# ---- design 1 ----
design_1/congestion_map.png
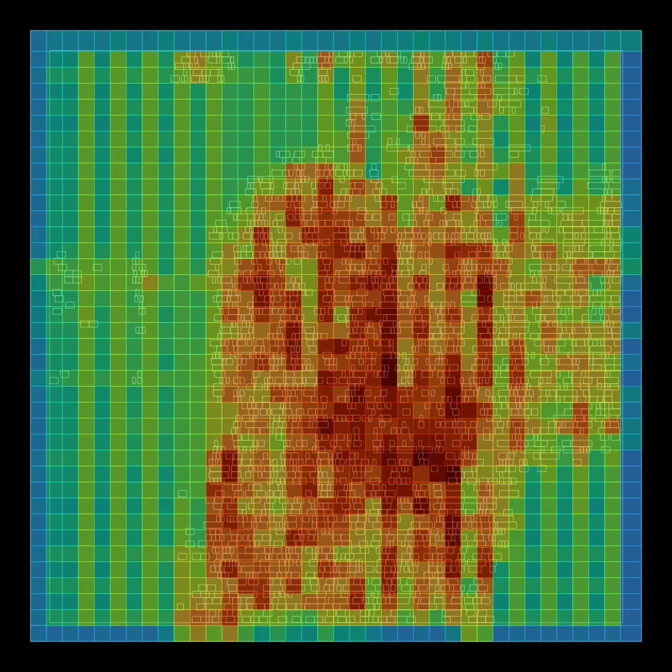

[src/rtl/alu_pkg.sv]
// Shared ALU op-code definitions and helpers for the ALU and the requester arbiter.
package alu_pkg;

  localparam int unsigned ALU_OP_W = 4;
  localparam int unsigned ALU_DW   = 32;

  localparam logic [ALU_OP_W-1:0] ALU_ADD  = 4'b0000;
  localparam logic [ALU_OP_W-1:0] ALU_SLL  = 4'b0001;
  localparam logic [ALU_OP_W-1:0] ALU_SLT  = 4'b0010;
  localparam logic [ALU_OP_W-1:0] ALU_SLTU = 4'b0011;
  localparam logic [ALU_OP_W-1:0] ALU_XOR  = 4'b0100;
  localparam logic [ALU_OP_W-1:0] ALU_SRL  = 4'b0101;
  localparam logic [ALU_OP_W-1:0] ALU_OR   = 4'b0110;
  localparam logic [ALU_OP_W-1:0] ALU_AND  = 4'b0111;
  localparam logic [ALU_OP_W-1:0] ALU_SUB  = 4'b1000;
  localparam logic [ALU_OP_W-1:0] ALU_SRA  = 4'b1101;

  typedef enum logic {
    RR_REQ0 = 1'b0,
    RR_REQ1 = 1'b1
  } rr_ptr_t;

  function automatic logic alu_op_supported(input logic [ALU_OP_W-1:0] op);
    logic ok;
    case (op)
      ALU_ADD, ALU_SLL, ALU_SLT, ALU_SLTU, ALU_XOR,
      ALU_SRL, ALU_OR, ALU_AND, ALU_SUB, ALU_SRA: ok = 1'b1;
      default:                                    ok = 1'b0;
    endcase
    return ok;
  endfunction

endpackage

[src/rtl/alu.sv]
// Combinational 32-bit ALU; unsupported codes produce zero.
module alu
  import alu_pkg::*;
(
  input  logic [ALU_OP_W-1:0] op,
  input  logic [ALU_DW-1:0]   d1,
  input  logic [ALU_DW-1:0]   d2,
  output logic [ALU_DW-1:0]   result
);

  logic [4:0] shamt;
  assign shamt = d2[4:0];

  always_comb begin
    result = '0;
    case (op)
      ALU_ADD:  result = d1 + d2;
      ALU_SLL:  result = d1 << shamt;
      ALU_SLT:  result = {{(ALU_DW-1){1'b0}}, ($signed(d1) < $signed(d2))};
      ALU_SLTU: result = {{(ALU_DW-1){1'b0}}, (d1 < d2)};
      ALU_XOR:  result = d1 ^ d2;
      ALU_SRL:  result = d1 >> shamt;
      ALU_OR:   result = d1 | d2;
      ALU_AND:  result = d1 & d2;
      ALU_SUB:  result = d1 - d2;
      ALU_SRA:  result = $signed(d1) >>> shamt;
      default:  result = '0;
    endcase
  end

endmodule

[src/rtl/alu_arbiter.sv]
// Two-requester round-robin front end sharing one ALU; each requester owns a
// single registered response slot.
module alu_arbiter
  import alu_pkg::*;
#(
  parameter int unsigned TAG_W = 4
) (
  input  logic             clk,
  input  logic             rst_n,
  input  logic             req0_valid,
  output logic             req0_ready,
  input  logic [3:0]       req0_op,
  input  logic [31:0]      req0_a,
  input  logic [31:0]      req0_b,
  input  logic [TAG_W-1:0] req0_tag,
  output logic             rsp0_valid,
  input  logic             rsp0_ready,
  output logic [31:0]      rsp0_result,
  output logic [TAG_W-1:0] rsp0_tag,
  output logic             rsp0_err,
  input  logic             req1_valid,
  output logic             req1_ready,
  input  logic [3:0]       req1_op,
  input  logic [31:0]      req1_a,
  input  logic [31:0]      req1_b,
  input  logic [TAG_W-1:0] req1_tag,
  output logic             rsp1_valid,
  input  logic             rsp1_ready,
  output logic [31:0]      rsp1_result,
  output logic [TAG_W-1:0] rsp1_tag,
  output logic             rsp1_err
);

  typedef struct packed {
    logic             valid;
    logic [31:0]      result;
    logic [TAG_W-1:0] tag;
    logic             err;
  } slot_t;

  slot_t   slot0_q, slot0_d, slot1_q, slot1_d;
  rr_ptr_t ptr_q, ptr_d;

  logic        elig0, elig1, grant0, grant1;
  logic [3:0]  alu_op;
  logic [31:0] alu_a, alu_b, alu_result;
  logic        alu_err;

  // A full slot that is draining this cycle can accept again (1/cycle throughput).
  assign elig0  = req0_valid & (~slot0_q.valid | rsp0_ready);
  assign elig1  = req1_valid & (~slot1_q.valid | rsp1_ready);
  assign grant0 = rst_n & elig0 & (~elig1 | (ptr_q == RR_REQ0));
  assign grant1 = rst_n & elig1 & (~elig0 | (ptr_q == RR_REQ1));

  assign req0_ready = grant0;
  assign req1_ready = grant1;

  assign alu_op  = grant1 ? req1_op : req0_op;
  assign alu_a   = grant1 ? req1_a  : req0_a;
  assign alu_b   = grant1 ? req1_b  : req0_b;
  assign alu_err = ~alu_op_supported(alu_op);

  alu u_alu (
    .op     (alu_op),
    .d1     (alu_a),
    .d2     (alu_b),
    .result (alu_result)
  );

  always_comb begin
    slot0_d = slot0_q;
    if (slot0_q.valid & rsp0_ready) slot0_d.valid = 1'b0;
    if (grant0) slot0_d = '{valid: 1'b1, result: alu_result, tag: req0_tag, err: alu_err};

    slot1_d = slot1_q;
    if (slot1_q.valid & rsp1_ready) slot1_d.valid = 1'b0;
    if (grant1) slot1_d = '{valid: 1'b1, result: alu_result, tag: req1_tag, err: alu_err};

    ptr_d = ptr_q;
    if (grant0)      ptr_d = RR_REQ1;
    else if (grant1) ptr_d = RR_REQ0;
  end

  always_ff @(posedge clk or negedge rst_n) begin
    if (!rst_n) begin
      slot0_q <= '0;
      slot1_q <= '0;
      ptr_q   <= RR_REQ0;
    end else begin
      slot0_q <= slot0_d;
      slot1_q <= slot1_d;
      ptr_q   <= ptr_d;
    end
  end

  assign rsp0_valid  = slot0_q.valid;
  assign rsp0_result = slot0_q.result;
  assign rsp0_tag    = slot0_q.tag;
  assign rsp0_err    = slot0_q.err;
  assign rsp1_valid  = slot1_q.valid;
  assign rsp1_result = slot1_q.result;
  assign rsp1_tag    = slot1_q.tag;
  assign rsp1_err    = slot1_q.err;

endmodule

[config.mk]
export PLATFORM = sky130hd
export DESIGN_NAME = alu_arbiter
export DESIGN_NICKNAME = d
export VERILOG_FILES = /design/src/rtl/alu_pkg.sv /design/src/rtl/alu.sv /design/src/rtl/alu_arbiter.sv
export SDC_FILE = /design/constraint.sdc
export NUM_CORES = 1
export LEC_CHECK = 0
export CAP_MARGIN = 30
export CORE_MARGIN = 8
export CORE_UTILIZATION = 25
export DETAILED_ROUTE_END_ITERATION = 10
export SYNTH_ARGS = -nofsm -noshare
export SYNTH_HDL_FRONTEND = slang
export SYNTH_SLANG_ARGS = --single-unit
[constraint.sdc]
create_clock -name clk -period 10.9 [get_ports clk]
set_input_delay 3.27 -clock clk [delete_from_list [all_inputs] [get_ports clk]]
set_output_delay 3.27 -clock clk [all_outputs]
set_load 0.005 [all_outputs]
# ---- design 2 ----
--- src/rtl/serial_parity_receiver_pkg.sv ---
// Shared constants for the serial parity link: receiver FSM encoding and
// the line-level framing values common to transmitter and receiver.
package serial_parity_receiver_pkg;

    typedef enum logic [2:0] {
        ST_IDLE   = 3'd0,
        ST_START  = 3'd1,
        ST_DATA   = 3'd2,
        ST_PARITY = 3'd3,
        ST_STOP   = 3'd4
    } rx_state_t;

    // Line levels of the asynchronous serial frame
    localparam logic LINE_IDLE = 1'b1;
    localparam logic START_BIT = 1'b0;
    localparam logic STOP_BIT  = 1'b1;

endpackage

--- src/rtl/serial_parity_receiver_checker.sv ---
// Parity checkers for the serial link. The error output is high when the
// data word plus its parity bit does not carry the intended parity sense.
module EvenParityChecker #(
    parameter int W = 8
) (
    input  logic [W-1:0] i_data,
    input  logic         i_parity,
    output logic         o_error
);
    // Even sense: total count of ones in data+parity must be even
    assign o_error = ^{i_data, i_parity};
endmodule

module OddParityChecker #(
    parameter int W = 8
) (
    input  logic [W-1:0] i_data,
    input  logic         i_parity,
    output logic         o_error
);
    // Odd sense: total count of ones in data+parity must be odd
    assign o_error = ~(^{i_data, i_parity});
endmodule

--- src/rtl/serial_parity_receiver.sv ---
// Asynchronous-serial receiver: start bit, `width` data bits LSB-first,
// one parity bit, one stop bit, idle-high line. Delivers every completed
// frame with parity and framing error flags and a one-cycle valid pulse.
module serial_parity_receiver
    import serial_parity_receiver_pkg::*;
#(
    parameter int width   = 8,
    parameter int divisor = 16,
    parameter int odd     = 0
) (
    input  logic             clk,
    input  logic             rst_x,
    input  logic             i_rx,
    output logic [width-1:0] o_data,
    output logic             o_valid,
    output logic             o_parity_error,
    output logic             o_framing_error,
    output logic             o_busy
);

    localparam int CNT_W = $clog2(divisor);
    localparam int IDX_W = $clog2(width + 1);
    localparam logic [CNT_W-1:0] HALF_LAST = CNT_W'(divisor / 2 - 1);
    localparam logic [CNT_W-1:0] BIT_LAST  = CNT_W'(divisor - 1);
    localparam logic [IDX_W-1:0] IDX_LAST  = IDX_W'(width - 1);

    logic             r_rx_m;
    logic             r_rx_s;
    logic             r_rx_d;
    rx_state_t        r_state;
    rx_state_t        w_state_nxt;
    logic [CNT_W-1:0] r_cnt;
    logic [CNT_W-1:0] w_cnt_nxt;
    logic [IDX_W-1:0] r_idx;
    logic [IDX_W-1:0] w_idx_nxt;
    logic             w_shift_en;
    logic             w_par_en;
    logic             w_done;
    logic [width-1:0] r_shift;
    logic [width:0]   w_cat;
    logic             r_par;
    logic             w_par_err;

    // Two-flop synchronizer plus one history flop for edge detection;
    // all reset high so leaving reset never looks like a start edge
    always_ff @(posedge clk or negedge rst_x) begin
        if (!rst_x) begin
            r_rx_m <= LINE_IDLE;
            r_rx_s <= LINE_IDLE;
            r_rx_d <= LINE_IDLE;
        end else begin
            r_rx_m <= i_rx;
            r_rx_s <= r_rx_m;
            r_rx_d <= r_rx_s;
        end
    end

    // FSM state, bit-period counter and data bit index
    always_ff @(posedge clk or negedge rst_x) begin
        if (!rst_x) begin
            r_state <= ST_IDLE;
            r_cnt   <= '0;
            r_idx   <= '0;
        end else begin
            r_state <= w_state_nxt;
            r_cnt   <= w_cnt_nxt;
            r_idx   <= w_idx_nxt;
        end
    end

    // Next-state logic; the counter free-runs within a state and is cleared
    // on every sample so each sample lands mid-bit
    always_comb begin
        w_state_nxt = r_state;
        w_cnt_nxt   = r_cnt + 1'b1;
        w_idx_nxt   = r_idx;
        w_shift_en  = 1'b0;
        w_par_en    = 1'b0;
        w_done      = 1'b0;
        case (r_state)
            ST_IDLE: begin
                w_cnt_nxt = '0;
                w_idx_nxt = '0;
                if (r_rx_d == LINE_IDLE && r_rx_s == START_BIT) begin
                    w_state_nxt = ST_START;
                end
            end
            ST_START: begin
                if (r_cnt == HALF_LAST) begin
                    w_cnt_nxt   = '0;
                    w_state_nxt = (r_rx_s == START_BIT) ? ST_DATA : ST_IDLE;
                end
            end
            ST_DATA: begin
                if (r_cnt == BIT_LAST) begin
                    w_cnt_nxt  = '0;
                    w_shift_en = 1'b1;
                    w_idx_nxt  = r_idx + 1'b1;
                    if (r_idx == IDX_LAST) begin
                        w_state_nxt = ST_PARITY;
                    end
                end
            end
            ST_PARITY: begin
                if (r_cnt == BIT_LAST) begin
                    w_cnt_nxt   = '0;
                    w_par_en    = 1'b1;
                    w_state_nxt = ST_STOP;
                end
            end
            ST_STOP: begin
                if (r_cnt == BIT_LAST) begin
                    w_cnt_nxt   = '0;
                    w_done      = 1'b1;
                    w_state_nxt = ST_IDLE;
                end
            end
            default: begin
                w_cnt_nxt   = '0;
                w_state_nxt = ST_IDLE;
            end
        endcase
    end

    // New bits enter at the MSB so the first (LSB) bit ends up in bit 0
    assign w_cat = {r_rx_s, r_shift};

    // Data shift register and parity bit; pure datapath, no reset needed
    always_ff @(posedge clk) begin
        if (w_shift_en) begin
            r_shift <= w_cat[width:1];
        end
        if (w_par_en) begin
            r_par <= r_rx_s;
        end
    end

    generate
        if (odd != 0) begin : g_odd
            OddParityChecker #(.W(width)) u_chk (
                .i_data   (r_shift),
                .i_parity (r_par),
                .o_error  (w_par_err)
            );
        end else begin : g_even
            EvenParityChecker #(.W(width)) u_chk (
                .i_data   (r_shift),
                .i_parity (r_par),
                .o_error  (w_par_err)
            );
        end
    endgenerate

    // Output register: frame results update on the stop sample and hold
    always_ff @(posedge clk or negedge rst_x) begin
        if (!rst_x) begin
            o_data          <= '0;
            o_valid         <= 1'b0;
            o_parity_error  <= 1'b0;
            o_framing_error <= 1'b0;
        end else begin
            o_valid <= w_done;
            if (w_done) begin
                o_data          <= r_shift;
                o_parity_error  <= w_par_err;
                o_framing_error <= (r_rx_s != STOP_BIT);
            end
        end
    end

    assign o_busy = (r_state != ST_IDLE);

endmodule

--- config.mk ---
export PLATFORM = sky130hd
export DESIGN_NAME = serial_parity_receiver
export DESIGN_NICKNAME = d
export VERILOG_FILES = /design/src/rtl/serial_parity_receiver_pkg.sv /design/src/rtl/serial_parity_receiver_checker.sv /design/src/rtl/serial_parity_receiver.sv
export SDC_FILE = /design/constraint.sdc
export NUM_CORES = 1
export LEC_CHECK = 0
export CORE_MARGIN = 2
export CORE_UTILIZATION = 59
export CTS_BUF_LIST = sky130_fd_sc_hd__clkbuf_16
export DETAILED_ROUTE_END_ITERATION = 12
export PLACE_DENSITY_LB_ADDON = 0.05
export SYNTH_ARGS = -nofsm -noshare
export SYNTH_HDL_FRONTEND = slang
export SYNTH_SLANG_ARGS = --single-unit
export TNS_END_PERCENT = 1
--- constraint.sdc ---
create_clock -name clk -period 3.1 [get_ports clk]
set_input_delay 0.62 -clock clk [delete_from_list [all_inputs] [get_ports clk]]
set_output_delay 0.62 -clock clk [all_outputs]
set_load 0.005 [all_outputs]
design_2/congestion_map.png
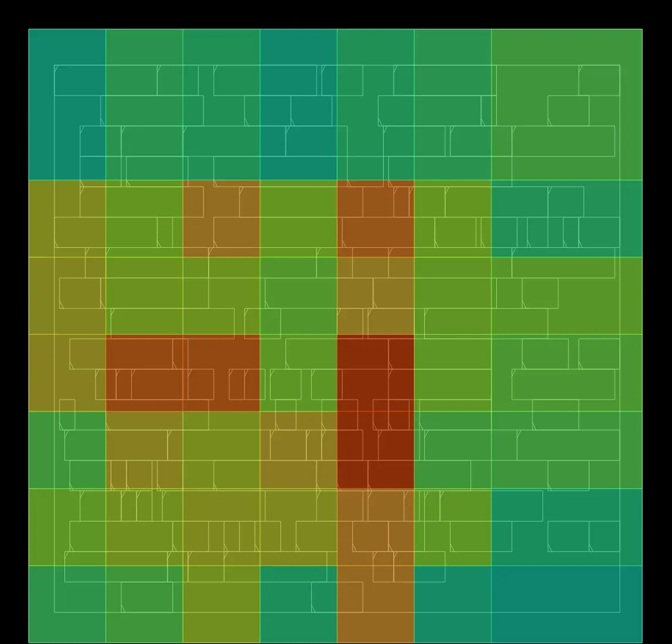
GRT Overall Usage: 19.2%
Wirelength per Cell: 15.5 um

==> metrics.cfg, design 2 <==
[yosys]
muxShareOfSynthArea_pct=10.2
top_area_share_pct=36.0
simple_gate_share_pct=11.9
synth.logic.top_family=simple AND/OR/NAND/NOR gates
synth_area_mm2=0.00153
ys_seq_elements=34

[final_timing]
finalClockPeriodUsage_pct=75.7
setup_violations=0

[global_route]
gr-usage-met3_pct=5.38
grt_overflow=0
grt_max_degree=26
top_usage_layer=met1

[worst_setup_path]
crit_arrival_ns=1.73
critPathBufInv=2

[drt]
dr_wl_met3_um=107
drtAntennaViolNets=0
num_vias=867

[run]
maxCapViolations=0
warnings=26

[place]
dp_hpwl_mm=1.53
io_buffers=14

[power]
powerComb_mw=0.205
finalPower_mw=1.21
p_leak_nw=0.801
seqPwrFrac_pct=45.4

[status]
status=finished, final reports clean

[cts]
clock-root-buffer=clkbuf_16
cts_setup_buffers=0

[cells_and_area]
fin_util_pct=72.3
num_antenna_cells=0
flop_area_um2=900

design 2: path summary, 6_finish.rpt:
check                           slack (ns)  startpoint         end  cells after the start
min in group asynchronous             0.71       rst_x  r_state[0]                      2
worst max-delay path                  0.75  r_state[0]      o_busy                      3
worst max register to register        1.30    r_cnt[0]  r_state[0]                      5
worst min-delay path                  0.35      r_rx_m      r_rx_s                      0
worst min register to register        0.35      r_rx_m      r_rx_s                      0
max in group asynchronous             2.09       rst_x      r_rx_s                      2
design 2: sequential cells by signal, indices dropped and copies added (netlist names):
signal / count
o_data: 8
o_framing_error: 1
o_parity_error: 1
o_valid: 1
r_cnt: 4
r_idx: 4
r_par: 1
r_rx_d: 1
r_rx_m: 1
r_rx_s: 1
r_shift: 8
r_state: 3
design 2: cell usage after synthesis (all sizes together), types with 3 or more instances:
master and n:
and3 4, buf 6, dfrtp 22, dfstp 3, edfxtp 9, mux2 9, nand2 6, nand3 5
nor2 6, o21ai 5, xnor2 4, xor2 6
design 2: cell type report:
type                       count  area share [%]
clock buffer                   5            6.99
clock inverter                 3           0.699
inverter                       2           0.419
multi-input combinational     64            31.3
sequential                    34            50.2
tap                           30            2.10
timing repair buffer          15            8.25
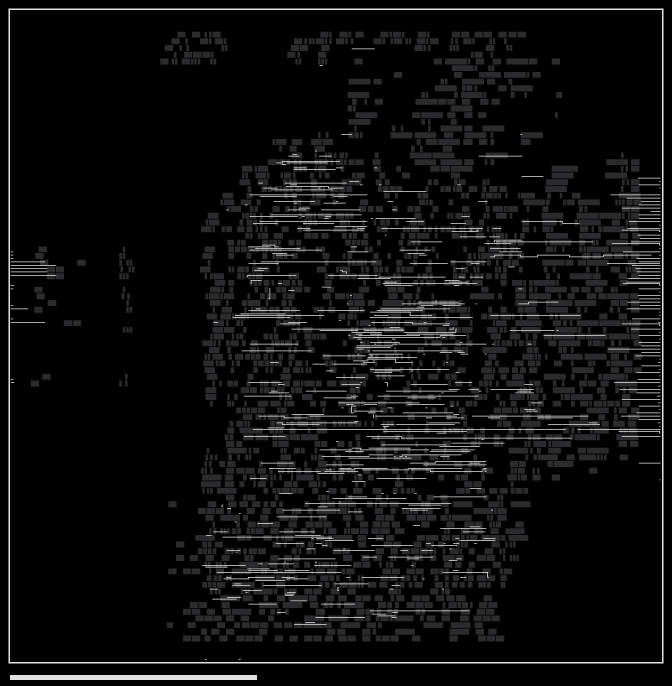
design_1/m3.png
Bar = 100 um.
share of all routed wire = 7.3%
main direction = horizontal
longest straight run = 127 um
wire length on this layer = 5410 um
nets with wire on the layer = 369

Notes on design_1/congestion_map.png above:
met2 global-route usage: 31.7%
global-route met1 utilization: 26.0%

==> metrics.cfg, design 1 <==
[status]
status=finished, final reports clean

[power]
power_leader=combinational cells
p_sw_mw=1.02
pwr.group.clock_mw=0.337

[cts]
htree_levels=3
cts.repair.resized=0

[yosys]
common_cells=nand2_1 (386), mux2i_1 (177), a21oi_1 (171), nor2_1 (124), inv_1 (102)
synth_area_mm2=0.0154
yosysChipArea_mm2=0.0154
simple_gate_share_pct=21.3
ys_cells=2081

[worst_hold_path]
hold_path.class=reg -> reg

[worst_setup_path]
worstPathCellList=buf_4 > nand2_1 > a211o_4 > inv_6 > clkdlybuf4s50_1
crit_required_ns=7.63

[drt]
wirelength_met1_mm=30.5
top_layer_used=met4
avgViaCountPerCell=5.70
first_iter_violations=2037

[global_route]
grt_max_degree=61

[cells_and_area]
multiInputGateArea_mm2=0.0124
fin_nets=2444
drive_gt1_share_pct=9.58

[final_timing]
slew_violations=0
fin_ws_ns=2.20

design 1: layout make-up:
cell class,count,share of cell area (%)
clock buffers,10,1.29
multi-input cells,1744,66.7
repair buffers,260,13.6
well taps,790,5.33
clock inverters,6,0.512
flip-flops and latches,77,10.4
inverters,105,2.16
diodes,1,0.0135
design 1: stage by stage:
stage          cell area [um2]  std cells
3_3_place_gp             18200       2976
3_5_place_dp             18200       2976
6_report                 18600       2993
5_1_grt                  18600       2993
4_1_cts                  18600       2992
2_1_floorplan            15400       2081
design 1: path summary, 6_finish.rpt:
path	end	startpoint	cells after the start
max	req1_ready	rst_n	5
min	rsp0_tag[1]	rsp0_tag[1]	2
max reg2reg	rsp1_result[23]	rsp1_valid	16
min reg2reg	rsp0_tag[1]	rsp0_tag[1]	2
max in group asynchronous	rsp0_result[17]	rst_n	2
min in group asynchronous	rsp0_result[24]	rst_n	1
design 1: routing by layer:
| layer | up-vias | global-route usage (%) |
|---|---|---|
| li1 | 7867 | - |
| met1 | 8183 | 26.0 |
| met2 | 846 | 31.7 |
| met3 | 158 | 2.58 |
| met4 | 0 | 12.0 |
| met5 | - | 0 |

# ---- design 3 ----
==> config.mk <==
export PLATFORM = sky130hd
export DESIGN_NAME = fetch_sequencer
export DESIGN_NICKNAME = d
export VERILOG_FILES = /design/src/rtl/fetch_sequencer.sv
export SDC_FILE = /design/constraint.sdc
export NUM_CORES = 1
export LEC_CHECK = 0
export ABC_AREA = 1
export CORE_MARGIN = 5
export CORE_UTILIZATION = 59
export DETAILED_ROUTE_END_ITERATION = 6
export GPL_TIMING_DRIVEN = 0
export MAX_ROUTING_LAYER = met4
export PLACE_DENSITY = 0.85
export SLEW_MARGIN = 20
export SYNTH_ARGS = -nofsm -noshare
export SYNTH_HDL_FRONTEND = slang
export SYNTH_SLANG_ARGS = --single-unit
==> constraint.sdc <==
create_clock -name CLK -period 12.86 [get_ports CLK]
set_input_delay 2.572 -clock CLK [delete_from_list [all_inputs] [get_ports CLK]]
set_output_delay 2.572 -clock CLK [all_outputs]
set_load 0.05 [all_outputs]
==> src/rtl/fetch_sequencer.sv <==
// Instruction-fetch sequencer: issues in-order imem requests, tags each return with
// its PC, buffers {pc, instr} for decode, and handles redirects and misaligned faults.
module fetch_sequencer #(
    parameter int unsigned size  = 32,
    parameter int unsigned DEPTH = 4
) (
    input  logic            CLK,
    input  logic            RESET_N,
    input  logic [size-1:0] pc,
    output logic [size-1:0] pc_next,
    output logic            imem_req,
    output logic [size-1:0] imem_addr,
    input  logic            imem_gnt,
    input  logic            imem_rvalid,
    input  logic [size-1:0] imem_rdata,
    input  logic            redirect_valid,
    input  logic [size-1:0] redirect_target,
    output logic            if_valid,
    input  logic            if_ready,
    output logic [size-1:0] if_instr,
    output logic [size-1:0] if_pc,
    output logic            fetch_fault
);
    localparam int unsigned AW = (DEPTH > 1) ? $clog2(DEPTH) : 1;
    localparam int unsigned CW = AW + 1;
    localparam int unsigned OW = CW + 2;

    typedef enum logic [1:0] {BOOT = 2'd0, RUN = 2'd1, FAULT = 2'd2} state_t;

    state_t          state_q;
    state_t          state_d;

    logic [size-1:0] tag_mem  [DEPTH];
    logic [size-1:0] dpc_mem  [DEPTH];
    logic [size-1:0] dins_mem [DEPTH];

    logic [CW-1:0]   tag_wr_q;
    logic [CW-1:0]   tag_rd_q;
    logic [CW-1:0]   dat_wr_q;
    logic [CW-1:0]   dat_rd_q;
    logic [CW-1:0]   live_q;
    logic [CW-1:0]   discard_q;
    logic [CW-1:0]   dat_count;
    logic [OW-1:0]   occupancy;
    logic [CW:0]     pending;

    logic            run;
    logic            flush;
    logic            redirect_ok;
    logic            redirect_bad;
    logic            grant;
    logic            rsp_drop;
    logic            rsp_take;
    logic            pop;

    // State register
    always_ff @(posedge CLK or negedge RESET_N) begin
        if (!RESET_N) begin
            state_q <= BOOT;
        end else begin
            state_q <= state_d;
        end
    end

    // Next state and control decode; anything outside RUN keeps the pipeline flushed
    always_comb begin
        state_d      = state_q;
        run          = 1'b0;
        flush        = 1'b1;
        redirect_ok  = 1'b0;
        redirect_bad = 1'b0;
        case (state_q)
            BOOT: begin
                state_d = RUN;
            end
            RUN: begin
                run          = 1'b1;
                flush        = redirect_valid;
                redirect_ok  = redirect_valid & (redirect_target[1:0] == 2'b00);
                redirect_bad = redirect_valid & (redirect_target[1:0] != 2'b00);
                if (redirect_bad) begin
                    state_d = FAULT;
                end
            end
            FAULT: begin
                state_d = FAULT;
            end
            default: begin
                state_d = BOOT;
            end
        endcase
    end

    assign dat_count = dat_wr_q - dat_rd_q;
    // Credit rule: every slot is either buffered, live, or owed to a stale response
    assign occupancy = OW'(live_q) + OW'(discard_q) + OW'(dat_count);
    assign pending   = (CW + 1)'(live_q) + (CW + 1)'(discard_q);

    assign imem_req    = run & ~redirect_valid & (occupancy < OW'(DEPTH));
    assign imem_addr   = pc;
    assign grant       = imem_req & imem_gnt;
    assign rsp_drop    = imem_rvalid & (discard_q != '0);
    assign rsp_take    = imem_rvalid & (discard_q == '0) & (live_q != '0);

    assign if_valid    = run & ~redirect_valid & (dat_count != '0);
    assign pop         = if_valid & if_ready;
    assign if_instr    = dins_mem[dat_rd_q[AW-1:0]];
    assign if_pc       = dpc_mem[dat_rd_q[AW-1:0]];
    assign fetch_fault = (state_q == FAULT);

    // Next PC back to the PC register
    always_comb begin
        pc_next = pc;
        if (redirect_ok) begin
            pc_next = redirect_target;
        end else if (grant) begin
            pc_next = pc + size'(4);
        end
    end

    // Pointers and counters
    always_ff @(posedge CLK or negedge RESET_N) begin
        if (!RESET_N) begin
            tag_wr_q  <= '0;
            tag_rd_q  <= '0;
            dat_wr_q  <= '0;
            dat_rd_q  <= '0;
            live_q    <= '0;
            discard_q <= '0;
        end else if (flush) begin
            tag_wr_q <= '0;
            tag_rd_q <= '0;
            dat_wr_q <= '0;
            dat_rd_q <= '0;
            live_q   <= '0;
            // Live requests become stale; a response arriving now retires one of them
            if (redirect_ok) begin
                if (imem_rvalid && (pending != '0)) begin
                    discard_q <= CW'(pending - (CW + 1)'(1));
                end else begin
                    discard_q <= CW'(pending);
                end
            end else begin
                discard_q <= '0;
            end
        end else begin
            if (grant) begin
                tag_wr_q <= tag_wr_q + CW'(1);
            end
            if (rsp_take) begin
                tag_rd_q <= tag_rd_q + CW'(1);
                dat_wr_q <= dat_wr_q + CW'(1);
            end
            if (pop) begin
                dat_rd_q <= dat_rd_q + CW'(1);
            end
            if (rsp_drop) begin
                discard_q <= discard_q - CW'(1);
            end
            live_q <= live_q + CW'(grant) - CW'(rsp_take);
        end
    end

    // FIFO storage
    always_ff @(posedge CLK) begin
        if (grant) begin
            tag_mem[tag_wr_q[AW-1:0]] <= pc;
        end
        if (rsp_take && !flush) begin
            dpc_mem[dat_wr_q[AW-1:0]]  <= tag_mem[tag_rd_q[AW-1:0]];
            dins_mem[dat_wr_q[AW-1:0]] <= imem_rdata;
        end
    end
endmodule

# ---- design 4 ----
### src/rtl/fsm5_mon_pkg.sv
// Shared types and defaults for the FSM5 result monitor.
//   state_t  : monitor FSM states
//   code_t   : outcome code stored in each result record
//   result_t : result record {code, latency} at the default latency width
package fsm5_mon_pkg;

    localparam int unsigned LAT_W_DEF   = 7;
    localparam int unsigned LAT_MAX_DEF = 104;

    typedef enum logic [1:0] {
        IDLE  = 2'b00,
        BUSY  = 2'b01,
        DONE1 = 2'b10,
        DONE2 = 2'b11
    } state_t;

    typedef enum logic [1:0] {
        NOT_FOUND = 2'b00,
        FOUND     = 2'b01,
        PROTO_ERR = 2'b10,
        TIMEOUT   = 2'b11
    } code_t;

    typedef struct packed {
        code_t                code;
        logic [LAT_W_DEF-1:0] lat;
    } result_t;

    // Map a captured FSM5 flag to the outcome of a cleanly finished job.
    function automatic code_t flag_to_code(input logic [1:0] flag);
        code_t code;
        case (flag)
            2'b00:   code = NOT_FOUND;
            2'b01:   code = FOUND;
            default: code = PROTO_ERR;
        endcase
        return code;
    endfunction

endpackage

### src/rtl/fsm5_result_monitor_if.sv
// Bus between FSM5 / the record consumer and the result monitor.
//   start, avail, done, flag : FSM5 handshake, observed only
//   out_valid, out_ready     : ready/valid handshake for result records
//   out_data                 : record {code[1:0], latency[LAT_W-1:0]}
// slave  : the monitor side
// master : the environment side (FSM5 taps + record consumer)
interface fsm5_result_monitor_if #(
    parameter int unsigned LAT_W = 7
);
    logic             start;
    logic             avail;
    logic             done;
    logic [1:0]       flag;
    logic             out_valid;
    logic             out_ready;
    logic [LAT_W+1:0] out_data;

    modport slave (
        input  start, avail, done, flag, out_ready,
        output out_valid, out_data
    );

    modport master (
        output start, avail, done, flag, out_ready,
        input  out_valid, out_data
    );
endinterface

### src/rtl/fsm5_result_fifo.sv
// Small synchronous FIFO with registered storage; the head entry is read
// straight from the storage registers (first-word fall-through).
//   i_push/i_data : write request; ignored when full unless popping
//   i_pop         : read request; ignored when empty
//   o_valid       : head holds an entry (registered)
//   o_data        : head entry
//   o_full_c      : combinational full flag
module fsm5_result_fifo #(
    parameter int unsigned DEPTH = 4,
    parameter int unsigned WIDTH = 9
) (
    input  logic             clk,
    input  logic             reset_n,
    input  logic             i_push,
    input  logic [WIDTH-1:0] i_data,
    input  logic             i_pop,
    output logic             o_valid,
    output logic [WIDTH-1:0] o_data,
    output logic             o_full_c
);
    localparam int unsigned AW = $clog2(DEPTH);
    localparam int unsigned PW = AW + 1;

    logic [PW-1:0]    r_wr_ptr;
    logic [PW-1:0]    r_rd_ptr;
    logic [WIDTH-1:0] r_mem [DEPTH];
    logic             r_valid;

    logic             w_empty;
    logic             w_full;
    logic             w_do_pop;
    logic             w_do_push;
    logic [PW-1:0]    w_wr_nxt;
    logic [PW-1:0]    w_rd_nxt;

    // Extra wrap bit distinguishes full from empty when the indices match.
    assign w_empty   = (r_wr_ptr == r_rd_ptr);
    assign w_full    = (r_wr_ptr[AW] != r_rd_ptr[AW]) &&
                       (r_wr_ptr[AW-1:0] == r_rd_ptr[AW-1:0]);
    assign w_do_pop  = i_pop & ~w_empty;
    assign w_do_push = i_push & (~w_full | w_do_pop);
    assign w_wr_nxt  = w_do_push ? r_wr_ptr + PW'(1) : r_wr_ptr;
    assign w_rd_nxt  = w_do_pop  ? r_rd_ptr + PW'(1) : r_rd_ptr;

    // Storage and pointers.
    always_ff @(posedge clk or negedge reset_n) begin
        if (!reset_n) begin
            r_wr_ptr <= '0;
            r_rd_ptr <= '0;
            r_valid  <= 1'b0;
            for (int i = 0; i < DEPTH; i++) begin
                r_mem[i] <= '0;
            end
        end else begin
            if (w_do_push) begin
                r_mem[r_wr_ptr[AW-1:0]] <= i_data;
            end
            r_wr_ptr <= w_wr_nxt;
            r_rd_ptr <= w_rd_nxt;
            r_valid  <= (w_wr_nxt != w_rd_nxt);
        end
    end

    assign o_valid  = r_valid;
    assign o_data   = r_mem[r_rd_ptr[AW-1:0]];
    assign o_full_c = w_full;

endmodule

### src/rtl/fsm5_result_monitor.sv
// Passive protocol monitor for FSM5. Tracks each job from accept to the end
// of its two-cycle DONE pulse, turns it into a {code, latency} record,
// queues records in a small FIFO and keeps saturating outcome statistics.
//   clk, reset_n      : clock, asynchronous active-low reset
//   bus (slave)       : FSM5 taps and the record ready/valid stream
//   i_clr_stats       : synchronous clear of counters and overflow flag
//   o_cnt_found       : FOUND jobs
//   o_cnt_not_found   : NOT_FOUND jobs
//   o_cnt_err         : PROTO_ERR + TIMEOUT jobs + stray DONE rising edges
//   o_overflow        : sticky, a record was dropped on a full FIFO
module fsm5_result_monitor
    import fsm5_mon_pkg::*;
#(
    parameter int unsigned LAT_W   = LAT_W_DEF,
    parameter int unsigned LAT_MAX = LAT_MAX_DEF,
    parameter int unsigned DEPTH   = 4,
    parameter int unsigned CNT_W   = 16
) (
    input  logic                    clk,
    input  logic                    reset_n,
    fsm5_result_monitor_if.slave    bus,
    input  logic                    i_clr_stats,
    output logic [CNT_W-1:0]        o_cnt_found,
    output logic [CNT_W-1:0]        o_cnt_not_found,
    output logic [CNT_W-1:0]        o_cnt_err,
    output logic                    o_overflow
);
    localparam int unsigned REC_W = LAT_W + 2;

    state_t           r_state;
    logic [LAT_W-1:0] r_lat;
    logic [1:0]       r_flag;
    logic             r_done_q;
    logic [CNT_W-1:0] r_cnt_found;
    logic [CNT_W-1:0] r_cnt_not_found;
    logic [CNT_W-1:0] r_cnt_err;
    logic             r_overflow;

    logic             w_accept;
    logic             w_stray;
    logic             w_push;
    code_t            w_code;
    logic             w_pop;
    logic             w_full;
    logic             w_fifo_valid;
    logic [REC_W-1:0] w_fifo_data;

    assign w_accept = (r_state == IDLE) & bus.start & bus.avail;
    // An accept in the same cycle masks a DONE edge.
    assign w_stray  = (r_state == IDLE) & ~w_accept & bus.done & ~r_done_q;
    assign w_pop    = w_fifo_valid & bus.out_ready;

    // Job-exit decode: a record is pushed in the cycle the FSM returns to IDLE.
    always_comb begin
        w_push = 1'b0;
        w_code = PROTO_ERR;
        case (r_state)
            BUSY: begin
                if (!bus.done) begin
                    if (bus.avail) begin
                        w_push = 1'b1;
                        w_code = PROTO_ERR;
                    end else if (r_lat == LAT_W'(LAT_MAX)) begin
                        w_push = 1'b1;
                        w_code = TIMEOUT;
                    end
                end
            end
            DONE1: begin
                if (!(bus.done && (bus.flag == r_flag))) begin
                    w_push = 1'b1;
                    w_code = PROTO_ERR;
                end
            end
            DONE2: begin
                w_push = 1'b1;
                w_code = bus.done ? PROTO_ERR : flag_to_code(r_flag);
            end
            default: begin
                w_push = 1'b0;
                w_code = PROTO_ERR;
            end
        endcase
    end

    // Job-tracking FSM with latency counter and captured flag.
    always_ff @(posedge clk or negedge reset_n) begin
        if (!reset_n) begin
            r_state  <= IDLE;
            r_lat    <= '0;
            r_flag   <= 2'b00;
            r_done_q <= 1'b0;
        end else begin
            r_done_q <= bus.done;
            case (r_state)
                IDLE: begin
                    if (w_accept) begin
                        r_state <= BUSY;
                        r_lat   <= LAT_W'(1);
                    end
                end
                BUSY: begin
                    if (bus.done) begin
                        r_flag  <= bus.flag;
                        r_state <= DONE1;
                    end else if (w_push) begin
                        r_state <= IDLE;
                    end else if (~&r_lat) begin
                        r_lat <= r_lat + LAT_W'(1);
                    end
                end
                DONE1: begin
                    r_state <= w_push ? IDLE : DONE2;
                end
                DONE2: begin
                    r_state <= IDLE;
                end
                default: begin
                    r_state <= IDLE;
                end
            endcase
        end
    end

    // Saturating statistics and sticky overflow; clear beats any increment.
    always_ff @(posedge clk or negedge reset_n) begin
        if (!reset_n) begin
            r_cnt_found     <= '0;
            r_cnt_not_found <= '0;
            r_cnt_err       <= '0;
            r_overflow      <= 1'b0;
        end else if (i_clr_stats) begin
            r_cnt_found     <= '0;
            r_cnt_not_found <= '0;
            r_cnt_err       <= '0;
            r_overflow      <= 1'b0;
        end else begin
            if (w_push) begin
                case (w_code)
                    FOUND: begin
                        if (~&r_cnt_found) r_cnt_found <= r_cnt_found + CNT_W'(1);
                    end
                    NOT_FOUND: begin
                        if (~&r_cnt_not_found) r_cnt_not_found <= r_cnt_not_found + CNT_W'(1);
                    end
                    default: begin
                        if (~&r_cnt_err) r_cnt_err <= r_cnt_err + CNT_W'(1);
                    end
                endcase
            end
            // Stray DONE only occurs in IDLE, so it never collides with a push.
            if (w_stray && (~&r_cnt_err)) begin
                r_cnt_err <= r_cnt_err + CNT_W'(1);
            end
            if (w_push && w_full && !w_pop) begin
                r_overflow <= 1'b1;
            end
        end
    end

    fsm5_result_fifo #(
        .DEPTH (DEPTH),
        .WIDTH (REC_W)
    ) u_fifo (
        .clk      (clk),
        .reset_n  (reset_n),
        .i_push   (w_push),
        .i_data   ({w_code, r_lat}),
        .i_pop    (bus.out_ready),
        .o_valid  (w_fifo_valid),
        .o_data   (w_fifo_data),
        .o_full_c (w_full)
    );

    assign bus.out_valid   = w_fifo_valid;
    assign bus.out_data    = w_fifo_data;
    assign o_cnt_found     = r_cnt_found;
    assign o_cnt_not_found = r_cnt_not_found;
    assign o_cnt_err       = r_cnt_err;
    assign o_overflow      = r_overflow;

endmodule

### src/flat_wrapper.sv
// flat-port wrapper written by rule: the top's interface ports become plain ports
module fsm5_result_monitor_flat import fsm5_mon_pkg::*;
#(
    parameter int unsigned LAT_W   = LAT_W_DEF,
    parameter int unsigned LAT_MAX = LAT_MAX_DEF,
    parameter int unsigned DEPTH   = 4,
    parameter int unsigned CNT_W   = 16
)
  (clk, reset_n, i_clr_stats, o_cnt_found, o_cnt_not_found, o_cnt_err, o_overflow, bus_start, bus_avail, bus_done, bus_flag, bus_out_ready, bus_out_valid, bus_out_data);
  fsm5_result_monitor_if #(.LAT_W(LAT_W)) bus_i ();
  input  logic clk;
  input  logic reset_n;
  input  logic i_clr_stats;
  output logic [CNT_W-1:0] o_cnt_found;
  output logic [CNT_W-1:0] o_cnt_not_found;
  output logic [CNT_W-1:0] o_cnt_err;
  output logic o_overflow;
  input wire logic [$bits(bus_i.start)-1:0] bus_start;
  input wire logic [$bits(bus_i.avail)-1:0] bus_avail;
  input wire logic [$bits(bus_i.done)-1:0] bus_done;
  input wire logic [$bits(bus_i.flag)-1:0] bus_flag;
  input wire logic [$bits(bus_i.out_ready)-1:0] bus_out_ready;
  output wire logic [$bits(bus_i.out_valid)-1:0] bus_out_valid;
  output wire logic [$bits(bus_i.out_data)-1:0] bus_out_data;
  assign bus_i.start = bus_start;
  assign bus_i.avail = bus_avail;
  assign bus_i.done = bus_done;
  assign bus_i.flag = bus_flag;
  assign bus_i.out_ready = bus_out_ready;
  assign bus_out_valid = bus_i.out_valid;
  assign bus_out_data = bus_i.out_data;
  fsm5_result_monitor #(.LAT_W(LAT_W), .LAT_MAX(LAT_MAX), .DEPTH(DEPTH), .CNT_W(CNT_W)) u_core (.clk(clk), .reset_n(reset_n), .bus(bus_i), .i_clr_stats(i_clr_stats), .o_cnt_found(o_cnt_found), .o_cnt_not_found(o_cnt_not_found), .o_cnt_err(o_cnt_err), .o_overflow(o_overflow));
endmodule
### config.mk
export PLATFORM = sky130hd
export DESIGN_NAME = fsm5_result_monitor_flat
export DESIGN_NICKNAME = d
export VERILOG_FILES = /design/src/rtl/fsm5_mon_pkg.sv /design/src/rtl/fsm5_result_monitor_if.sv /design/src/rtl/fsm5_result_fifo.sv /design/src/rtl/fsm5_result_monitor.sv /design/src/flat_wrapper.sv
export SDC_FILE = /design/constraint.sdc
export NUM_CORES = 1
export LEC_CHECK = 0
export ABC_AREA = 1
export CAP_MARGIN = 20
export CORE_AREA = 2 2 112 114
export DETAILED_ROUTE_END_ITERATION = 10
export DIE_AREA = 0 0 114 116
export MAX_ROUTING_LAYER = met4
export PLACE_DENSITY = 0.83
export SYNTH_ARGS = -nofsm -noshare
export SYNTH_HDL_FRONTEND = slang
export SYNTH_SLANG_ARGS = --single-unit
### constraint.sdc
create_clock -name clk -period 2.5 [get_ports clk]
set_input_delay 0.5 -clock clk [delete_from_list [all_inputs] [get_ports clk]]
set_output_delay 0.5 -clock clk [all_outputs]
set_load 0.05 [all_outputs]
# ---- design 5 ----
--- src/rtl/lfsr_pkg.sv ---
// lfsr_pkg
//   Shared definitions for the LFSR random-word arbiter.
//   - arb_state_t : arbiter FSM state encoding (WARMUP, IDLE, GEN, DELIVER)
//   - TAPS_W*     : known-good feedback tap masks for common widths
//   - default_taps: picks a tap mask for a given LFSR width
//   - next_lfsr   : one Fibonacci shift step (shift left, feedback into bit 0)
package lfsr_pkg;

  typedef enum logic [1:0] {
    WARMUP  = 2'd0,
    IDLE    = 2'd1,
    GEN     = 2'd2,
    DELIVER = 2'd3
  } arb_state_t;

  localparam logic [3:0]  TAPS_W4  = 4'b1100;
  localparam logic [7:0]  TAPS_W8  = 8'hB8;
  localparam logic [15:0] TAPS_W16 = 16'hB400;
  localparam logic [31:0] TAPS_W32 = 32'h8020_0003;

  // Widths without a tabulated polynomial fall back to the MSB alone,
  // which is a plain rotate; such instances must override TAPS.
  function automatic logic [31:0] default_taps(input int width);
    case (width)
      4:       return 32'(TAPS_W4);
      8:       return 32'(TAPS_W8);
      16:      return 32'(TAPS_W16);
      32:      return TAPS_W32;
      default: return 32'd1 << (width - 1);
    endcase
  endfunction

  // Works on a 32-bit container so one function serves every width;
  // bits at and above 'width' are forced to zero.
  function automatic logic [31:0] next_lfsr(input logic [31:0] state,
                                            input logic [31:0] taps,
                                            input int          width);
    logic [31:0] mask;
    logic        fb;
    mask = (width >= 32) ? 32'hFFFF_FFFF : ((32'd1 << width) - 32'd1);
    fb   = ^(state & taps & mask);
    return ((state << 1) | {31'd0, fb}) & mask;
  endfunction

endpackage

--- src/rtl/lfsr_rand_arbiter_if.sv ---
// lfsr_rand_arbiter_if
//   Bundle between the random-number consumers and the arbiter.
//   Consumer side (master) drives: i_seed_load, i_seed, i_req, i_ack.
//   Arbiter side (slave) drives:   o_grant, o_data, o_valid, o_ready.
interface lfsr_rand_arbiter_if #(
  parameter int NO_OF_REQ  = 4,
  parameter int LFSR_WIDTH = 16,
  parameter int WORD_WIDTH = 8
) ();

  logic                  i_seed_load;
  logic [LFSR_WIDTH-1:0] i_seed;
  logic [NO_OF_REQ-1:0]  i_req;
  logic                  i_ack;
  logic [NO_OF_REQ-1:0]  o_grant;
  logic [WORD_WIDTH-1:0] o_data;
  logic                  o_valid;
  logic                  o_ready;

  modport master (
    output i_seed_load, i_seed, i_req, i_ack,
    input  o_grant, o_data, o_valid, o_ready
  );

  modport slave (
    input  i_seed_load, i_seed, i_req, i_ack,
    output o_grant, o_data, o_valid, o_ready
  );

endinterface

--- src/rtl/rr_arbiter.sv ---
// rr_arbiter
//   Combinational round-robin picker. The search starts just above 'last'
//   and wraps to index 0; the pointer register lives in the parent.
//   Ports:
//     req   - request vector
//     last  - index of the most recently granted requester
//     grant - one-hot grant, all zero when req is zero
module rr_arbiter #(
  parameter int NO_OF_REQ = 4
) (
  input  logic [NO_OF_REQ-1:0]         req,
  input  logic [$clog2(NO_OF_REQ)-1:0] last,
  output logic [NO_OF_REQ-1:0]         grant
);

  logic [NO_OF_REQ-1:0] upper_mask;
  logic [NO_OF_REQ-1:0] req_upper;
  logic [NO_OF_REQ-1:0] pick;

  // Requesters strictly above 'last' have priority over the wrapped ones.
  genvar gi;
  generate
    for (gi = 0; gi < NO_OF_REQ; gi++) begin : g_mask
      assign upper_mask[gi] = (gi > int'(last));
    end
  endgenerate

  assign req_upper = req & upper_mask;
  assign pick      = (|req_upper) ? req_upper : req;
  // Isolate the lowest set bit of the chosen vector.
  assign grant     = pick & (~pick + NO_OF_REQ'(1));

endmodule

--- src/rtl/lfsr_rand_arbiter.sv ---
// lfsr_rand_arbiter
//   Shares one Fibonacci LFSR among NO_OF_REQ requesters. After a seed load
//   the LFSR free-runs WARMUP_CYCLES steps, then each round-robin grant
//   receives a fresh WORD_WIDTH-bit word shifted out MSB-first, held until
//   the requester acks it.
//   Ports:
//     i_clk, i_rst - clock, synchronous active-high reset
//     bus (slave)  - seed load/value, request/ack in; grant/data/valid/ready out
module lfsr_rand_arbiter
  import lfsr_pkg::*;
#(
  parameter int                    NO_OF_REQ     = 4,
  parameter int                    LFSR_WIDTH    = 16,
  parameter logic [LFSR_WIDTH-1:0] TAPS          = LFSR_WIDTH'(default_taps(LFSR_WIDTH)),
  parameter int                    WORD_WIDTH    = 8,
  parameter int                    WARMUP_CYCLES = 16,
  parameter logic [LFSR_WIDTH-1:0] RESET_SEED    = LFSR_WIDTH'(1)
) (
  input  logic                i_clk,
  input  logic                i_rst,
  lfsr_rand_arbiter_if.slave  bus
);

  localparam int IDX_W  = $clog2(NO_OF_REQ);
  localparam int WARM_W = $clog2(WARMUP_CYCLES + 2);
  localparam int BIT_W  = $clog2(WORD_WIDTH + 1);

  localparam logic [WARM_W-1:0] WARM_LAST =
    WARM_W'((WARMUP_CYCLES > 0) ? WARMUP_CYCLES - 1 : 0);
  localparam logic [BIT_W-1:0]  BIT_LAST  = BIT_W'(WORD_WIDTH - 1);

  // An all-zero state would lock the LFSR, so zero seeds become 1.
  localparam logic [LFSR_WIDTH-1:0] SEED_INIT =
    (RESET_SEED == '0) ? LFSR_WIDTH'(1) : RESET_SEED;

  arb_state_t            state_reg;
  logic [LFSR_WIDTH-1:0] lfsr_reg;
  logic [IDX_W-1:0]      rr_last_reg;
  logic [WARM_W-1:0]     warm_cnt_reg;
  logic [BIT_W-1:0]      bit_cnt_reg;
  logic                  dropped_reg;
  logic [NO_OF_REQ-1:0]  grant_reg;
  logic [WORD_WIDTH-1:0] data_reg;
  logic                  valid_reg;
  logic                  ready_reg;

  logic [LFSR_WIDTH-1:0] lfsr_next;
  logic [LFSR_WIDTH-1:0] seed_fixed;
  logic [WORD_WIDTH-1:0] data_shift;
  logic [NO_OF_REQ-1:0]  arb_grant;
  logic [IDX_W-1:0]      arb_idx;
  logic                  out_bit;
  logic                  req_kept;

  assign out_bit    = lfsr_reg[LFSR_WIDTH-1];
  assign lfsr_next  = LFSR_WIDTH'(next_lfsr(32'(lfsr_reg), 32'(TAPS), LFSR_WIDTH));
  assign seed_fixed = (bus.i_seed == '0) ? LFSR_WIDTH'(1) : bus.i_seed;
  // Is the currently granted requester still asking?
  assign req_kept   = |(bus.i_req & grant_reg);

  generate
    if (WORD_WIDTH == 1) begin : g_word1
      assign data_shift = out_bit;
    end else begin : g_wordn
      assign data_shift = {data_reg[WORD_WIDTH-2:0], out_bit};
    end
  endgenerate

  rr_arbiter #(
    .NO_OF_REQ (NO_OF_REQ)
  ) u_rr_arbiter (
    .req   (bus.i_req),
    .last  (rr_last_reg),
    .grant (arb_grant)
  );

  always_comb begin
    arb_idx = '0;
    for (int k = 0; k < NO_OF_REQ; k++) begin
      if (arb_grant[k]) arb_idx = IDX_W'(k);
    end
  end

  always_ff @(posedge i_clk) begin
    if (i_rst) begin
      state_reg    <= WARMUP;
      lfsr_reg     <= SEED_INIT;
      rr_last_reg  <= IDX_W'(NO_OF_REQ - 1);
      warm_cnt_reg <= '0;
      bit_cnt_reg  <= '0;
      dropped_reg  <= 1'b0;
      grant_reg    <= '0;
      data_reg     <= '0;
      valid_reg    <= 1'b0;
      ready_reg    <= 1'b0;
    end else if (bus.i_seed_load) begin
      // Reseed aborts any word in flight; rr_last keeps fairness across it.
      state_reg    <= WARMUP;
      lfsr_reg     <= seed_fixed;
      warm_cnt_reg <= '0;
      bit_cnt_reg  <= '0;
      dropped_reg  <= 1'b0;
      grant_reg    <= '0;
      valid_reg    <= 1'b0;
      ready_reg    <= 1'b0;
    end else begin
      case (state_reg)
        WARMUP: begin
          if (WARMUP_CYCLES == 0) begin
            state_reg <= IDLE;
            ready_reg <= 1'b1;
          end else begin
            lfsr_reg <= lfsr_next;
            if (warm_cnt_reg == WARM_LAST) begin
              warm_cnt_reg <= '0;
              state_reg    <= IDLE;
              ready_reg    <= 1'b1;
            end else begin
              warm_cnt_reg <= warm_cnt_reg + WARM_W'(1);
            end
          end
        end

        IDLE: begin
          if (|bus.i_req) begin
            grant_reg   <= arb_grant;
            rr_last_reg <= arb_idx;
            bit_cnt_reg <= '0;
            dropped_reg <= 1'b0;
            state_reg   <= GEN;
          end
        end

        GEN: begin
          lfsr_reg <= lfsr_next;
          data_reg <= data_shift;
          if (!req_kept) dropped_reg <= 1'b1;
          if (bit_cnt_reg == BIT_LAST) begin
            bit_cnt_reg <= '0;
            // A withdrawal at any point during generation discards the word,
            // but the LFSR keeps the steps it took.
            if (dropped_reg || !req_kept) begin
              grant_reg <= '0;
              state_reg <= IDLE;
            end else begin
              valid_reg <= 1'b1;
              state_reg <= DELIVER;
            end
          end else begin
            bit_cnt_reg <= bit_cnt_reg + BIT_W'(1);
          end
        end

        DELIVER: begin
          if (bus.i_ack || !req_kept) begin
            valid_reg <= 1'b0;
            grant_reg <= '0;
            state_reg <= IDLE;
          end
        end

        default: state_reg <= WARMUP;
      endcase
    end
  end

  assign bus.o_grant = grant_reg;
  assign bus.o_data  = data_reg;
  assign bus.o_valid = valid_reg;
  assign bus.o_ready = ready_reg;

endmodule
--- src/flat_wrapper.sv ---
// flat-port wrapper written by rule: the top's interface ports become plain ports
module lfsr_rand_arbiter_flat import lfsr_pkg::*;
#(
  parameter int                    NO_OF_REQ     = 4,
  parameter int                    LFSR_WIDTH    = 16,
  parameter logic [LFSR_WIDTH-1:0] TAPS          = LFSR_WIDTH'(default_taps(LFSR_WIDTH)),
  parameter int                    WORD_WIDTH    = 8,
  parameter int                    WARMUP_CYCLES = 16,
  parameter logic [LFSR_WIDTH-1:0] RESET_SEED    = LFSR_WIDTH'(1)
)
  (i_clk, i_rst, bus_i_seed_load, bus_i_seed, bus_i_req, bus_i_ack, bus_o_grant, bus_o_data, bus_o_valid, bus_o_ready);
  lfsr_rand_arbiter_if #(.NO_OF_REQ(NO_OF_REQ), .LFSR_WIDTH(LFSR_WIDTH), .WORD_WIDTH(WORD_WIDTH)) bus_i ();
  input  logic i_clk;
  input  logic i_rst;
  input wire logic [$bits(bus_i.i_seed_load)-1:0] bus_i_seed_load;
  input wire logic [$bits(bus_i.i_seed)-1:0] bus_i_seed;
  input wire logic [$bits(bus_i.i_req)-1:0] bus_i_req;
  input wire logic [$bits(bus_i.i_ack)-1:0] bus_i_ack;
  output wire logic [$bits(bus_i.o_grant)-1:0] bus_o_grant;
  output wire logic [$bits(bus_i.o_data)-1:0] bus_o_data;
  output wire logic [$bits(bus_i.o_valid)-1:0] bus_o_valid;
  output wire logic [$bits(bus_i.o_ready)-1:0] bus_o_ready;
  assign bus_i.i_seed_load = bus_i_seed_load;
  assign bus_i.i_seed = bus_i_seed;
  assign bus_i.i_req = bus_i_req;
  assign bus_i.i_ack = bus_i_ack;
  assign bus_o_grant = bus_i.o_grant;
  assign bus_o_data = bus_i.o_data;
  assign bus_o_valid = bus_i.o_valid;
  assign bus_o_ready = bus_i.o_ready;
  lfsr_rand_arbiter #(.NO_OF_REQ(NO_OF_REQ), .LFSR_WIDTH(LFSR_WIDTH), .TAPS(TAPS), .WORD_WIDTH(WORD_WIDTH), .WARMUP_CYCLES(WARMUP_CYCLES), .RESET_SEED(RESET_SEED)) u_core (.i_clk(i_clk), .i_rst(i_rst), .bus(bus_i));
endmodule
--- config.mk ---
export PLATFORM = sky130hd
export DESIGN_NAME = lfsr_rand_arbiter_flat
export DESIGN_NICKNAME = d
export VERILOG_FILES = /design/src/rtl/lfsr_pkg.sv /design/src/rtl/lfsr_rand_arbiter_if.sv /design/src/rtl/rr_arbiter.sv /design/src/rtl/lfsr_rand_arbiter.sv /design/src/flat_wrapper.sv
export SDC_FILE = /design/constraint.sdc
export NUM_CORES = 1
export LEC_CHECK = 0
export ABC_AREA = 1
export CORE_ASPECT_RATIO = 1.2
export CORE_UTILIZATION = 25
export DETAILED_ROUTE_END_ITERATION = 7
export PLACE_DENSITY = 0.46
export SLEW_MARGIN = 15
export SYNTH_ARGS = -nofsm -noshare
export SYNTH_HDL_FRONTEND = slang
export SYNTH_SLANG_ARGS = --single-unit
export TNS_END_PERCENT = 100
--- constraint.sdc ---
create_clock -name i_clk -period 1.47 [get_ports i_clk]
set_input_delay 0.294 -clock i_clk [delete_from_list [all_inputs] [get_ports i_clk]]
set_output_delay 0.294 -clock i_clk [all_outputs]
set_load 0.05 [all_outputs]
design_4/m3.png
Bar = 20 um.
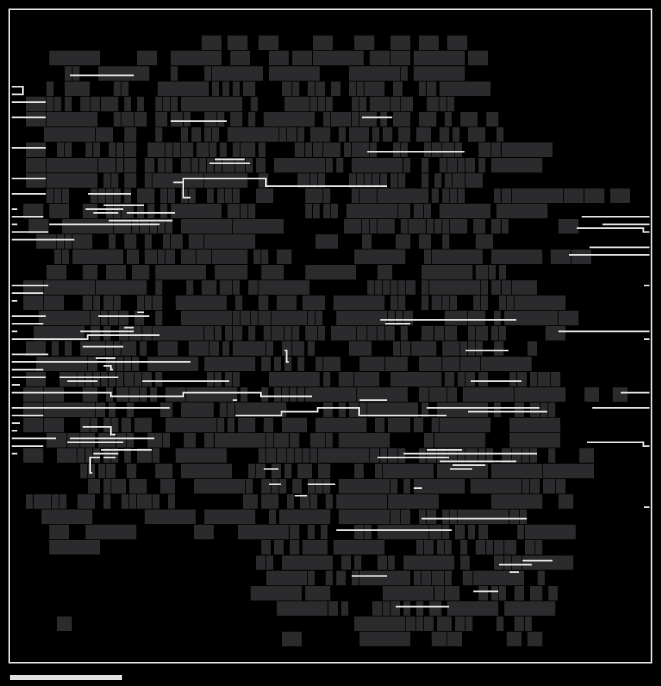
longest straight run = 31.5 um
main direction = horizontal
share of all routed wire = 6.7%
wire length on this layer = 910 um

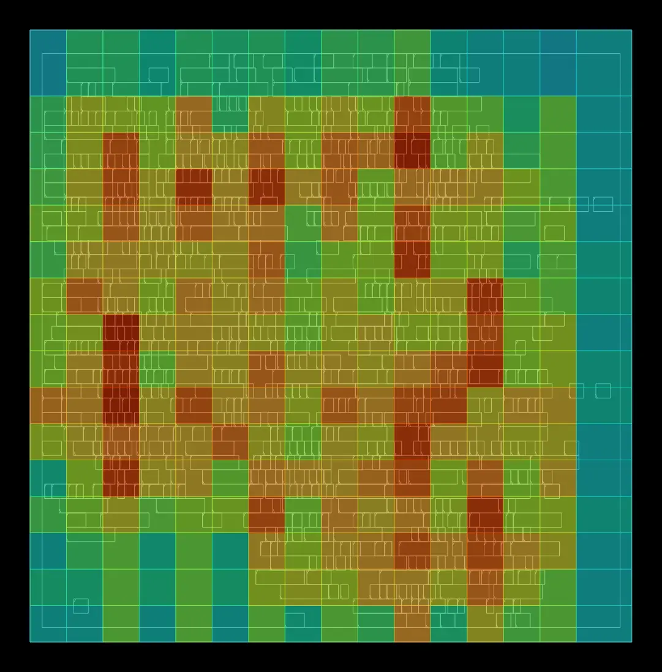
design_4/congestion_map.png
final core utilization: 58.4%
GRT Overall Usage: 22.1%

==> metrics.cfg, design 4 <==
[floorplan]
die_y_um=116
rows=40

[worst_setup_path]
crit_arrival_ns=1.87
cp-start-kind=flip-flop

[global_route]
use_met1_pct=30.2
grt_overflow=0
grt_max_degree=44

[yosys]
yosys.area_share.aoi_pct=10.7
syn_nets=768
common_cells=nand2_1 (208), dfrtp_1 (104), nor2_1 (82), inv_1 (54), o21ai_1 (48)

[drt]
wl_mm=13.6

[cells_and_area]
post-route-cell-area_mm2=0.00696

[status]
status=finished, final reports clean

[final_timing]
fin_crit_ns=2.37

[place]
io_buffers=67

[power]
seqPwrFrac_pct=37.6

[cts]
clock-root-buffer=clkbuf_16

-- design 4: layout make-up --
type	count	area (um2)	area share, %
repair buffers	78	741	10.6
inverters	65	248	3.56
clock buffers	10	229	3.29
well taps	147	184	2.64
clock inverters	6	68.8	0.988
multi-input cells	558	2890	41.5
flip-flops and latches	104	2600	37.4
-- design 4: worst max path at each step --
stage	startpoint	endpoint	slack (ns)	cells after the start
2_1_floorplan	u_core.u_fifo.r_rd_ptr[0]	bus_out_data[7]	0.19	4
3_3_place_gp	bus_done	u_core.o_cnt_err[15]	0.12	8
3_5_place_dp	bus_done	u_core.o_cnt_err[4]	0.07	8
4_1_cts	u_core.u_fifo.r_rd_ptr[0]	bus_out_data[8]	0.02	4
5_1_grt	u_core.u_fifo.r_rd_ptr[1]	bus_out_data[8]	0.03	4
6_report	u_core.u_fifo.r_rd_ptr[1]	bus_out_data[8]	0.13	4
-- design 4: cells by family after synthesis --
group / Yosys count
compound gates: 112
xor+xnor: 31
fa+ha+maj: 10
buf+inv: 87
flops: 104
simple gates: 405
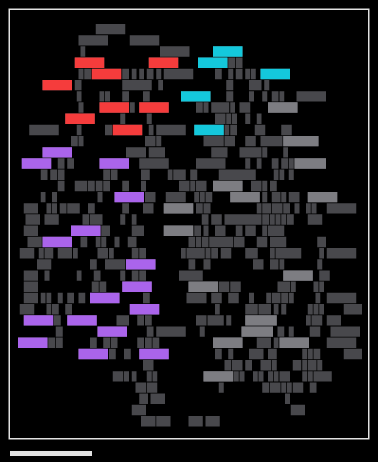
design_5/ff_map.png
Bar = 20 um. Other sequential cells in the stronger gray, the rest of the logic in the fainter gray.
u_core.lfsr_reg -> purple  # flops 16
u_core.bus.o_data -> red  # flops 8, where north-west
u_core.warm_cnt_reg -> cyan  # flops 5, where north
power in sequential cells: 1.23 mW
final core utilization: 39.9%
Seq area share: 27.0%
register area: 888 um2

==> metrics.cfg, design 5 <==
[cells_and_area]
post-route-cell-area_mm2=0.00329
drive_gt1_share_pct=26.1
fill_cells=855
num_antenna_cells=0
comb_share_pct=36.5
clkbuf_count=6
inv_count=31
largest_reg_flops=16
final_common_cell=nand2_1
multi_input_comb_cells=221

[yosys]
synthCells=304
ys_cells=304
post-synth-top-count-cell=nand2_1
yosysChipArea_mm2=0.00216
muxShareOfSynthArea_pct=0
synth_area_mm2=0.00216
top_cells_by_area=dfxtp_1 (41%), o21ai_0 (11%), nand2_1 (9.4%)
yosysWarnings=0
common_cells=nand2_1 (54), o21ai_0 (48), dfxtp_1 (44), nor2_1 (42), a21oi_1 (30)

[cts]
htree_levels=2
clkTransAtPathRegs_ns=0.08
cts_tree=yes
cts_hold_buf=0
numCtsBuffers=5

[worst_setup_path]
critPathBufInv=2
worstReg2RegStart=u_core.state_reg[0]
worstPathCellList=inv_2 > ha_4 > buf_12 > a21oi_4 > nand3_4 > nor2_4 > nand3_2 > a21oi_2
critPathKind=reg -> reg
end_kind=flip-flop

[final_timing]
max_slew_margin_pct=82.8
fmax_mhz=681

[drt]
num_vias=2193
avgViaCountPerCell=4.44
wl_per_cell_um=10.8
drtAntennaViolNets=0
drtPass1Iterations=4

[power]
p_leak_nw=1.39

[floorplan]
core_mm2=0.00824
top_level_ports=38
floorplan.core_util_pct=26.3

[global_route]
antenna_found_initial=0
grt_overflow=0

[status]
status=finished, final reports clean

[run]
maxCapViolations=0

## design 5: routing by layer
metal  GRT usage (%)  wire, um
met1            15.5      2450
met2            22.3      2650
met3            2.62       197
met4            3.93        67
met5               0         0
## design 5: metrics by stage
step	worst slack [ns]	TNS (ns)	cells	hold WS (ns)	power [mW]
2_1_floorplan	0.000664	0	304	0.390	1.35
3_3_place_gp	-0.309	-4.95	482	0.440	1.48
3_5_place_dp	-0.279	-5.54	482	0.440	1.48
4_1_cts	-0.00306	-0.00631	493	0.455	2.22
5_1_grt	-0.0607	-0.312	494	0.489	2.31
6_report	0.00265	0	494	0.449	2.18
## design 5: worst reg2reg max path, stage by stage, from the launching register on
cell,delay [ns]
dfxtp_2,0.35
inv_2,0.05
ha_4,0.18
buf_12,0.14
a21oi_4,0.18
nand3_4,0.13
nor2_4,0.16
nand3_2,0.11
a21oi_2,0.11
## design 5: report_power, final
group / switching, mW / leakage (nW) / internal [mW]
sequential: 0.0166 / 0.360 / 1.22
clock: 0.396 / 0.0410 / 0.324
combinational: 0.103 / 0.990 / 0.121
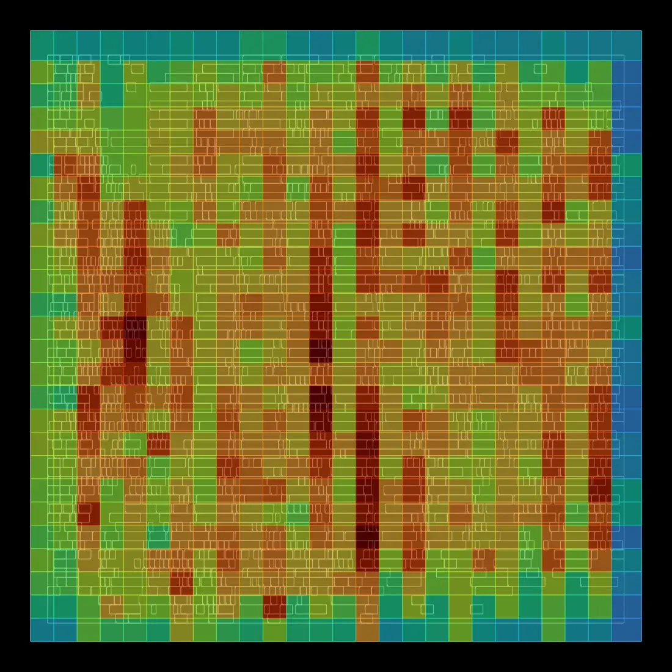
design_3/congestion_map.png
Wirelength per Cell: 20.5 um
grt peak-use layer: met2
met2 global-route usage: 46.6%
met3 usage: 3.80%

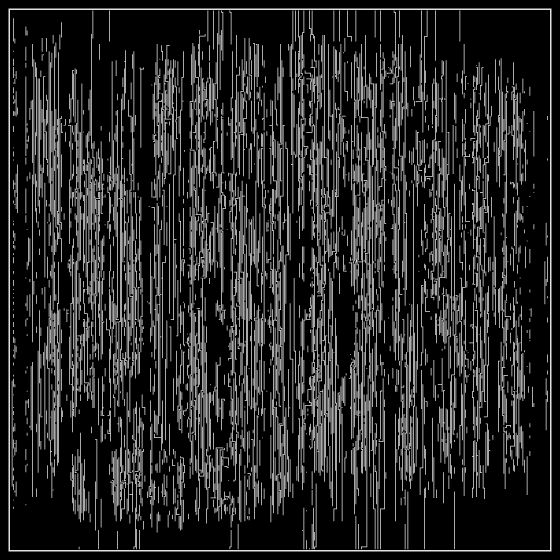
design_3/m2.png
nets with wire on the layer = 1597
main direction = vertical
wire length on this layer = 22.9 mm
longest straight run = 67.3 um
share of all routed wire = 51%

==> metrics.cfg, design 3 <==
[place]
io_buffers=232
dp_cells=2136

[power]
power.density_mw_per_mm2=134

[yosys]
ys_cells=1506
synthCells=1506
syn_nets=1637
edf_count=384

[cts]
clk_path_buf_depth=3
cts_hold_buf=0

[worst_setup_path]
worstPathCellList=clkdlybuf4s50_1 > ha_1 > nand2_1 > nor2_4 > inv_1 > nor2_2 > xor2_1 > nand2_1 > nand2_1 > nand2_1 > nand2_1 > clkdlybuf4s50_1
slowest_stage=clkdlybuf4s50_1

[drt]
wl_met2_mm=22.9
wl_mm=45.3
first_iter_violations=1238

[global_route]
grtUsageTotal_pct=27.4
grt_overflow=0

[final_timing]
fin_ws_ns=4.73

[status]
status=finished, final reports clean

[cells_and_area]
fin_util_pct=75.5

==> design 3: cell usage after synthesis, types with 2 or more instances <==
cell type  number
o22ai_1        96
o21bai_1        6
clkinv_1        2
nand3_1        39
nand4_1         5
o21ai_0       204
buf_4          35
a21oi_1        12
inv_2           2
ha_1           23
a31oi_1         6
nand2_1       246
xor2_1         10
nor2_2          4
xnor2_1         4
buf_2          12
nand3_2         2
edfxtp_1      384
inv_1          61
nor2_4          2
buf_6           3
nor2_1        261
nor3_1          2
fa_1            6
clkbuf_1       56
dfrtp_1        18
==> design 3: area by class of cell <==
| type | count | area (um2) |
|---|---|---|
| sequential | 402 | 12000 |
| fill | 1790 | 7080 |
| multi-input combinational | 932 | 4590 |
| timing repair buffer | 246 | 2670 |
| clock buffer | 49 | 1110 |
| buffer | 107 | 571 |
| tap | 384 | 480 |
| inverter | 65 | 244 |
| clock inverter | 21 | 131 |
| antenna | 1 | 2.50 |
==> design 3: worst max-delay path, delay by kind of cell <==
family / cells / cell delay (ns)
XOR/XNOR: 1 / 0.20
AND/OR/NAND/NOR: 7 / 0.87
buffers and inverters: 3 / 1.60
adder cells (fa/ha/maj): 1 / 0.31

==> screenshots <==
Met1 routing.
Plate I
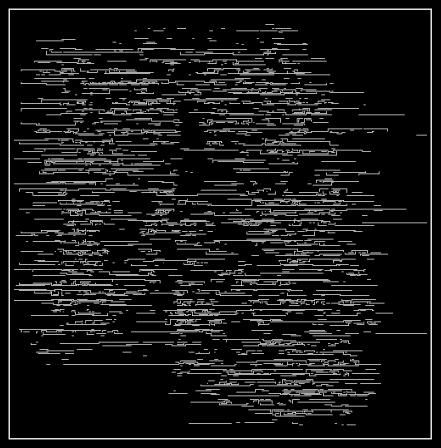
Plate II
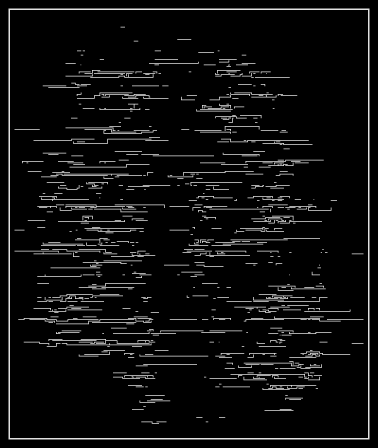
Plate III
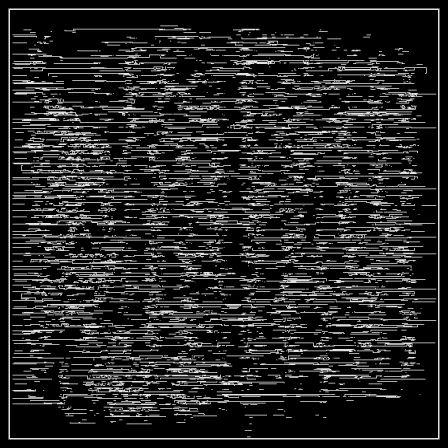
design 4 -> Plate I
design 3 -> Plate III
design 5 -> Plate II


# ---- design 6 ----
design_6/congestion_map.png
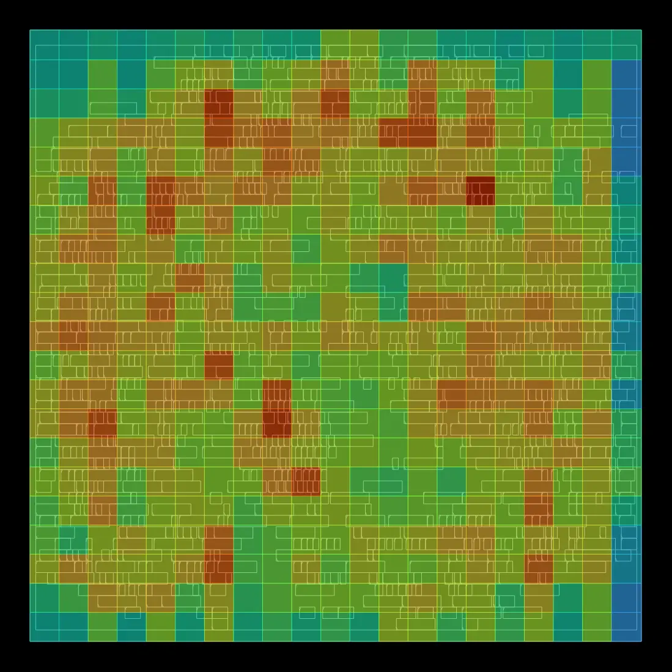

<file path="src/rtl/dual_xor_cfg_pkg.sv">
// Frame layout and FSM encoding for the dual XOR cipher configuration chain,
// used by the receiver RTL and by the stimulus side.
package dual_xor_cfg_pkg;

  function automatic int cfg_len(input int m);
    return 4 * m + 2;
  endfunction

  function automatic int MUX_EXT_A_BIT(input int m);
    return 4 * m + 1;
  endfunction

  function automatic int MUX_EN_D_BIT(input int m);
    return 4 * m;
  endfunction

  function automatic int TX_TAPS_LSB(input int m);
    return 3 * m;
  endfunction

  function automatic int TX_STATE_LSB(input int m);
    return 2 * m;
  endfunction

  function automatic int RX_TAPS_LSB(input int m);
    return m;
  endfunction

  function automatic int RX_STATE_LSB();
    return 0;
  endfunction

  typedef enum logic {
    S_IDLE,
    S_SHIFT
  } cfg_rx_state_t;

endpackage

</file>
<file path="src/rtl/dual_xor_cfg_rx_shift.sv">
// Shadow shift register plus saturating frame-length counter for the config receiver.
module cfg_shift_reg #(
  parameter int N  = 130,
  parameter int CW = 8
) (
  input  logic          clk,
  input  logic          rst,
  input  logic          shift_en,
  input  logic          start,
  input  logic          cfg_i,
  output logic [N-1:0]  shadow,
  output logic [CW-1:0] cnt,
  output logic          overrun
);

  localparam logic [CW-1:0] SAT = CW'(N + 1);

  logic [N-1:0]  shadow_q, shadow_d;
  logic [CW-1:0] cnt_q, cnt_d;

  always_comb begin
    shadow_d = shadow_q;
    cnt_d    = cnt_q;
    if (shift_en) begin
      shadow_d = {cfg_i, shadow_q[N-1:1]};
      if (start)              cnt_d = CW'(1);
      else if (cnt_q != SAT)  cnt_d = cnt_q + CW'(1);
    end
  end

  always_ff @(posedge clk or posedge rst) begin
    if (rst) begin
      shadow_q <= '0;
      cnt_q    <= '0;
    end else begin
      shadow_q <= shadow_d;
      cnt_q    <= cnt_d;
    end
  end

  assign shadow  = shadow_q;
  assign cnt     = cnt_q;
  // Counter parks at N+1 so any frame longer than N stays distinguishable.
  assign overrun = (cnt_q == SAT);

endmodule

</file>
<file path="src/rtl/dual_xor_cfg_rx.sv">
// Config chain receiver: captures LSB-first frames, commits on exact length.
// Optional macro DUAL_XOR_CFG_RX_LOCKUP_CHECK_EN also rejects all-zero LFSR seeds.
module dual_xor_cfg_rx
  import dual_xor_cfg_pkg::*;
#(
  parameter int M = 32
) (
  input  logic         clk,
  input  logic         rst,
  input  logic         cfg_en,
  input  logic         cfg_i,
  output logic         cfg_o,
  output logic         mux_ext_a,
  output logic         mux_en_d,
  output logic [M-1:0] tx_lfsr_taps,
  output logic [M-1:0] tx_lfsr_state,
  output logic [M-1:0] rx_lfsr_taps,
  output logic [M-1:0] rx_lfsr_state,
  output logic         cfg_load,
  output logic         cfg_valid,
  output logic         cfg_err
);

  localparam int N   = cfg_len(M);
  localparam int CW  = $clog2(N + 2);
  localparam int EXT = MUX_EXT_A_BIT(M);
  localparam int END = MUX_EN_D_BIT(M);
  localparam int TXT = TX_TAPS_LSB(M);
  localparam int TXS = TX_STATE_LSB(M);
  localparam int RXT = RX_TAPS_LSB(M);
  localparam int RXS = RX_STATE_LSB();

  cfg_rx_state_t state_q, state_d;
  logic [N-1:0]  active_q, active_d;
  logic          load_q, load_d;
  logic          valid_q, valid_d;
  logic          err_q, err_d;

  logic [N-1:0]  shadow;
  logic [CW-1:0] cnt;
  logic          overrun;
  logic          start;
  logic          seeds_ok;
  logic          frame_ok;

  cfg_shift_reg #(.N(N), .CW(CW)) u_shift (
    .clk      (clk),
    .rst      (rst),
    .shift_en (cfg_en),
    .start    (start),
    .cfg_i    (cfg_i),
    .shadow   (shadow),
    .cnt      (cnt),
    .overrun  (overrun)
  );

`ifdef DUAL_XOR_CFG_RX_LOCKUP_CHECK_EN
  assign seeds_ok = (shadow[TXS +: M] != '0) && (shadow[RXS +: M] != '0);
`else
  assign seeds_ok = 1'b1;
`endif

  assign frame_ok = (cnt == CW'(N)) && !overrun && seeds_ok;

  always_comb begin
    state_d  = state_q;
    active_d = active_q;
    load_d   = 1'b0;
    valid_d  = valid_q;
    err_d    = err_q;
    start    = 1'b0;
    unique case (state_q)
      S_IDLE: begin
        if (cfg_en) begin
          state_d = S_SHIFT;
          start   = 1'b1;
          err_d   = 1'b0;
        end
      end
      S_SHIFT: begin
        // Falling cfg_en is the only frame terminator; the frame is judged here.
        if (!cfg_en) begin
          state_d = S_IDLE;
          if (frame_ok) begin
            active_d = shadow;
            load_d   = 1'b1;
            valid_d  = 1'b1;
          end else begin
            err_d    = 1'b1;
          end
        end
      end
      default: state_d = S_IDLE;
    endcase
  end

  always_ff @(posedge clk or posedge rst) begin
    if (rst) begin
      state_q  <= S_IDLE;
      active_q <= '0;
      load_q   <= 1'b0;
      valid_q  <= 1'b0;
      err_q    <= 1'b0;
    end else begin
      state_q  <= state_d;
      active_q <= active_d;
      load_q   <= load_d;
      valid_q  <= valid_d;
      err_q    <= err_d;
    end
  end

  assign cfg_o         = shadow[0];
  assign mux_ext_a     = active_q[EXT];
  assign mux_en_d      = active_q[END];
  assign tx_lfsr_taps  = active_q[TXT +: M];
  assign tx_lfsr_state = active_q[TXS +: M];
  assign rx_lfsr_taps  = active_q[RXT +: M];
  assign rx_lfsr_state = active_q[RXS +: M];
  assign cfg_load      = load_q;
  assign cfg_valid     = valid_q;
  assign cfg_err       = err_q;

endmodule

</file>
<file path="config.mk">
export PLATFORM = sky130hd
export DESIGN_NAME = dual_xor_cfg_rx
export DESIGN_NICKNAME = d
export VERILOG_FILES = /design/src/rtl/dual_xor_cfg_pkg.sv /design/src/rtl/dual_xor_cfg_rx_shift.sv /design/src/rtl/dual_xor_cfg_rx.sv
export SDC_FILE = /design/constraint.sdc
export NUM_CORES = 1
export LEC_CHECK = 0
export ABC_AREA = 1
export CAP_MARGIN = 20
export CORE_UTILIZATION = 50
export DETAILED_ROUTE_END_ITERATION = 7
export PLACE_DENSITY = 0.83
export SLEW_MARGIN = 10
export SYNTH_ARGS = -nofsm -noshare
export SYNTH_HDL_FRONTEND = slang
export SYNTH_SLANG_ARGS = --single-unit
export TNS_END_PERCENT = 1
</file>
<file path="constraint.sdc">
create_clock -name clk -period 9.09 [get_ports clk]
set_input_delay 0.909 -clock clk [delete_from_list [all_inputs] [get_ports clk]]
set_output_delay 0.909 -clock clk [all_outputs]
set_load 0.02 [all_outputs]
</file>
# ---- design 7 ----
==> src/rtl/ctl_charlieplex_scroll_pkg.sv <==
// Shared constants and types for the charlieplex scroller and the display peripheral it feeds.
package ctl_charlieplex_scroll_pkg;

  localparam int unsigned Rows = 5;
  localparam int unsigned Cols = 7;
  localparam int unsigned RowW = 3;
  localparam int unsigned AdrW = 4;
  localparam int unsigned DatW = 8;

  typedef enum logic {StIdle, StWrite} state_e;

  typedef logic [Cols-1:0] row_t;

  // Row register format: bit 7 unused, bits 6..0 are the columns of that row.
  function automatic logic [DatW-1:0] row_dat(row_t r);
    return {1'b0, r};
  endfunction

endpackage

==> src/rtl/ctl_charlieplex_scroll_if.sv <==
// Wishbone B4 write-only bus between the scroller (master) and the display peripheral (slave).
interface ctl_charlieplex_scroll_if;
  import ctl_charlieplex_scroll_pkg::*;

  logic            cyc;
  logic            stb;
  logic            we;
  logic [AdrW-1:0] adr;
  logic [DatW-1:0] dat;
  logic            ack;

  modport master (output cyc, stb, we, adr, dat, input ack);
  modport slave  (input cyc, stb, we, adr, dat, output ack);

endinterface

==> src/rtl/ctl_charlieplex_scroll_tick_divider.sv <==
// Free-running divider: one-cycle tick every ClkHz/TickHz cycles, on the counter wrap.
module ctl_charlieplex_scroll_tick_divider #(
  parameter int unsigned ClkHz  = 0,
  parameter int unsigned TickHz = 10
) (
  input  logic clk_i,
  input  logic rst_ni,
  output logic tick_o
);

  localparam int unsigned Period = ClkHz / TickHz;
  localparam int unsigned CntW   = (Period > 1) ? $clog2(Period) : 1;
  localparam logic [CntW-1:0] Last = CntW'(Period - 1);

  logic [CntW-1:0] cnt_q, cnt_d;

  always_comb begin
    tick_o = (cnt_q == Last);
    cnt_d  = tick_o ? '0 : cnt_q + 1'b1;
  end

  always_ff @(posedge clk_i) begin
    if (!rst_ni) begin
      cnt_q <= '0;
    end else begin
      cnt_q <= cnt_d;
    end
  end

endmodule

==> src/rtl/ctl_charlieplex_scroll.sv <==
// Scrolls a 5x7 pixel window one column per tick and rewrites all five display row
// registers over Wishbone after every step.
module ctl_charlieplex_scroll
  import ctl_charlieplex_scroll_pkg::*;
#(
  parameter int unsigned ClkHz    = 0,
  parameter int unsigned ScrollHz = 10
) (
  input  logic                      clk_i,
  input  logic                      rst_ni,
  input  logic [Rows-1:0]           s_data_i,
  input  logic                      s_valid_i,
  output logic                      s_ready_o,
  ctl_charlieplex_scroll_if.master  wb,
  output logic                      busy_o
);

  state_e                      state_q, state_d;
  logic [RowW-1:0]             row_q, row_d;
  logic [Rows-1:0][Cols-1:0]   win_q, win_d;
  logic                        pending_q, pending_d;
  logic                        stb_q, stb_d;
  logic [AdrW-1:0]             adr_q, adr_d;
  logic [DatW-1:0]             dat_q, dat_d;
  logic                        tick;
  logic                        step;
  logic [Rows-1:0]             col;

  ctl_charlieplex_scroll_tick_divider #(
    .ClkHz  (ClkHz),
    .TickHz (ScrollHz)
  ) u_tick (
    .clk_i  (clk_i),
    .rst_ni (rst_ni),
    .tick_o (tick)
  );

  // Gated by reset so no column is ever consumed while reset is asserted.
  assign s_ready_o = rst_ni & (state_q == StIdle) & pending_q;

  always_comb begin
    state_d = state_q;
    row_d   = row_q;
    win_d   = win_q;
    step    = 1'b0;
    col     = '0;
    unique case (state_q)
      StIdle: begin
        if (pending_q) begin
          step = 1'b1;
          col  = s_valid_i ? s_data_i : '0;
          for (int r = 0; r < Rows; r++) begin
            win_d[r] = {col[r], win_q[r][Cols-1:1]};
          end
          row_d   = '0;
          state_d = StWrite;
        end
      end
      StWrite: begin
        // stb_q guards the reset-release cycle, where the bus is not yet driven.
        if (stb_q && wb.ack) begin
          if (row_q == RowW'(Rows - 1)) begin
            state_d = StIdle;
          end else begin
            row_d = row_q + 1'b1;
          end
        end
      end
    endcase
    // A tick coinciding with a step re-arms pending rather than being lost.
    pending_d = tick | (pending_q & ~step);
    stb_d     = (state_d == StWrite);
    adr_d     = {1'b0, row_d};
    dat_d     = row_dat(win_d[row_d]);
  end

  always_ff @(posedge clk_i) begin
    if (!rst_ni) begin
      state_q   <= StWrite;
      row_q     <= '0;
      win_q     <= '0;
      pending_q <= 1'b0;
      stb_q     <= 1'b0;
      adr_q     <= '0;
      dat_q     <= '0;
    end else begin
      state_q   <= state_d;
      row_q     <= row_d;
      win_q     <= win_d;
      pending_q <= pending_d;
      stb_q     <= stb_d;
      adr_q     <= adr_d;
      dat_q     <= dat_d;
    end
  end

  assign wb.cyc = stb_q;
  assign wb.stb = stb_q;
  assign wb.we  = stb_q;
  assign wb.adr = adr_q;
  assign wb.dat = dat_q;
  assign busy_o = stb_q;

endmodule

==> src/flat_wrapper.sv <==
// flat-port wrapper written by rule: the top's interface ports become plain ports
module ctl_charlieplex_scroll_flat import ctl_charlieplex_scroll_pkg::*;
#(
  parameter int unsigned ClkHz    = 0,
  parameter int unsigned ScrollHz = 10
)
  (clk_i, rst_ni, s_data_i, s_valid_i, s_ready_o, busy_o, wb_cyc, wb_stb, wb_we, wb_adr, wb_dat, wb_ack);
  ctl_charlieplex_scroll_if wb_i ();
  input  logic clk_i;
  input  logic rst_ni;
  input  logic [Rows-1:0] s_data_i;
  input  logic s_valid_i;
  output logic s_ready_o;
  output logic busy_o;
  output wire logic [$bits(wb_i.cyc)-1:0] wb_cyc;
  output wire logic [$bits(wb_i.stb)-1:0] wb_stb;
  output wire logic [$bits(wb_i.we)-1:0] wb_we;
  output wire logic [$bits(wb_i.adr)-1:0] wb_adr;
  output wire logic [$bits(wb_i.dat)-1:0] wb_dat;
  input wire logic [$bits(wb_i.ack)-1:0] wb_ack;
  assign wb_cyc = wb_i.cyc;
  assign wb_stb = wb_i.stb;
  assign wb_we = wb_i.we;
  assign wb_adr = wb_i.adr;
  assign wb_dat = wb_i.dat;
  assign wb_i.ack = wb_ack;
  ctl_charlieplex_scroll #(.ClkHz(ClkHz), .ScrollHz(ScrollHz)) u_core (.clk_i(clk_i), .rst_ni(rst_ni), .s_data_i(s_data_i), .s_valid_i(s_valid_i), .s_ready_o(s_ready_o), .wb(wb_i), .busy_o(busy_o));
endmodule
==> config.mk <==
export PLATFORM = sky130hd
export DESIGN_NAME = ctl_charlieplex_scroll_flat
export DESIGN_NICKNAME = d
export VERILOG_FILES = /design/src/rtl/ctl_charlieplex_scroll_pkg.sv /design/src/rtl/ctl_charlieplex_scroll_if.sv /design/src/rtl/ctl_charlieplex_scroll_tick_divider.sv /design/src/rtl/ctl_charlieplex_scroll.sv /design/src/flat_wrapper.sv
export SDC_FILE = /design/constraint.sdc
export NUM_CORES = 1
export LEC_CHECK = 0
export ABC_AREA = 1
export ABC_CLOCK_PERIOD_IN_PS = 1700
export CELL_PAD_IN_SITES_DETAIL_PLACEMENT = 1
export CELL_PAD_IN_SITES_GLOBAL_PLACEMENT = 2
export CORE_MARGIN = 4
export CORE_UTILIZATION = 29
export CTS_BUF_LIST = sky130_fd_sc_hd__clkbuf_4 sky130_fd_sc_hd__clkbuf_8
export DETAILED_ROUTE_END_ITERATION = 8
export GPL_ROUTABILITY_DRIVEN = 0
export GPL_TIMING_DRIVEN = 1
export PLACE_DENSITY = 0.88
export SYNTH_ARGS = -nofsm -noshare
export SYNTH_HDL_FRONTEND = slang
export SYNTH_HIERARCHICAL = 1
export SYNTH_SLANG_ARGS = --single-unit
==> constraint.sdc <==
create_clock -name clk_i -period 1.7 [get_ports clk_i]
set_clock_uncertainty 0.15 [all_clocks]
set_input_delay 0.51 -clock clk_i [delete_from_list [all_inputs] [get_ports clk_i]]
set_output_delay 0.51 -clock clk_i [all_outputs]
set_load 0.03 [all_outputs]
# ---- design 8 ----
==> src/rtl/spi_slave_shift_engine.sv <==
// SPI slave shift engine: oversamples sclk/cs/mosi0 on pclk, streams bytes through a
// one-entry tx holding buffer and a parallel rx port. All CPOL/CPHA modes, MSB/LSB-first.
module spi_slave_shift_engine #(
  parameter int DATA_WIDTH  = 8,
  parameter int SYNC_STAGES = 2
) (
  input  logic                  pclk,
  input  logic                  areset,
  input  logic                  cpol,
  input  logic                  cpha,
  input  logic                  lsb_first,
  input  logic                  sclk,
  input  logic                  cs,
  input  logic                  mosi0,
  output logic                  miso0,
  output logic                  miso0_oe,
  input  logic [DATA_WIDTH-1:0] tx_data,
  input  logic                  tx_valid,
  output logic                  tx_ready,
  output logic [DATA_WIDTH-1:0] rx_data,
  output logic                  rx_valid,
  output logic                  tx_underrun
);
  localparam int CW = $clog2(DATA_WIDTH);
  localparam logic [CW-1:0] LAST_BIT = CW'(DATA_WIDTH - 1);

  typedef enum logic {IDLE = 1'b0, ACTIVE = 1'b1} state_t;

  logic [SYNC_STAGES-1:0] sclk_sync_q, cs_sync_q, mosi_sync_q;
  logic                   sclk_dly_q, cs_dly_q;

  state_t                 state_q;
  logic                   cpol_q, cpha_q, lsb_q;
  logic [CW-1:0]          bit_cnt_q;
  logic [DATA_WIDTH-1:0]  rx_sr_q, tx_sr_q, buf_q, rx_data_q;
  logic                   buf_full_q, rx_valid_q, underrun_q, miso_q, oe_q;

  logic                   sclk_s, cs_s, mosi_s;
  logic                   sclk_rise, sclk_fall, lead_edge, trail_edge;
  logic                   in_xfer, sample_edge, shift_edge, cs_fall, load, wr_accept;
  logic                   lsb_d, miso_d;
  logic [DATA_WIDTH-1:0]  tx_sr_d, rx_sr_d;

  always_ff @(posedge pclk) begin
    if (!areset) begin
      sclk_sync_q <= '0;
      cs_sync_q   <= '0;
      mosi_sync_q <= '0;
      sclk_dly_q  <= 1'b0;
      cs_dly_q    <= 1'b0;
    end else begin
      sclk_sync_q <= {sclk_sync_q[SYNC_STAGES-2:0], sclk};
      cs_sync_q   <= {cs_sync_q[SYNC_STAGES-2:0], cs};
      mosi_sync_q <= {mosi_sync_q[SYNC_STAGES-2:0], mosi0};
      sclk_dly_q  <= sclk_sync_q[SYNC_STAGES-1];
      cs_dly_q    <= cs_sync_q[SYNC_STAGES-1];
    end
  end

  assign sclk_s = sclk_sync_q[SYNC_STAGES-1];
  assign cs_s   = cs_sync_q[SYNC_STAGES-1];
  assign mosi_s = mosi_sync_q[SYNC_STAGES-1];

  assign sclk_rise  = sclk_s & ~sclk_dly_q;
  assign sclk_fall  = ~sclk_s & sclk_dly_q;
  assign lead_edge  = cpol_q ? sclk_fall : sclk_rise;
  assign trail_edge = cpol_q ? sclk_rise : sclk_fall;

  assign in_xfer     = (state_q == ACTIVE) & ~cs_s;
  assign sample_edge = in_xfer & (cpha_q ? trail_edge : lead_edge);
  assign shift_edge  = in_xfer & (cpha_q ? lead_edge : trail_edge);
  assign cs_fall     = (state_q == IDLE) & ~cs_s & cs_dly_q;

  // cpha=0 preloads on select; both modes reload on the shift edge seen at count 0
  assign load      = (cs_fall & ~cpha) | (shift_edge & (bit_cnt_q == '0));
  assign wr_accept = tx_valid & ~buf_full_q;
  assign lsb_d     = cs_fall ? lsb_first : lsb_q;

  always_comb begin
    tx_sr_d = tx_sr_q;
    if (load)            tx_sr_d = buf_full_q ? buf_q : '1;
    else if (shift_edge) tx_sr_d = lsb_q ? (tx_sr_q >> 1) : (tx_sr_q << 1);
  end

  assign miso_d  = lsb_d ? tx_sr_d[0] : tx_sr_d[DATA_WIDTH-1];
  assign rx_sr_d = lsb_q ? {mosi_s, rx_sr_q[DATA_WIDTH-1:1]}
                         : {rx_sr_q[DATA_WIDTH-2:0], mosi_s};

  // state  | meaning
  // IDLE   | cs inactive, miso0 tristated, counter cleared, waiting for cs fall
  // ACTIVE | cs active, shifting on sclk edges per latched mode
  always_ff @(posedge pclk) begin
    if (!areset) begin
      state_q    <= IDLE;
      cpol_q     <= 1'b0;
      cpha_q     <= 1'b0;
      lsb_q      <= 1'b0;
      bit_cnt_q  <= '0;
      rx_sr_q    <= '0;
      tx_sr_q    <= '0;
      buf_q      <= '0;
      buf_full_q <= 1'b0;
      rx_data_q  <= '0;
      rx_valid_q <= 1'b0;
      underrun_q <= 1'b0;
      miso_q     <= 1'b0;
      oe_q       <= 1'b0;
    end else begin
      rx_valid_q <= 1'b0;
      underrun_q <= load & ~buf_full_q;

      // a load in the same cycle as a write sees the buffer as it was before the write
      if (wr_accept)  buf_q      <= tx_data;
      if (load)       buf_full_q <= wr_accept;
      else if (wr_accept) buf_full_q <= 1'b1;

      case (state_q)
        IDLE: begin
          bit_cnt_q <= '0;
          rx_sr_q   <= '0;
          oe_q      <= 1'b0;
          miso_q    <= 1'b0;
          if (cs_fall) begin
            state_q <= ACTIVE;
            cpol_q  <= cpol;
            cpha_q  <= cpha;
            lsb_q   <= lsb_first;
            oe_q    <= 1'b1;
            tx_sr_q <= tx_sr_d;
            miso_q  <= miso_d;
          end
        end
        ACTIVE: begin
          if (cs_s) begin
            state_q   <= IDLE;
            bit_cnt_q <= '0;
            rx_sr_q   <= '0;
            tx_sr_q   <= '0;
            oe_q      <= 1'b0;
            miso_q    <= 1'b0;
          end else begin
            tx_sr_q <= tx_sr_d;
            miso_q  <= miso_d;
            if (sample_edge) begin
              rx_sr_q <= rx_sr_d;
              if (bit_cnt_q == LAST_BIT) begin
                bit_cnt_q  <= '0;
                rx_data_q  <= rx_sr_d;
                rx_valid_q <= 1'b1;
              end else begin
                bit_cnt_q <= bit_cnt_q + CW'(1);
              end
            end
          end
        end
        default: state_q <= IDLE;
      endcase
    end
  end

  assign miso0       = miso_q;
  assign miso0_oe    = oe_q;
  assign tx_ready    = ~buf_full_q;
  assign rx_data     = rx_data_q;
  assign rx_valid    = rx_valid_q;
  assign tx_underrun = underrun_q;

endmodule

==> config.mk <==
export PLATFORM = sky130hd
export DESIGN_NAME = spi_slave_shift_engine
export DESIGN_NICKNAME = d
export VERILOG_FILES = /design/src/rtl/spi_slave_shift_engine.sv
export SDC_FILE = /design/constraint.sdc
export NUM_CORES = 1
export LEC_CHECK = 0
export CORE_MARGIN = 2
export CORE_UTILIZATION = 49
export DETAILED_ROUTE_END_ITERATION = 6
export PLACE_DENSITY = 0.77
export SETUP_SLACK_MARGIN = 0.4
export SLEW_MARGIN = 20
export SYNTH_ARGS = -nofsm -noshare
export SYNTH_HDL_FRONTEND = slang
export SYNTH_SLANG_ARGS = --single-unit
==> constraint.sdc <==
create_clock -name pclk -period 1.65 [get_ports pclk]
set_input_delay 0.33 -clock pclk [delete_from_list [all_inputs] [get_ports pclk]]
set_output_delay 0.33 -clock pclk [all_outputs]
set_load 0.005 [all_outputs]

==> gallery <==
Met1 routing.
picture 1
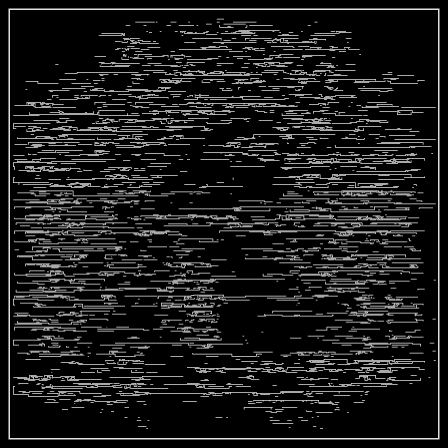
picture 2
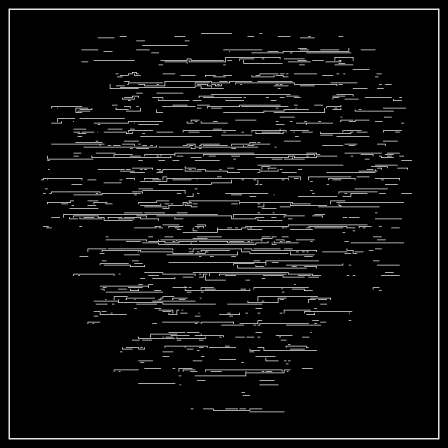
picture 3
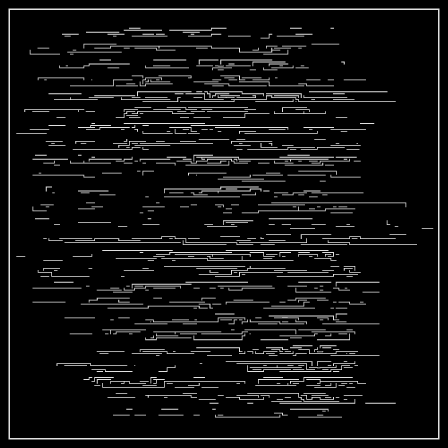
- design 7 = picture 2
- design 8 = picture 3
- design 6 = picture 1

Key to picture 3:
nets with wire on the layer = 305
longest straight run = 23.0 um
share of all routed wire = 45%
main direction = horizontal
wire length on this layer = 2560 um

design_8/ff_map.png
Bar = 20 um. Other sequential cells in the stronger gray, the rest of the logic in the fainter gray.
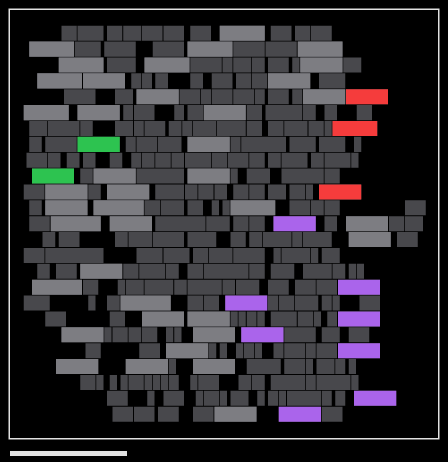
mosi_sync_q -> green  # flops 2
bit_cnt_q -> red  # flops 3
tx_sr_q -> purple  # flops 8
not colored = 39
Seq area share: 32.3%
final core utilization: 70.5%
register area: 0.00107 mm2
power in sequential cells: 1.30 mW

==> metrics.cfg, design 8 <==
[cells_and_area]
clkbuf_count=5
n_all_buffers=67
multi_input_comb_cells=179

[yosys]
xor_share_pct=0.690
ys_seq_elements=52

[drt]
top_layer_used=met4
wl_met2_mm=2.67
dr_wl_met3_um=287

[floorplan]
rows=25

[place]
dp_cells=335

[final_timing]
whs_ns=0.423

[global_route]
grt_pass1_wl_mm=9.03
grt_max_degree=19

[worst_setup_path]
startpoint=cpol_q
r2r_slack_ns=0.03
cp_num_cells=6

[power]
ir_drop_mv=0.604
pwr.group.clock_mw=0.700
power_leader=sequential cells

[status]
status=finished, final reports clean

[cts]
clkTransAtPathRegs_ns=0.08
numCtsBuffers=5

## design 8: repair_timing
action                                  CTS  global route
pin swaps                                13             7
endpoints found under the hold margin     0             0
endpoints found under the setup margin   47            43
gates resized                            45            32
hold buffers                              0             0
gates cloned                              5             0
buffers inserted                          9             7
## design 8: through the flow
| stage | util [%] | setup TNS [ns] |
|---|---|---|
| 5_1_grt | 70.5 | -0.232 |
| 6_report | 70.5 | 0 |
| 4_1_cts | 67.3 | 0 |
| 3_3_place_gp | 60.9 | -1.49 |
| 2_1_floorplan | - | 0 |
| 3_5_place_dp | 60.9 | -1.90 |
## design 8: worst min-delay path by stage
| stage | start | end | cells after the start |
|---|---|---|---|
| floorplan | cs_sync_q[0] | cs_sync_q[1] | 1 |
| global placement | sclk_sync_q[0] | sclk_sync_q[1] | 1 |
| detailed placement | sclk_sync_q[0] | sclk_sync_q[1] | 1 |
| CTS | sclk_sync_q[0] | sclk_sync_q[1] | 1 |
| global route | mosi_sync_q[0] | mosi_sync_q[1] | 1 |
| finish | cpha | cpha_q | 3 |
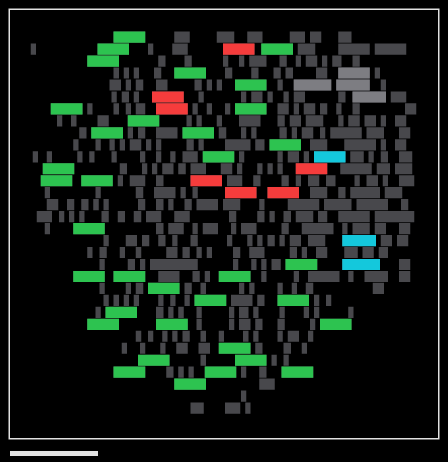
design_7/ff_map.png
Bar = 20 um. Other sequential cells in the stronger gray, the rest of the logic in the fainter gray.
u_core/wb.adr -> cyan  # flops 3
u_core/wb.dat -> red  # flops 7
u_core/win_q -> green  # flops 35
not colored = 4

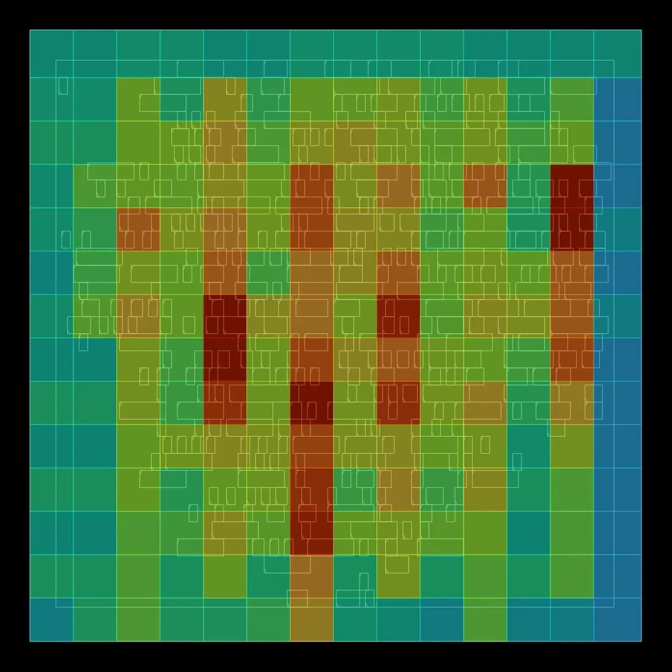
design_7/congestion_map.png
met2 global-route usage: 23.3%
Wirelength per Cell: 13.6 um

==> metrics.cfg, design 7 <==
[floorplan]
floorplan.core_util_pct=29.9
dieWidth_um=97.3

[status]
violations=setup timing
status=finished with violations

[yosys]
synth_cell_types=30
top_area_share_pct=42.4
synth.logic.top_family=simple AND/OR/NAND/NOR gates
yosysChipArea_mm2=0.00231

[global_route]
grtUsageTotal_pct=13.6
grt_pass1_wl_mm=10.5

[cts]
htree_levels=2
clock_latency_ns=0.31

[final_timing]
fin_ws_ns=-0.0801
setup_violations=2
hold_viol=0

[place]
place_ws_ns=-0.510

[worst_setup_path]
worstPathCellList=clkinv_4 > nand2_8 > nor2_4 > buf_6
cp-start-kind=flip-flop
critPathKind=reg -> out

[drt]
first_iter_violations=78

[cells_and_area]
fill_cells=952
num_antenna_cells=0

[worst_hold_path]
hp-start=u_core/u_tick/tick_o

[power]
clockPowerShare_pct=36.3
p_sw_mw=0.636

[design 7: critical path, delay by kind of cell, from the launching register on]
kind,cells,cell delay (ns)
buffers and inverters,2,0.22
flip-flops,1,0.38
AND/OR/NAND/NOR,2,0.21
[design 7: worst max-delay path by stage]
stage,end,start,slack (ns)
5_1_grt,s_ready_o,u_core/state_q,-0.13
3_3_place_gp,u_core/wb.dat[6],wb_ack,-0.47
6_report,s_ready_o,u_core/state_q,-0.08
2_1_floorplan,u_core/wb.dat[4],u_core/wb.adr[1],0.002
4_1_cts,s_ready_o,u_core/state_q,-0.21
3_5_place_dp,u_core/wb.dat[6],wb_ack,-0.51
[design 7: metal layers]
metal  part of all wire, %  global-route usage [%]  wire [um]
met5                     0                       0          0
met4                   2.2                    5.43        146
met3                   2.7                    2.15        178
met2                    51                    23.3       3330
met1                    44                    17.1       2930
[design 7: registers in the layout, summed over array words and instances, names as in the netlist]
signal / count
u_core/busy_o: 1
u_core/win_q: 35
u_core/u_tick/tick_o: 1
u_core/pending_q: 1
u_core/wb.adr: 3
u_core/wb.dat: 7
u_core/state_q: 1
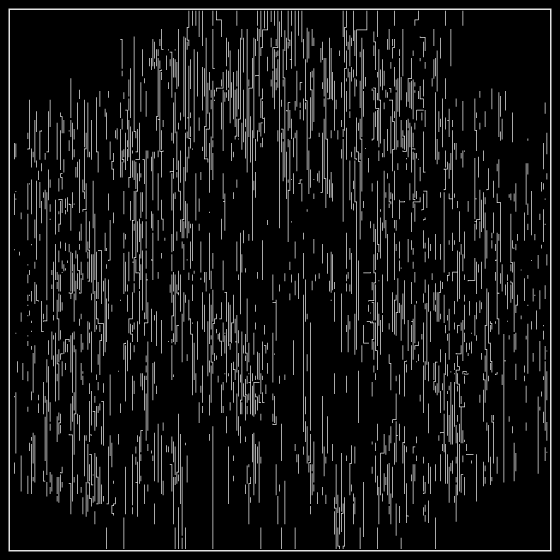
design_6/m2.png
wire length on this layer = 9020 um
longest straight run = 55.4 um
main direction = vertical

## Picture notes: design_6/congestion_map.png
grt peak-use layer: met1
GRT Overall Usage: 19.4%

==> metrics.cfg, design 6 <==
[cells_and_area]
fill_cells=1576
inv_count=126
clkbuf_count=37

[yosys]
syn-mean-instance-area_um2=9.69
ys_seq_elements=272
synthCells=1056
syn_nets=1062

[status]
status=finished, final reports clean

[final_timing]
max_slew_margin_pct=30.0
rsz0062_at_grt=false
fin_ws_ns=6.06

[run]
maxCapViolations=0

[worst_setup_path]
cp-start-kind=input port

[cts]
clkTransAtPathRegs_ns=0.06
cts_hold_buf=0

[power]
clockPowerShare_pct=41.1

[place]
io_buffers=137

design 6: critical path: stages:
cell and delay (ns):
buf_6 0.48, nor2_1 0.26, nand2_8 0.57, buf_4 0.89, o21ai_0 0.21
design 6: routing by layer:
metal	vias to the layer above	global-route usage [%]
met2	195	29.2
li1	3531	-
met4	0	3.58
met1	3367	29.3
met5	-	0
met3	29	4.06
design 6: worst paths after layout:
kind | start | endpoint | depth (start not counted)
worst max register to register | u_shift.cnt[1] | active_q[112] | 7
worst min-delay path | cfg_valid | cfg_valid | 1
max in group asynchronous | rst | u_shift.shadow[90] | 4
min in group asynchronous | rst | active_q[6] | 2
worst min register to register | cfg_valid | cfg_valid | 1
worst max-delay path | cfg_en | active_q[112] | 5
design 6: registers in the layout, summed over array words and instances (netlist names):
signal,count
u_shift.shadow,130
active_q,130
cfg_load,1
state_q,1
cfg_valid,1
u_shift.cnt,8
cfg_err,1
design 6: cells by family after synthesis:
family | share of synthesized area, %
fa+ha+maj | 0.244
compound gates | 12.6
flops | 66.5
simple gates | 12.9
buf+inv | 7.69
xor+xnor | 0.0856

# ---- design 9 ----
design_9/congestion_map.png
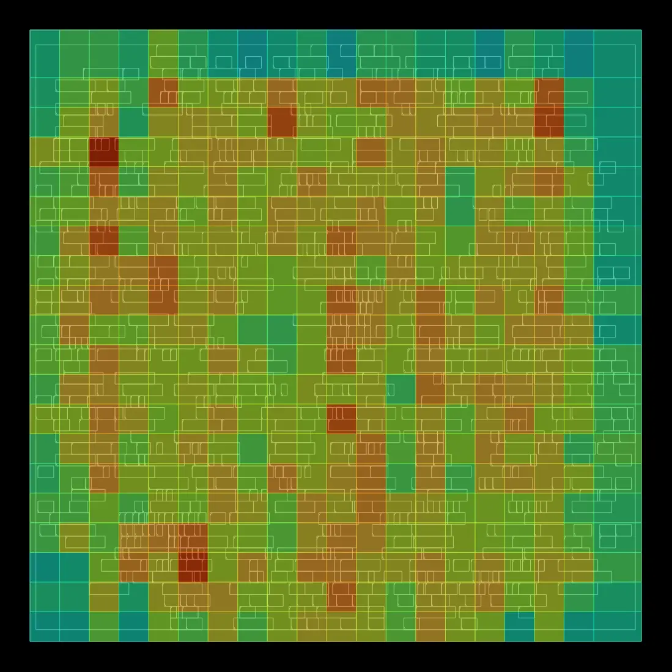

**src/rtl/pdfd_tap_ctrl_if.sv**
```systemverilog
`default_nettype none
// ============================================================================
// Module      : pdfd_tap_ctrl_if
// Description : Control/configuration bundle between software-side logic and
//               the PDFD tap controller. The read-back signals exist only when
//               PDFD_TAP_READBACK_EN is defined.
// Revision    : 1.0 - initial release
// ============================================================================
interface pdfd_tap_ctrl_if #(
    parameter int NUM_TAPS = 14,
    parameter int TAP_W    = 8,
    parameter int IDX_W    = 4
);
    logic                      io_enable;
    logic                      io_commit;
    logic                      io_cfgValid;
    logic                      io_cfgReady;
    logic [IDX_W-1:0]          io_cfgIdx;
    logic signed [TAP_W-1:0]   io_cfgTap;
    logic                      io_decValid;
    logic [NUM_TAPS*TAP_W-1:0] io_taps;
    logic                      io_decReset;
    logic                      io_outValid;
    logic [1:0]                io_state;
    logic                      io_cfgErr;
`ifdef PDFD_TAP_READBACK_EN
    logic                      io_rdEn;
    logic [IDX_W-1:0]          io_rdIdx;
    logic [TAP_W-1:0]          io_rdData;
    logic                      io_rdValid;

    modport master (
        output io_enable, io_commit, io_cfgValid, io_cfgIdx, io_cfgTap,
               io_decValid, io_rdEn, io_rdIdx,
        input  io_cfgReady, io_taps, io_decReset, io_outValid, io_state,
               io_cfgErr, io_rdData, io_rdValid
    );

    modport slave (
        input  io_enable, io_commit, io_cfgValid, io_cfgIdx, io_cfgTap,
               io_decValid, io_rdEn, io_rdIdx,
        output io_cfgReady, io_taps, io_decReset, io_outValid, io_state,
               io_cfgErr, io_rdData, io_rdValid
    );
`else
    modport master (
        output io_enable, io_commit, io_cfgValid, io_cfgIdx, io_cfgTap,
               io_decValid,
        input  io_cfgReady, io_taps, io_decReset, io_outValid, io_state,
               io_cfgErr
    );

    modport slave (
        input  io_enable, io_commit, io_cfgValid, io_cfgIdx, io_cfgTap,
               io_decValid,
        output io_cfgReady, io_taps, io_decReset, io_outValid, io_state,
               io_cfgErr
    );
`endif
endinterface
`default_nettype wire

```
**src/rtl/pdfd_tap_ctrl.sv**
```systemverilog
`default_nettype none
// ============================================================================
// Module      : pdfd_tap_ctrl
// Description : Sequencing/configuration controller for the lookahead PDFD
//               decoder. Double-buffered DFE tap bank (shadow -> active on
//               COMMIT), decoder reset while idle, and valid masking for the
//               pipeline flush interval after every enable or commit.
//               Optional shadow read-back port: define PDFD_TAP_READBACK_EN.
// Revision    : 1.0 - initial release
// ============================================================================
module pdfd_tap_ctrl #(
    parameter int NUM_TAPS     = 14,
    parameter int TAP_W        = 8,
    parameter int IDX_W        = 4,   // 2**IDX_W must cover NUM_TAPS
    parameter int FLUSH_CYCLES = 16   // must be >= 1
) (
    input  logic              clock,
    input  logic              reset,
    pdfd_tap_ctrl_if.slave    bus
);

    localparam int             c_cnt_w      = $clog2(FLUSH_CYCLES + 1);
    localparam logic [1:0]     c_st_idle    = 2'd0;
    localparam logic [1:0]     c_st_commit  = 2'd1;
    localparam logic [1:0]     c_st_flush   = 2'd2;
    localparam logic [1:0]     c_st_run     = 2'd3;
    localparam logic [c_cnt_w-1:0] c_flush_load = c_cnt_w'(FLUSH_CYCLES - 1);
    localparam logic [c_cnt_w-1:0] c_cnt_one    = c_cnt_w'(1);
    localparam logic [IDX_W:0] c_num_taps   = (IDX_W + 1)'(NUM_TAPS);

    logic [1:0]                r_state;
    logic [1:0]                w_state_nxt;
    logic [c_cnt_w-1:0]        r_flush_cnt;
    logic [NUM_TAPS*TAP_W-1:0] r_shadow;
    logic [NUM_TAPS*TAP_W-1:0] r_active;
    logic                      r_cfg_ready;
    logic                      r_cfg_err;
    logic                      w_wr_acc;
    logic                      w_idx_ok;

    assign w_wr_acc = bus.io_cfgValid && r_cfg_ready;
    assign w_idx_ok = ({1'b0, bus.io_cfgIdx} < c_num_taps);

    // Next-state decode; dropping enable wins over everything else.
    always_comb begin
        w_state_nxt = r_state;
        if (!bus.io_enable) begin
            w_state_nxt = c_st_idle;
        end else begin
            case (r_state)
                c_st_idle:   w_state_nxt = c_st_commit;
                c_st_commit: w_state_nxt = c_st_flush;
                c_st_flush:  if (r_flush_cnt == '0) w_state_nxt = c_st_run;
                c_st_run:    if (bus.io_commit) w_state_nxt = c_st_commit;
                default:     w_state_nxt = c_st_idle;
            endcase
        end
    end

    // State register; write-ready is registered from the next state so it
    // never depends combinationally on the handshake inputs.
    always_ff @(posedge clock or posedge reset) begin
        if (reset) begin
            r_state     <= c_st_idle;
            r_cfg_ready <= 1'b0;
        end else begin
            r_state     <= w_state_nxt;
            r_cfg_ready <= (w_state_nxt != c_st_commit);
        end
    end

    // Flush counter: loaded in COMMIT, counts down to zero in FLUSH.
    always_ff @(posedge clock or posedge reset) begin
        if (reset) begin
            r_flush_cnt <= '0;
        end else if (r_state == c_st_commit) begin
            r_flush_cnt <= c_flush_load;
        end else if ((r_state == c_st_flush) && (r_flush_cnt != '0)) begin
            r_flush_cnt <= r_flush_cnt - c_cnt_one;
        end
    end

    // Shadow bank writes; out-of-range indices are dropped and flagged.
    always_ff @(posedge clock or posedge reset) begin
        if (reset) begin
            r_shadow  <= '0;
            r_cfg_err <= 1'b0;
        end else begin
            for (int k = 0; k < NUM_TAPS; k++) begin
                if (w_wr_acc && (bus.io_cfgIdx == IDX_W'(k))) begin
                    r_shadow[k*TAP_W +: TAP_W] <= bus.io_cfgTap;
                end
            end
            if (w_wr_acc && !w_idx_ok) begin
                r_cfg_err <= 1'b1;
            end
        end
    end

    // Active bank takes the whole shadow bank on the edge leaving COMMIT.
    always_ff @(posedge clock or posedge reset) begin
        if (reset) begin
            r_active <= '0;
        end else if (r_state == c_st_commit) begin
            r_active <= r_shadow;
        end
    end

    assign bus.io_taps     = r_active;
    assign bus.io_decReset = (r_state == c_st_idle);
    assign bus.io_outValid = bus.io_decValid && (r_state == c_st_run);
    assign bus.io_state    = r_state;
    assign bus.io_cfgReady = r_cfg_ready;
    assign bus.io_cfgErr   = r_cfg_err;

`ifdef PDFD_TAP_READBACK_EN
    logic [TAP_W-1:0] w_rd_data;
    logic [TAP_W-1:0] r_rd_data;
    logic             r_rd_valid;

    // Read mux forwards a same-cycle accepted write so the read sees it.
    always_comb begin
        w_rd_data = '0;
        for (int k = 0; k < NUM_TAPS; k++) begin
            if (bus.io_rdIdx == IDX_W'(k)) begin
                if (w_wr_acc && (bus.io_cfgIdx == IDX_W'(k))) begin
                    w_rd_data = bus.io_cfgTap;
                end else begin
                    w_rd_data = r_shadow[k*TAP_W +: TAP_W];
                end
            end
        end
    end

    // Read response registered one cycle after the request.
    always_ff @(posedge clock or posedge reset) begin
        if (reset) begin
            r_rd_data  <= '0;
            r_rd_valid <= 1'b0;
        end else begin
            r_rd_valid <= bus.io_rdEn;
            if (bus.io_rdEn) begin
                r_rd_data <= w_rd_data;
            end
        end
    end

    assign bus.io_rdData  = r_rd_data;
    assign bus.io_rdValid = r_rd_valid;
`endif

endmodule
`default_nettype wire

```
**src/flat_wrapper.sv**
```systemverilog
// flat-port wrapper written by rule: the top's interface ports become plain ports
module pdfd_tap_ctrl_flat 
#(
    parameter int NUM_TAPS     = 14,
    parameter int TAP_W        = 8,
    parameter int IDX_W        = 4,                                  
    parameter int FLUSH_CYCLES = 16                  
)
  (clock, reset, bus_io_enable, bus_io_commit, bus_io_cfgValid, bus_io_cfgIdx, bus_io_cfgTap, bus_io_decValid, bus_io_cfgReady, bus_io_taps, bus_io_decReset, bus_io_outValid, bus_io_state, bus_io_cfgErr);
  pdfd_tap_ctrl_if #(.NUM_TAPS(NUM_TAPS), .TAP_W(TAP_W), .IDX_W(IDX_W)) bus_i ();
  input  logic clock;
  input  logic reset;
  input wire logic [$bits(bus_i.io_enable)-1:0] bus_io_enable;
  input wire logic [$bits(bus_i.io_commit)-1:0] bus_io_commit;
  input wire logic [$bits(bus_i.io_cfgValid)-1:0] bus_io_cfgValid;
  input wire logic [$bits(bus_i.io_cfgIdx)-1:0] bus_io_cfgIdx;
  input wire logic [$bits(bus_i.io_cfgTap)-1:0] bus_io_cfgTap;
  input wire logic [$bits(bus_i.io_decValid)-1:0] bus_io_decValid;
  output wire logic [$bits(bus_i.io_cfgReady)-1:0] bus_io_cfgReady;
  output wire logic [$bits(bus_i.io_taps)-1:0] bus_io_taps;
  output wire logic [$bits(bus_i.io_decReset)-1:0] bus_io_decReset;
  output wire logic [$bits(bus_i.io_outValid)-1:0] bus_io_outValid;
  output wire logic [$bits(bus_i.io_state)-1:0] bus_io_state;
  output wire logic [$bits(bus_i.io_cfgErr)-1:0] bus_io_cfgErr;
  assign bus_i.io_enable = bus_io_enable;
  assign bus_i.io_commit = bus_io_commit;
  assign bus_i.io_cfgValid = bus_io_cfgValid;
  assign bus_i.io_cfgIdx = bus_io_cfgIdx;
  assign bus_i.io_cfgTap = bus_io_cfgTap;
  assign bus_i.io_decValid = bus_io_decValid;
  assign bus_io_cfgReady = bus_i.io_cfgReady;
  assign bus_io_taps = bus_i.io_taps;
  assign bus_io_decReset = bus_i.io_decReset;
  assign bus_io_outValid = bus_i.io_outValid;
  assign bus_io_state = bus_i.io_state;
  assign bus_io_cfgErr = bus_i.io_cfgErr;
  pdfd_tap_ctrl #(.NUM_TAPS(NUM_TAPS), .TAP_W(TAP_W), .IDX_W(IDX_W), .FLUSH_CYCLES(FLUSH_CYCLES)) u_core (.clock(clock), .reset(reset), .bus(bus_i));
endmodule
```
**config.mk**
```make
export PLATFORM = sky130hd
export DESIGN_NAME = pdfd_tap_ctrl_flat
export DESIGN_NICKNAME = d
export VERILOG_FILES = /design/src/rtl/pdfd_tap_ctrl_if.sv /design/src/rtl/pdfd_tap_ctrl.sv /design/src/flat_wrapper.sv
export SDC_FILE = /design/constraint.sdc
export NUM_CORES = 1
export LEC_CHECK = 0
export ABC_AREA = 1
export CORE_UTILIZATION = 45
export CTS_CLUSTER_DIAMETER = 150
export CTS_CLUSTER_SIZE = 28
export DETAILED_ROUTE_END_ITERATION = 7
export PLACE_DENSITY_LB_ADDON = 0.1
export RECOVER_POWER = 25
export SLEW_MARGIN = 20
export SYNTH_ARGS = -nofsm -noshare
export SYNTH_HDL_FRONTEND = slang
export SYNTH_SLANG_ARGS = --single-unit
```
**constraint.sdc**
```tcl
create_clock -name clock -period 7.5 [get_ports clock]
set_input_delay 0.75 -clock clock [delete_from_list [all_inputs] [get_ports clock]]
set_output_delay 0.75 -clock clock [all_outputs]
set_load 0.01 [all_outputs]
```
# ---- design 10 ----
`src/rtl/riscv_data_arbiter.sv`:
```
// rtl/riscv_data_arbiter.sv - round-robin data bus arbiter with bounded lock and read-data return
module riscv_data_arbiter #(
    parameter int XLEN     = 32,
    parameter int NMASTERS = 2,
    parameter int MAX_LOCK = 16
) (
    input  logic                                 clk,
    input  logic                                 rst,
    input  logic [NMASTERS-1:0]                  m_req,
    input  logic [NMASTERS-1:0]                  m_lock,
    input  logic [NMASTERS-1:0]                  m_we,
    input  logic [NMASTERS-1:0][XLEN/8-1:0]      m_be,
    input  logic [NMASTERS-1:0][XLEN-1:0]        m_addr,
    input  logic [NMASTERS-1:0][XLEN-1:0]        m_wdata,
    output logic [NMASTERS-1:0]                  m_gnt,
    output logic [NMASTERS-1:0]                  m_done,
    output logic [XLEN-1:0]                      m_rdata,
    output logic                                 s_req,
    output logic                                 s_we,
    output logic [XLEN/8-1:0]                    s_be,
    output logic [XLEN-1:0]                      s_addr,
    output logic [XLEN-1:0]                      s_wdata,
    input  logic [XLEN-1:0]                      s_rdata
);

    localparam int IW = (NMASTERS > 1) ? $clog2(NMASTERS) : 1;
    localparam int CW = $clog2(MAX_LOCK + 1);

    logic [IW-1:0] last_idx;
    logic          lock_act;
    logic [IW-1:0] lock_own;
    logic [CW-1:0] lock_cnt;
    logic          resp_vld;
    logic [IW-1:0] resp_idx;

    logic          lock_hold;
    logic          gnt_any;
    logic [IW-1:0] gnt_idx;
    logic [IW-1:0] cand_idx;
    int            cand;
    logic          gnt_locked;
    logic [CW-1:0] cnt_next;
    logic [IW-1:0] sel;

    // The lock owner keeps the bus only while it still asks for both req and lock
    assign lock_hold = lock_act && m_req[lock_own] && m_lock[lock_own];

    // Pick the winner: lock owner first, otherwise first requester after last_idx
    always_comb begin
        gnt_any  = 1'b0;
        gnt_idx  = '0;
        cand     = 0;
        cand_idx = '0;
        if (!rst) begin
            if (lock_hold) begin
                gnt_any = 1'b1;
                gnt_idx = lock_own;
            end else begin
                for (int k = 1; k <= NMASTERS; k++) begin
                    cand = int'(last_idx) + k;
                    if (cand >= NMASTERS) cand = cand - NMASTERS;
                    cand_idx = IW'(cand);
                    if (!gnt_any && m_req[cand_idx]) begin
                        gnt_any = 1'b1;
                        gnt_idx = cand_idx;
                    end
                end
            end
        end
    end

    assign m_gnt      = gnt_any ? (NMASTERS'(1) << gnt_idx) : '0;
    assign gnt_locked = gnt_any && m_lock[gnt_idx];
    // A locked grant to the current owner extends the run; any other locked grant starts one
    assign cnt_next   = (lock_act && (lock_own == gnt_idx)) ? lock_cnt + CW'(1) : CW'(1);

    // Slave side follows the winner; with no winner it idles on master 0's fields
    assign sel     = gnt_any ? gnt_idx : '0;
    assign s_req   = gnt_any;
    assign s_we    = m_we[sel];
    assign s_be    = m_be[sel];
    assign s_addr  = m_addr[sel];
    assign s_wdata = m_wdata[sel];

    // Response of last cycle's grant; suppressed while reset is asserted
    assign m_done  = (resp_vld && !rst) ? (NMASTERS'(1) << resp_idx) : '0;
    assign m_rdata = s_rdata;

    // Round-robin pointer, lock bookkeeping and response tracking
    always_ff @(posedge clk) begin
        if (rst) begin
            last_idx <= IW'(NMASTERS - 1);
            lock_act <= 1'b0;
            lock_own <= '0;
            lock_cnt <= '0;
            resp_vld <= 1'b0;
            resp_idx <= '0;
        end else begin
            resp_vld <= gnt_any;
            resp_idx <= gnt_idx;
            if (gnt_any) begin
                last_idx <= gnt_idx;
                if (gnt_locked) begin
                    if (cnt_next == CW'(MAX_LOCK)) begin
                        lock_act <= 1'b0;
                        lock_cnt <= '0;
                    end else begin
                        lock_act <= 1'b1;
                        lock_own <= gnt_idx;
                        lock_cnt <= cnt_next;
                    end
                end else begin
                    lock_act <= 1'b0;
                    lock_cnt <= '0;
                end
            end else begin
                lock_act <= 1'b0;
            end
        end
    end

endmodule
```
`config.mk`:
```
export PLATFORM = sky130hd
export DESIGN_NAME = riscv_data_arbiter
export DESIGN_NICKNAME = d
export VERILOG_FILES = /design/src/rtl/riscv_data_arbiter.sv
export SDC_FILE = /design/constraint.sdc
export NUM_CORES = 1
export LEC_CHECK = 0
export CAP_MARGIN = 20
export CORE_AREA = 2 2 109 111
export DETAILED_ROUTE_END_ITERATION = 12
export DIE_AREA = 0 0 111 113
export GPL_TIMING_DRIVEN = 0
export PLACE_DENSITY = 0.6
export SYNTH_ARGS = -nofsm -noshare
export SYNTH_HDL_FRONTEND = slang
export SYNTH_SLANG_ARGS = --single-unit
```
`constraint.sdc`:
```
create_clock -name clk -period 1.9 [get_ports clk]
set_clock_uncertainty 0.2 [all_clocks]
set_input_delay 0.38 -clock clk [delete_from_list [all_inputs] [get_ports clk]]
set_output_delay 0.38 -clock clk [all_outputs]
set_load 0.01 [all_outputs]
```
design_10/congestion_map.png
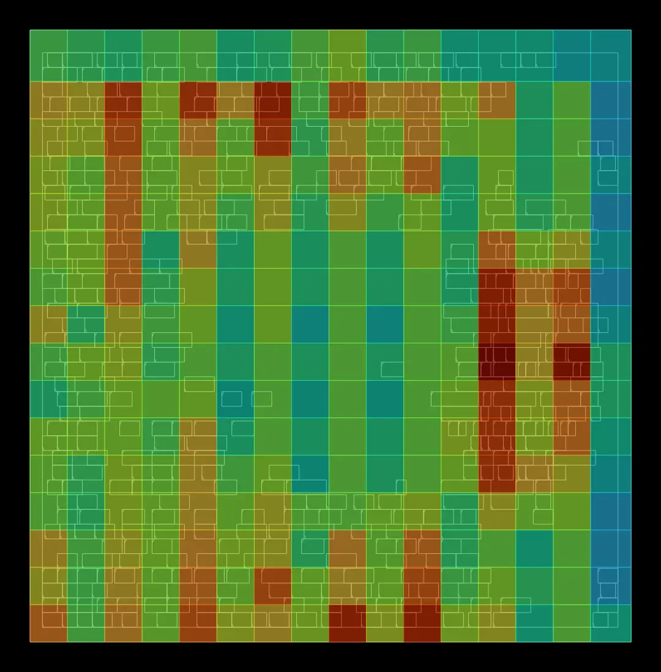
Wirelength per Cell: 17.5 um
grt peak-use layer: met2
met3 usage: 4.39%
met2 global-route usage: 30.7%

==> metrics.cfg, design 10 <==
[cells_and_area]
drive_gt1_share_pct=52.4
num_antenna_cells=0
largest_reg_flops=5
layout.nonclk_buf_share_pct=60.4
inv_count=4
seq-cell-share_pct=4.08

[status]
status=finished with violations
violations=setup timing

[yosys]
ys_sh_adder_pct=0.717
synth.logic.top_family=multiplexers
xor_share_pct=0.502

[worst_setup_path]
r2r-end=lock_own
slowest_stage=dfxtp_4
critical_path.max_stage_delay_ns=0.36
r2r.worst_path.cells=10
cp_max_fo=7
worstPathCellList=nand2_1 > nand2_2 > o21ai_4 > a21oi_4 > buf_6 > buf_12 > buf_12 > mux2_4 > buf_2
end_kind=output pin
cp-start-kind=flip-flop

[power]
ir_drop_mv=0.375
finalPower_mw=1.88
seqPwrFrac_pct=12.1
swShare_pct=26.8
p_sw_mw=0.505

[global_route]
grt_pass1_wl_mm=15.5
grt_overflow=0
grt_pass1_vias=2820

[run]
warnings=29

[cts]
clock-sinks=10
clock_latency_ns=0.24

[worst_hold_path]
holdPathStages=2

[drt]
num_vias=2535
wl_mm=10.7
avgViaCountPerCell=4.15
drc=0

[floorplan]
core_mm2=0.0113
nWellTaps=143
dieWidth_um=111

[place]
place_ws_ns=-1.46
io_buffers=248

[final_timing]
fin_crit_ns=2.43
setup_violations=73
fin_ws_ns=-0.535

[design 10: layer usage]
metal,vias to the layer above,GRT usage [%],wire [um],share of wire (%)
li1,1206,-,-,-
met1,1207,17.1,3790,36
met2,114,30.7,6000,56
met3,8,4.39,812,7.6
met4,0,2.42,72,0.67
met5,-,0,0,0
[design 10: timing repair]
action / in CTS / in global routing
hold endpoints to repair: 0 / 0
endpoints found under the setup margin: 81 / 73
buffers inserted: 19 / 8
gates resized: 487 / 30
gates cloned: 7 / 0
pin swaps: 6 / 10
[design 10: Yosys cell counts, types with 2 or more instances]
master | n | area share [%]
a211o_1 | 2 | 1.0
a21oi_1 | 7 | 2.0
a31oi_1 | 3 | 1.1
and3b_1 | 2 | 1.0
buf_4 | 32 | 14
buf_6 | 8 | 5.2
dfxtp_1 | 10 | 11
inv_1 | 4 | 0.86
mux2_2 | 70 | 45
nand2_1 | 13 | 2.8
nand2b_1 | 3 | 1.1
nor2_1 | 5 | 1.1
nor2b_1 | 2 | 0.72
nor3_1 | 2 | 0.57
o21ai_0 | 3 | 0.86
o21ai_1 | 2 | 0.57
or3_1 | 2 | 0.72
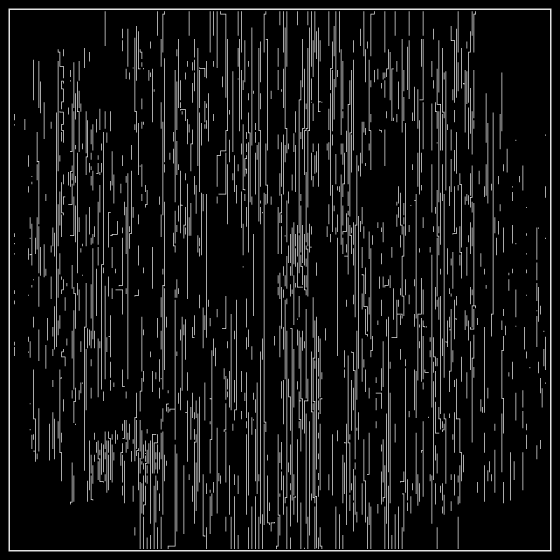
design_9/m2.png
nets with wire on the layer = 723
wire length on this layer = 9130 um
share of all routed wire = 48%
main direction = vertical
longest straight run = 61.5 um

About design_9/congestion_map.png:
GRT Overall Usage: 19.2%
met2 global-route usage: 32.4%
met3 usage: 2.15%

==> metrics.cfg, design 9 <==
[status]
status=finished with violations
violations=capacitance limit, slew limit

[final_timing]
slew_violations=222
setup_tns_ns=0
setup_violations=0
max_slew_margin_pct=-125
worst_slew_pin_slew_ns=3.38
fin_ws_ns=3.55

[worst_setup_path]
crit_arrival_ns=4.44
critPathBufInv=3
slowest_stage=clkinvlp_4
worstPathCellList=dlygate4sd3_1 > clkinvlp_4 > buf_4
cp-start-kind=input port
r2r-end=u_core.r_flush_cnt[0]
r2r.worst_path.cells=6
critical_path.max_stage_delay_ns=2.09
r2r_slack_ns=3.84

[cts]
cts_tree=yes
htree_levels=1
cts_setup_buffers=0
cts_hold_buf=0

[power]
clockPowerShare_pct=17.4
p_comb_share_pct=33.6
ir_drop_mv=0.172

[place]
postPlaceCellArea_mm2=0.0103

[global_route]
grt_pass1_vias=5409

[cells_and_area]
multiInputGateArea_mm2=0.00263
inv_count=24
num_antenna_cells=0
flop_area_mm2=0.00583
layout.nonclk_buf_share_pct=12.9
multi_input_comb_cells=402
flop-count=233
lay_top_cells=dfrtp_1 (233), nand2_1 (146), clkdlybuf4s50_1 (133)

[run]
maxCapViolations=2

[yosys]
simple_gate_share_pct=8.28
yosysWarnings=0
yosysTopAreaCell=dfrtp_1
common_cells=dfrtp_1 (233), nand2_1 (145), mux2_2 (112), o21ai_0 (91), inv_1 (24)

[worst_hold_path]
holdPathStages=1

[floorplan]
floorplan.core_util_pct=46.6

[drt]
drtAntennaViolNets=0

[design 9: routing by layer]
metal / global-route usage [%] / wire length, um / vias to the layer above
met5: 0 / 0 / -
met4: 3.51 / 200 / 0
met3: 2.15 / 697 / 17
met2: 32.4 / 9130 / 109
met1: 27.2 / 8810 / 2711
li1: - / - / 2531
[design 9: power by group through the flow]
| stage | clock [mW] | combinational (mW) | sequential, mW |
|---|---|---|---|
| 2_1_floorplan | 0 | 0.551 | 2.07 |
| 3_3_place_gp | 0 | 1.34 | 2.00 |
| 3_5_place_dp | 0 | 1.38 | 2.02 |
| 4_1_cts | 0.727 | 1.39 | 1.99 |
| 5_1_grt | 0.778 | 1.48 | 2.05 |
| 6_report | 0.706 | 1.37 | 1.99 |
[design 9: per-stage QoR]
step	utilization (%)	hold slack (ns)	instances
after detailed placement	54.1	0.462	1056
after floorplan	-	0.449	694
after global placement	54.1	0.457	1056
after CTS	56.0	0.487	1070
final	55.9	0.486	1070
after global routing	55.9	0.505	1070
[design 9: sequential cells by signal, summed over array words and instances (netlist names)]
signal	flops
u_core.bus.io_cfgErr	1
u_core.bus.io_cfgReady	1
u_core.bus.io_state	2
u_core.bus.io_taps	112
u_core.r_flush_cnt	5
u_core.r_shadow	112


## Gallery

Met1 routing.
image #1
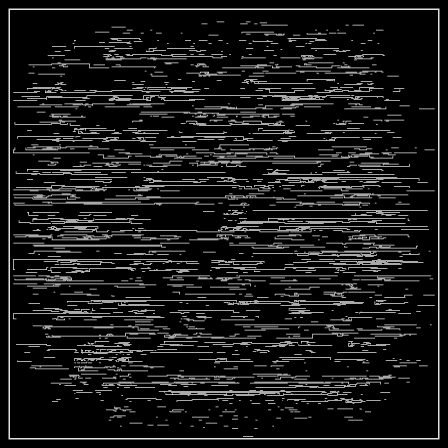
image #2
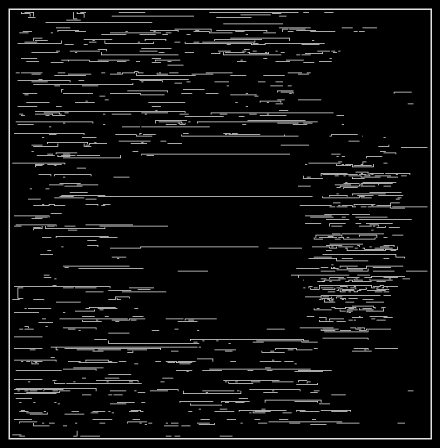
image #3
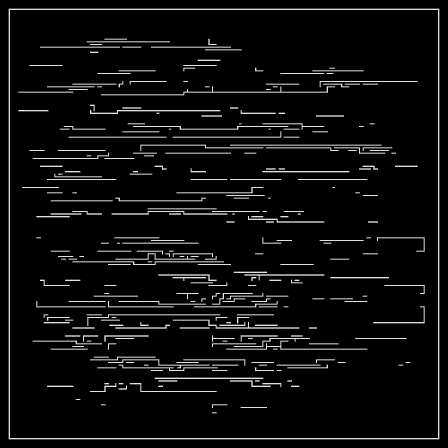
image #4
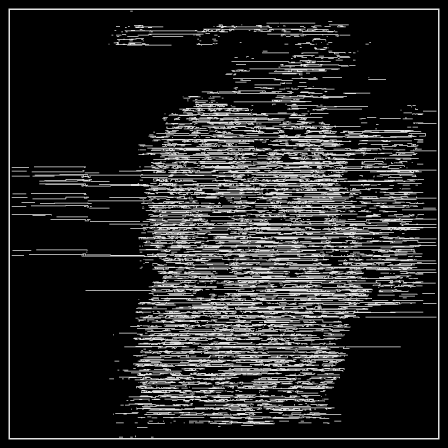
For design 2, see image #3.
For design 10, see image #2.
For design 9, see image #1.
For design 1, see image #4.

Key to image #4:
longest straight run = 83.3 um
wire length on this layer = 30.5 mm
share of all routed wire = 41%


==> screenshots <==
Met2 routing.
shot_01.png
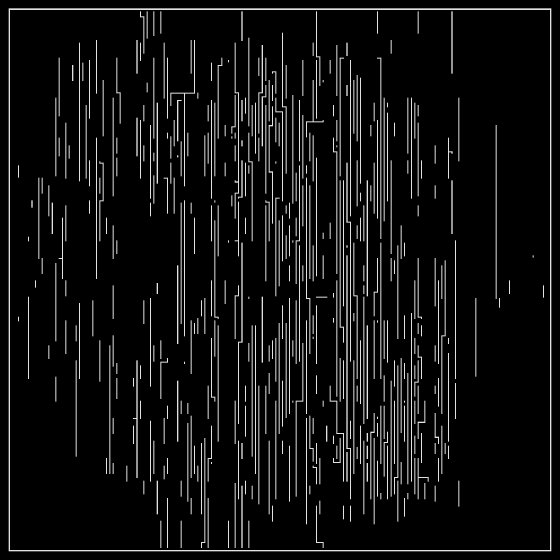
shot_02.png
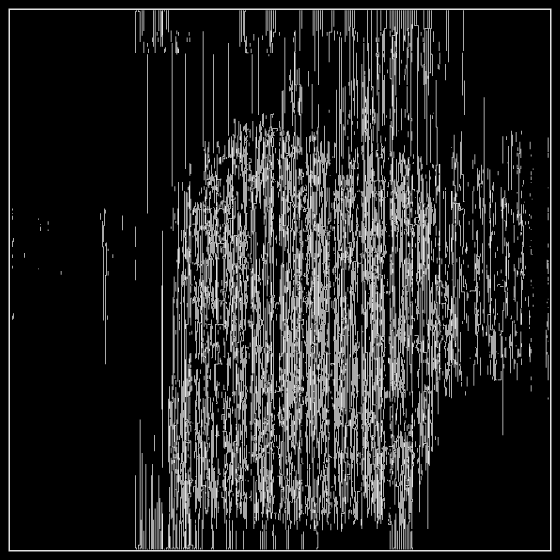
shot_03.png
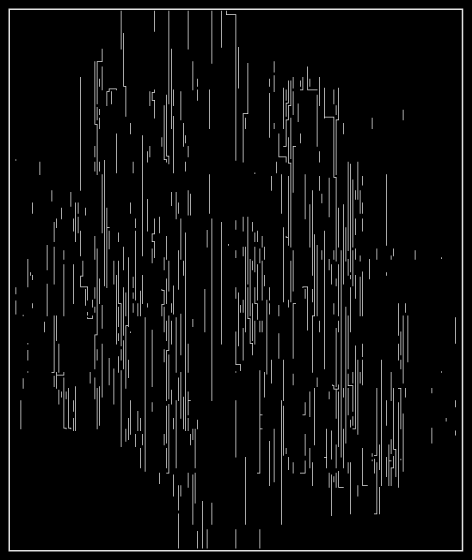
shot_04.png
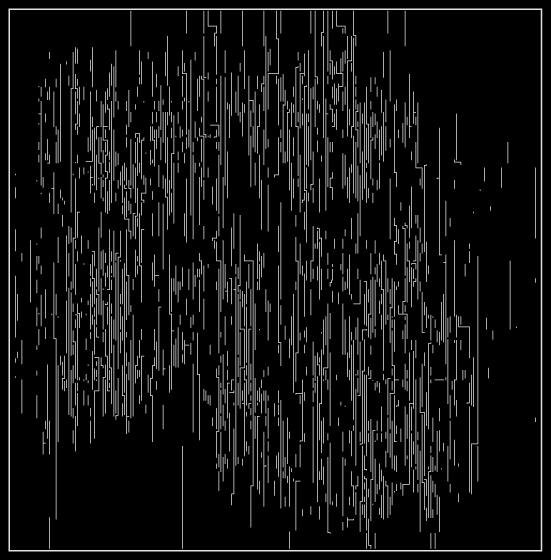
shot_05.png
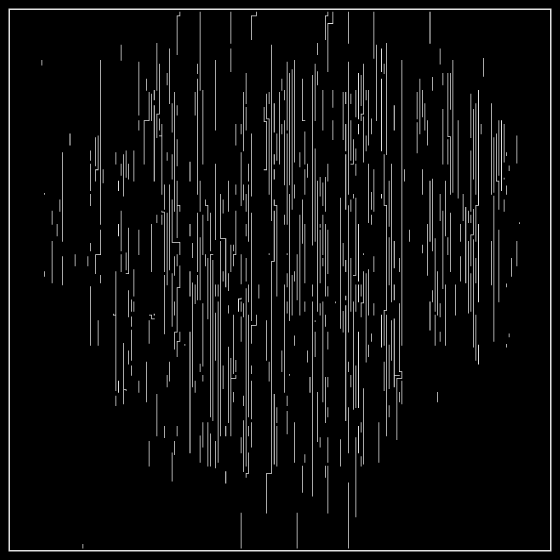
shot_06.png
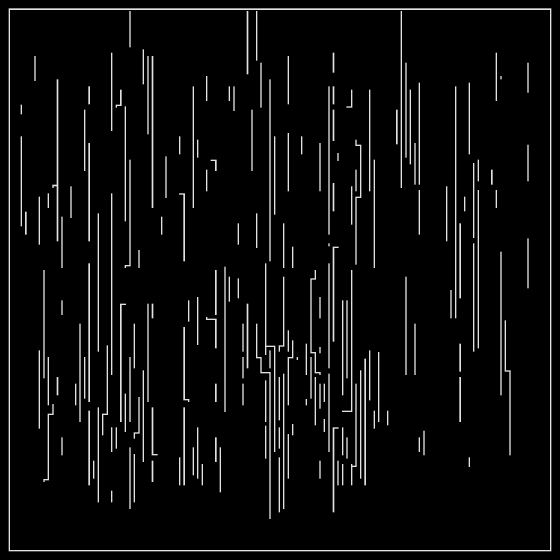
- shot_01.png = design 8
- shot_02.png = design 1
- shot_05.png = design 7
- shot_03.png = design 5
- shot_04.png = design 4
- shot_06.png = design 2

Power is estimated from default activity; no workload was simulated.
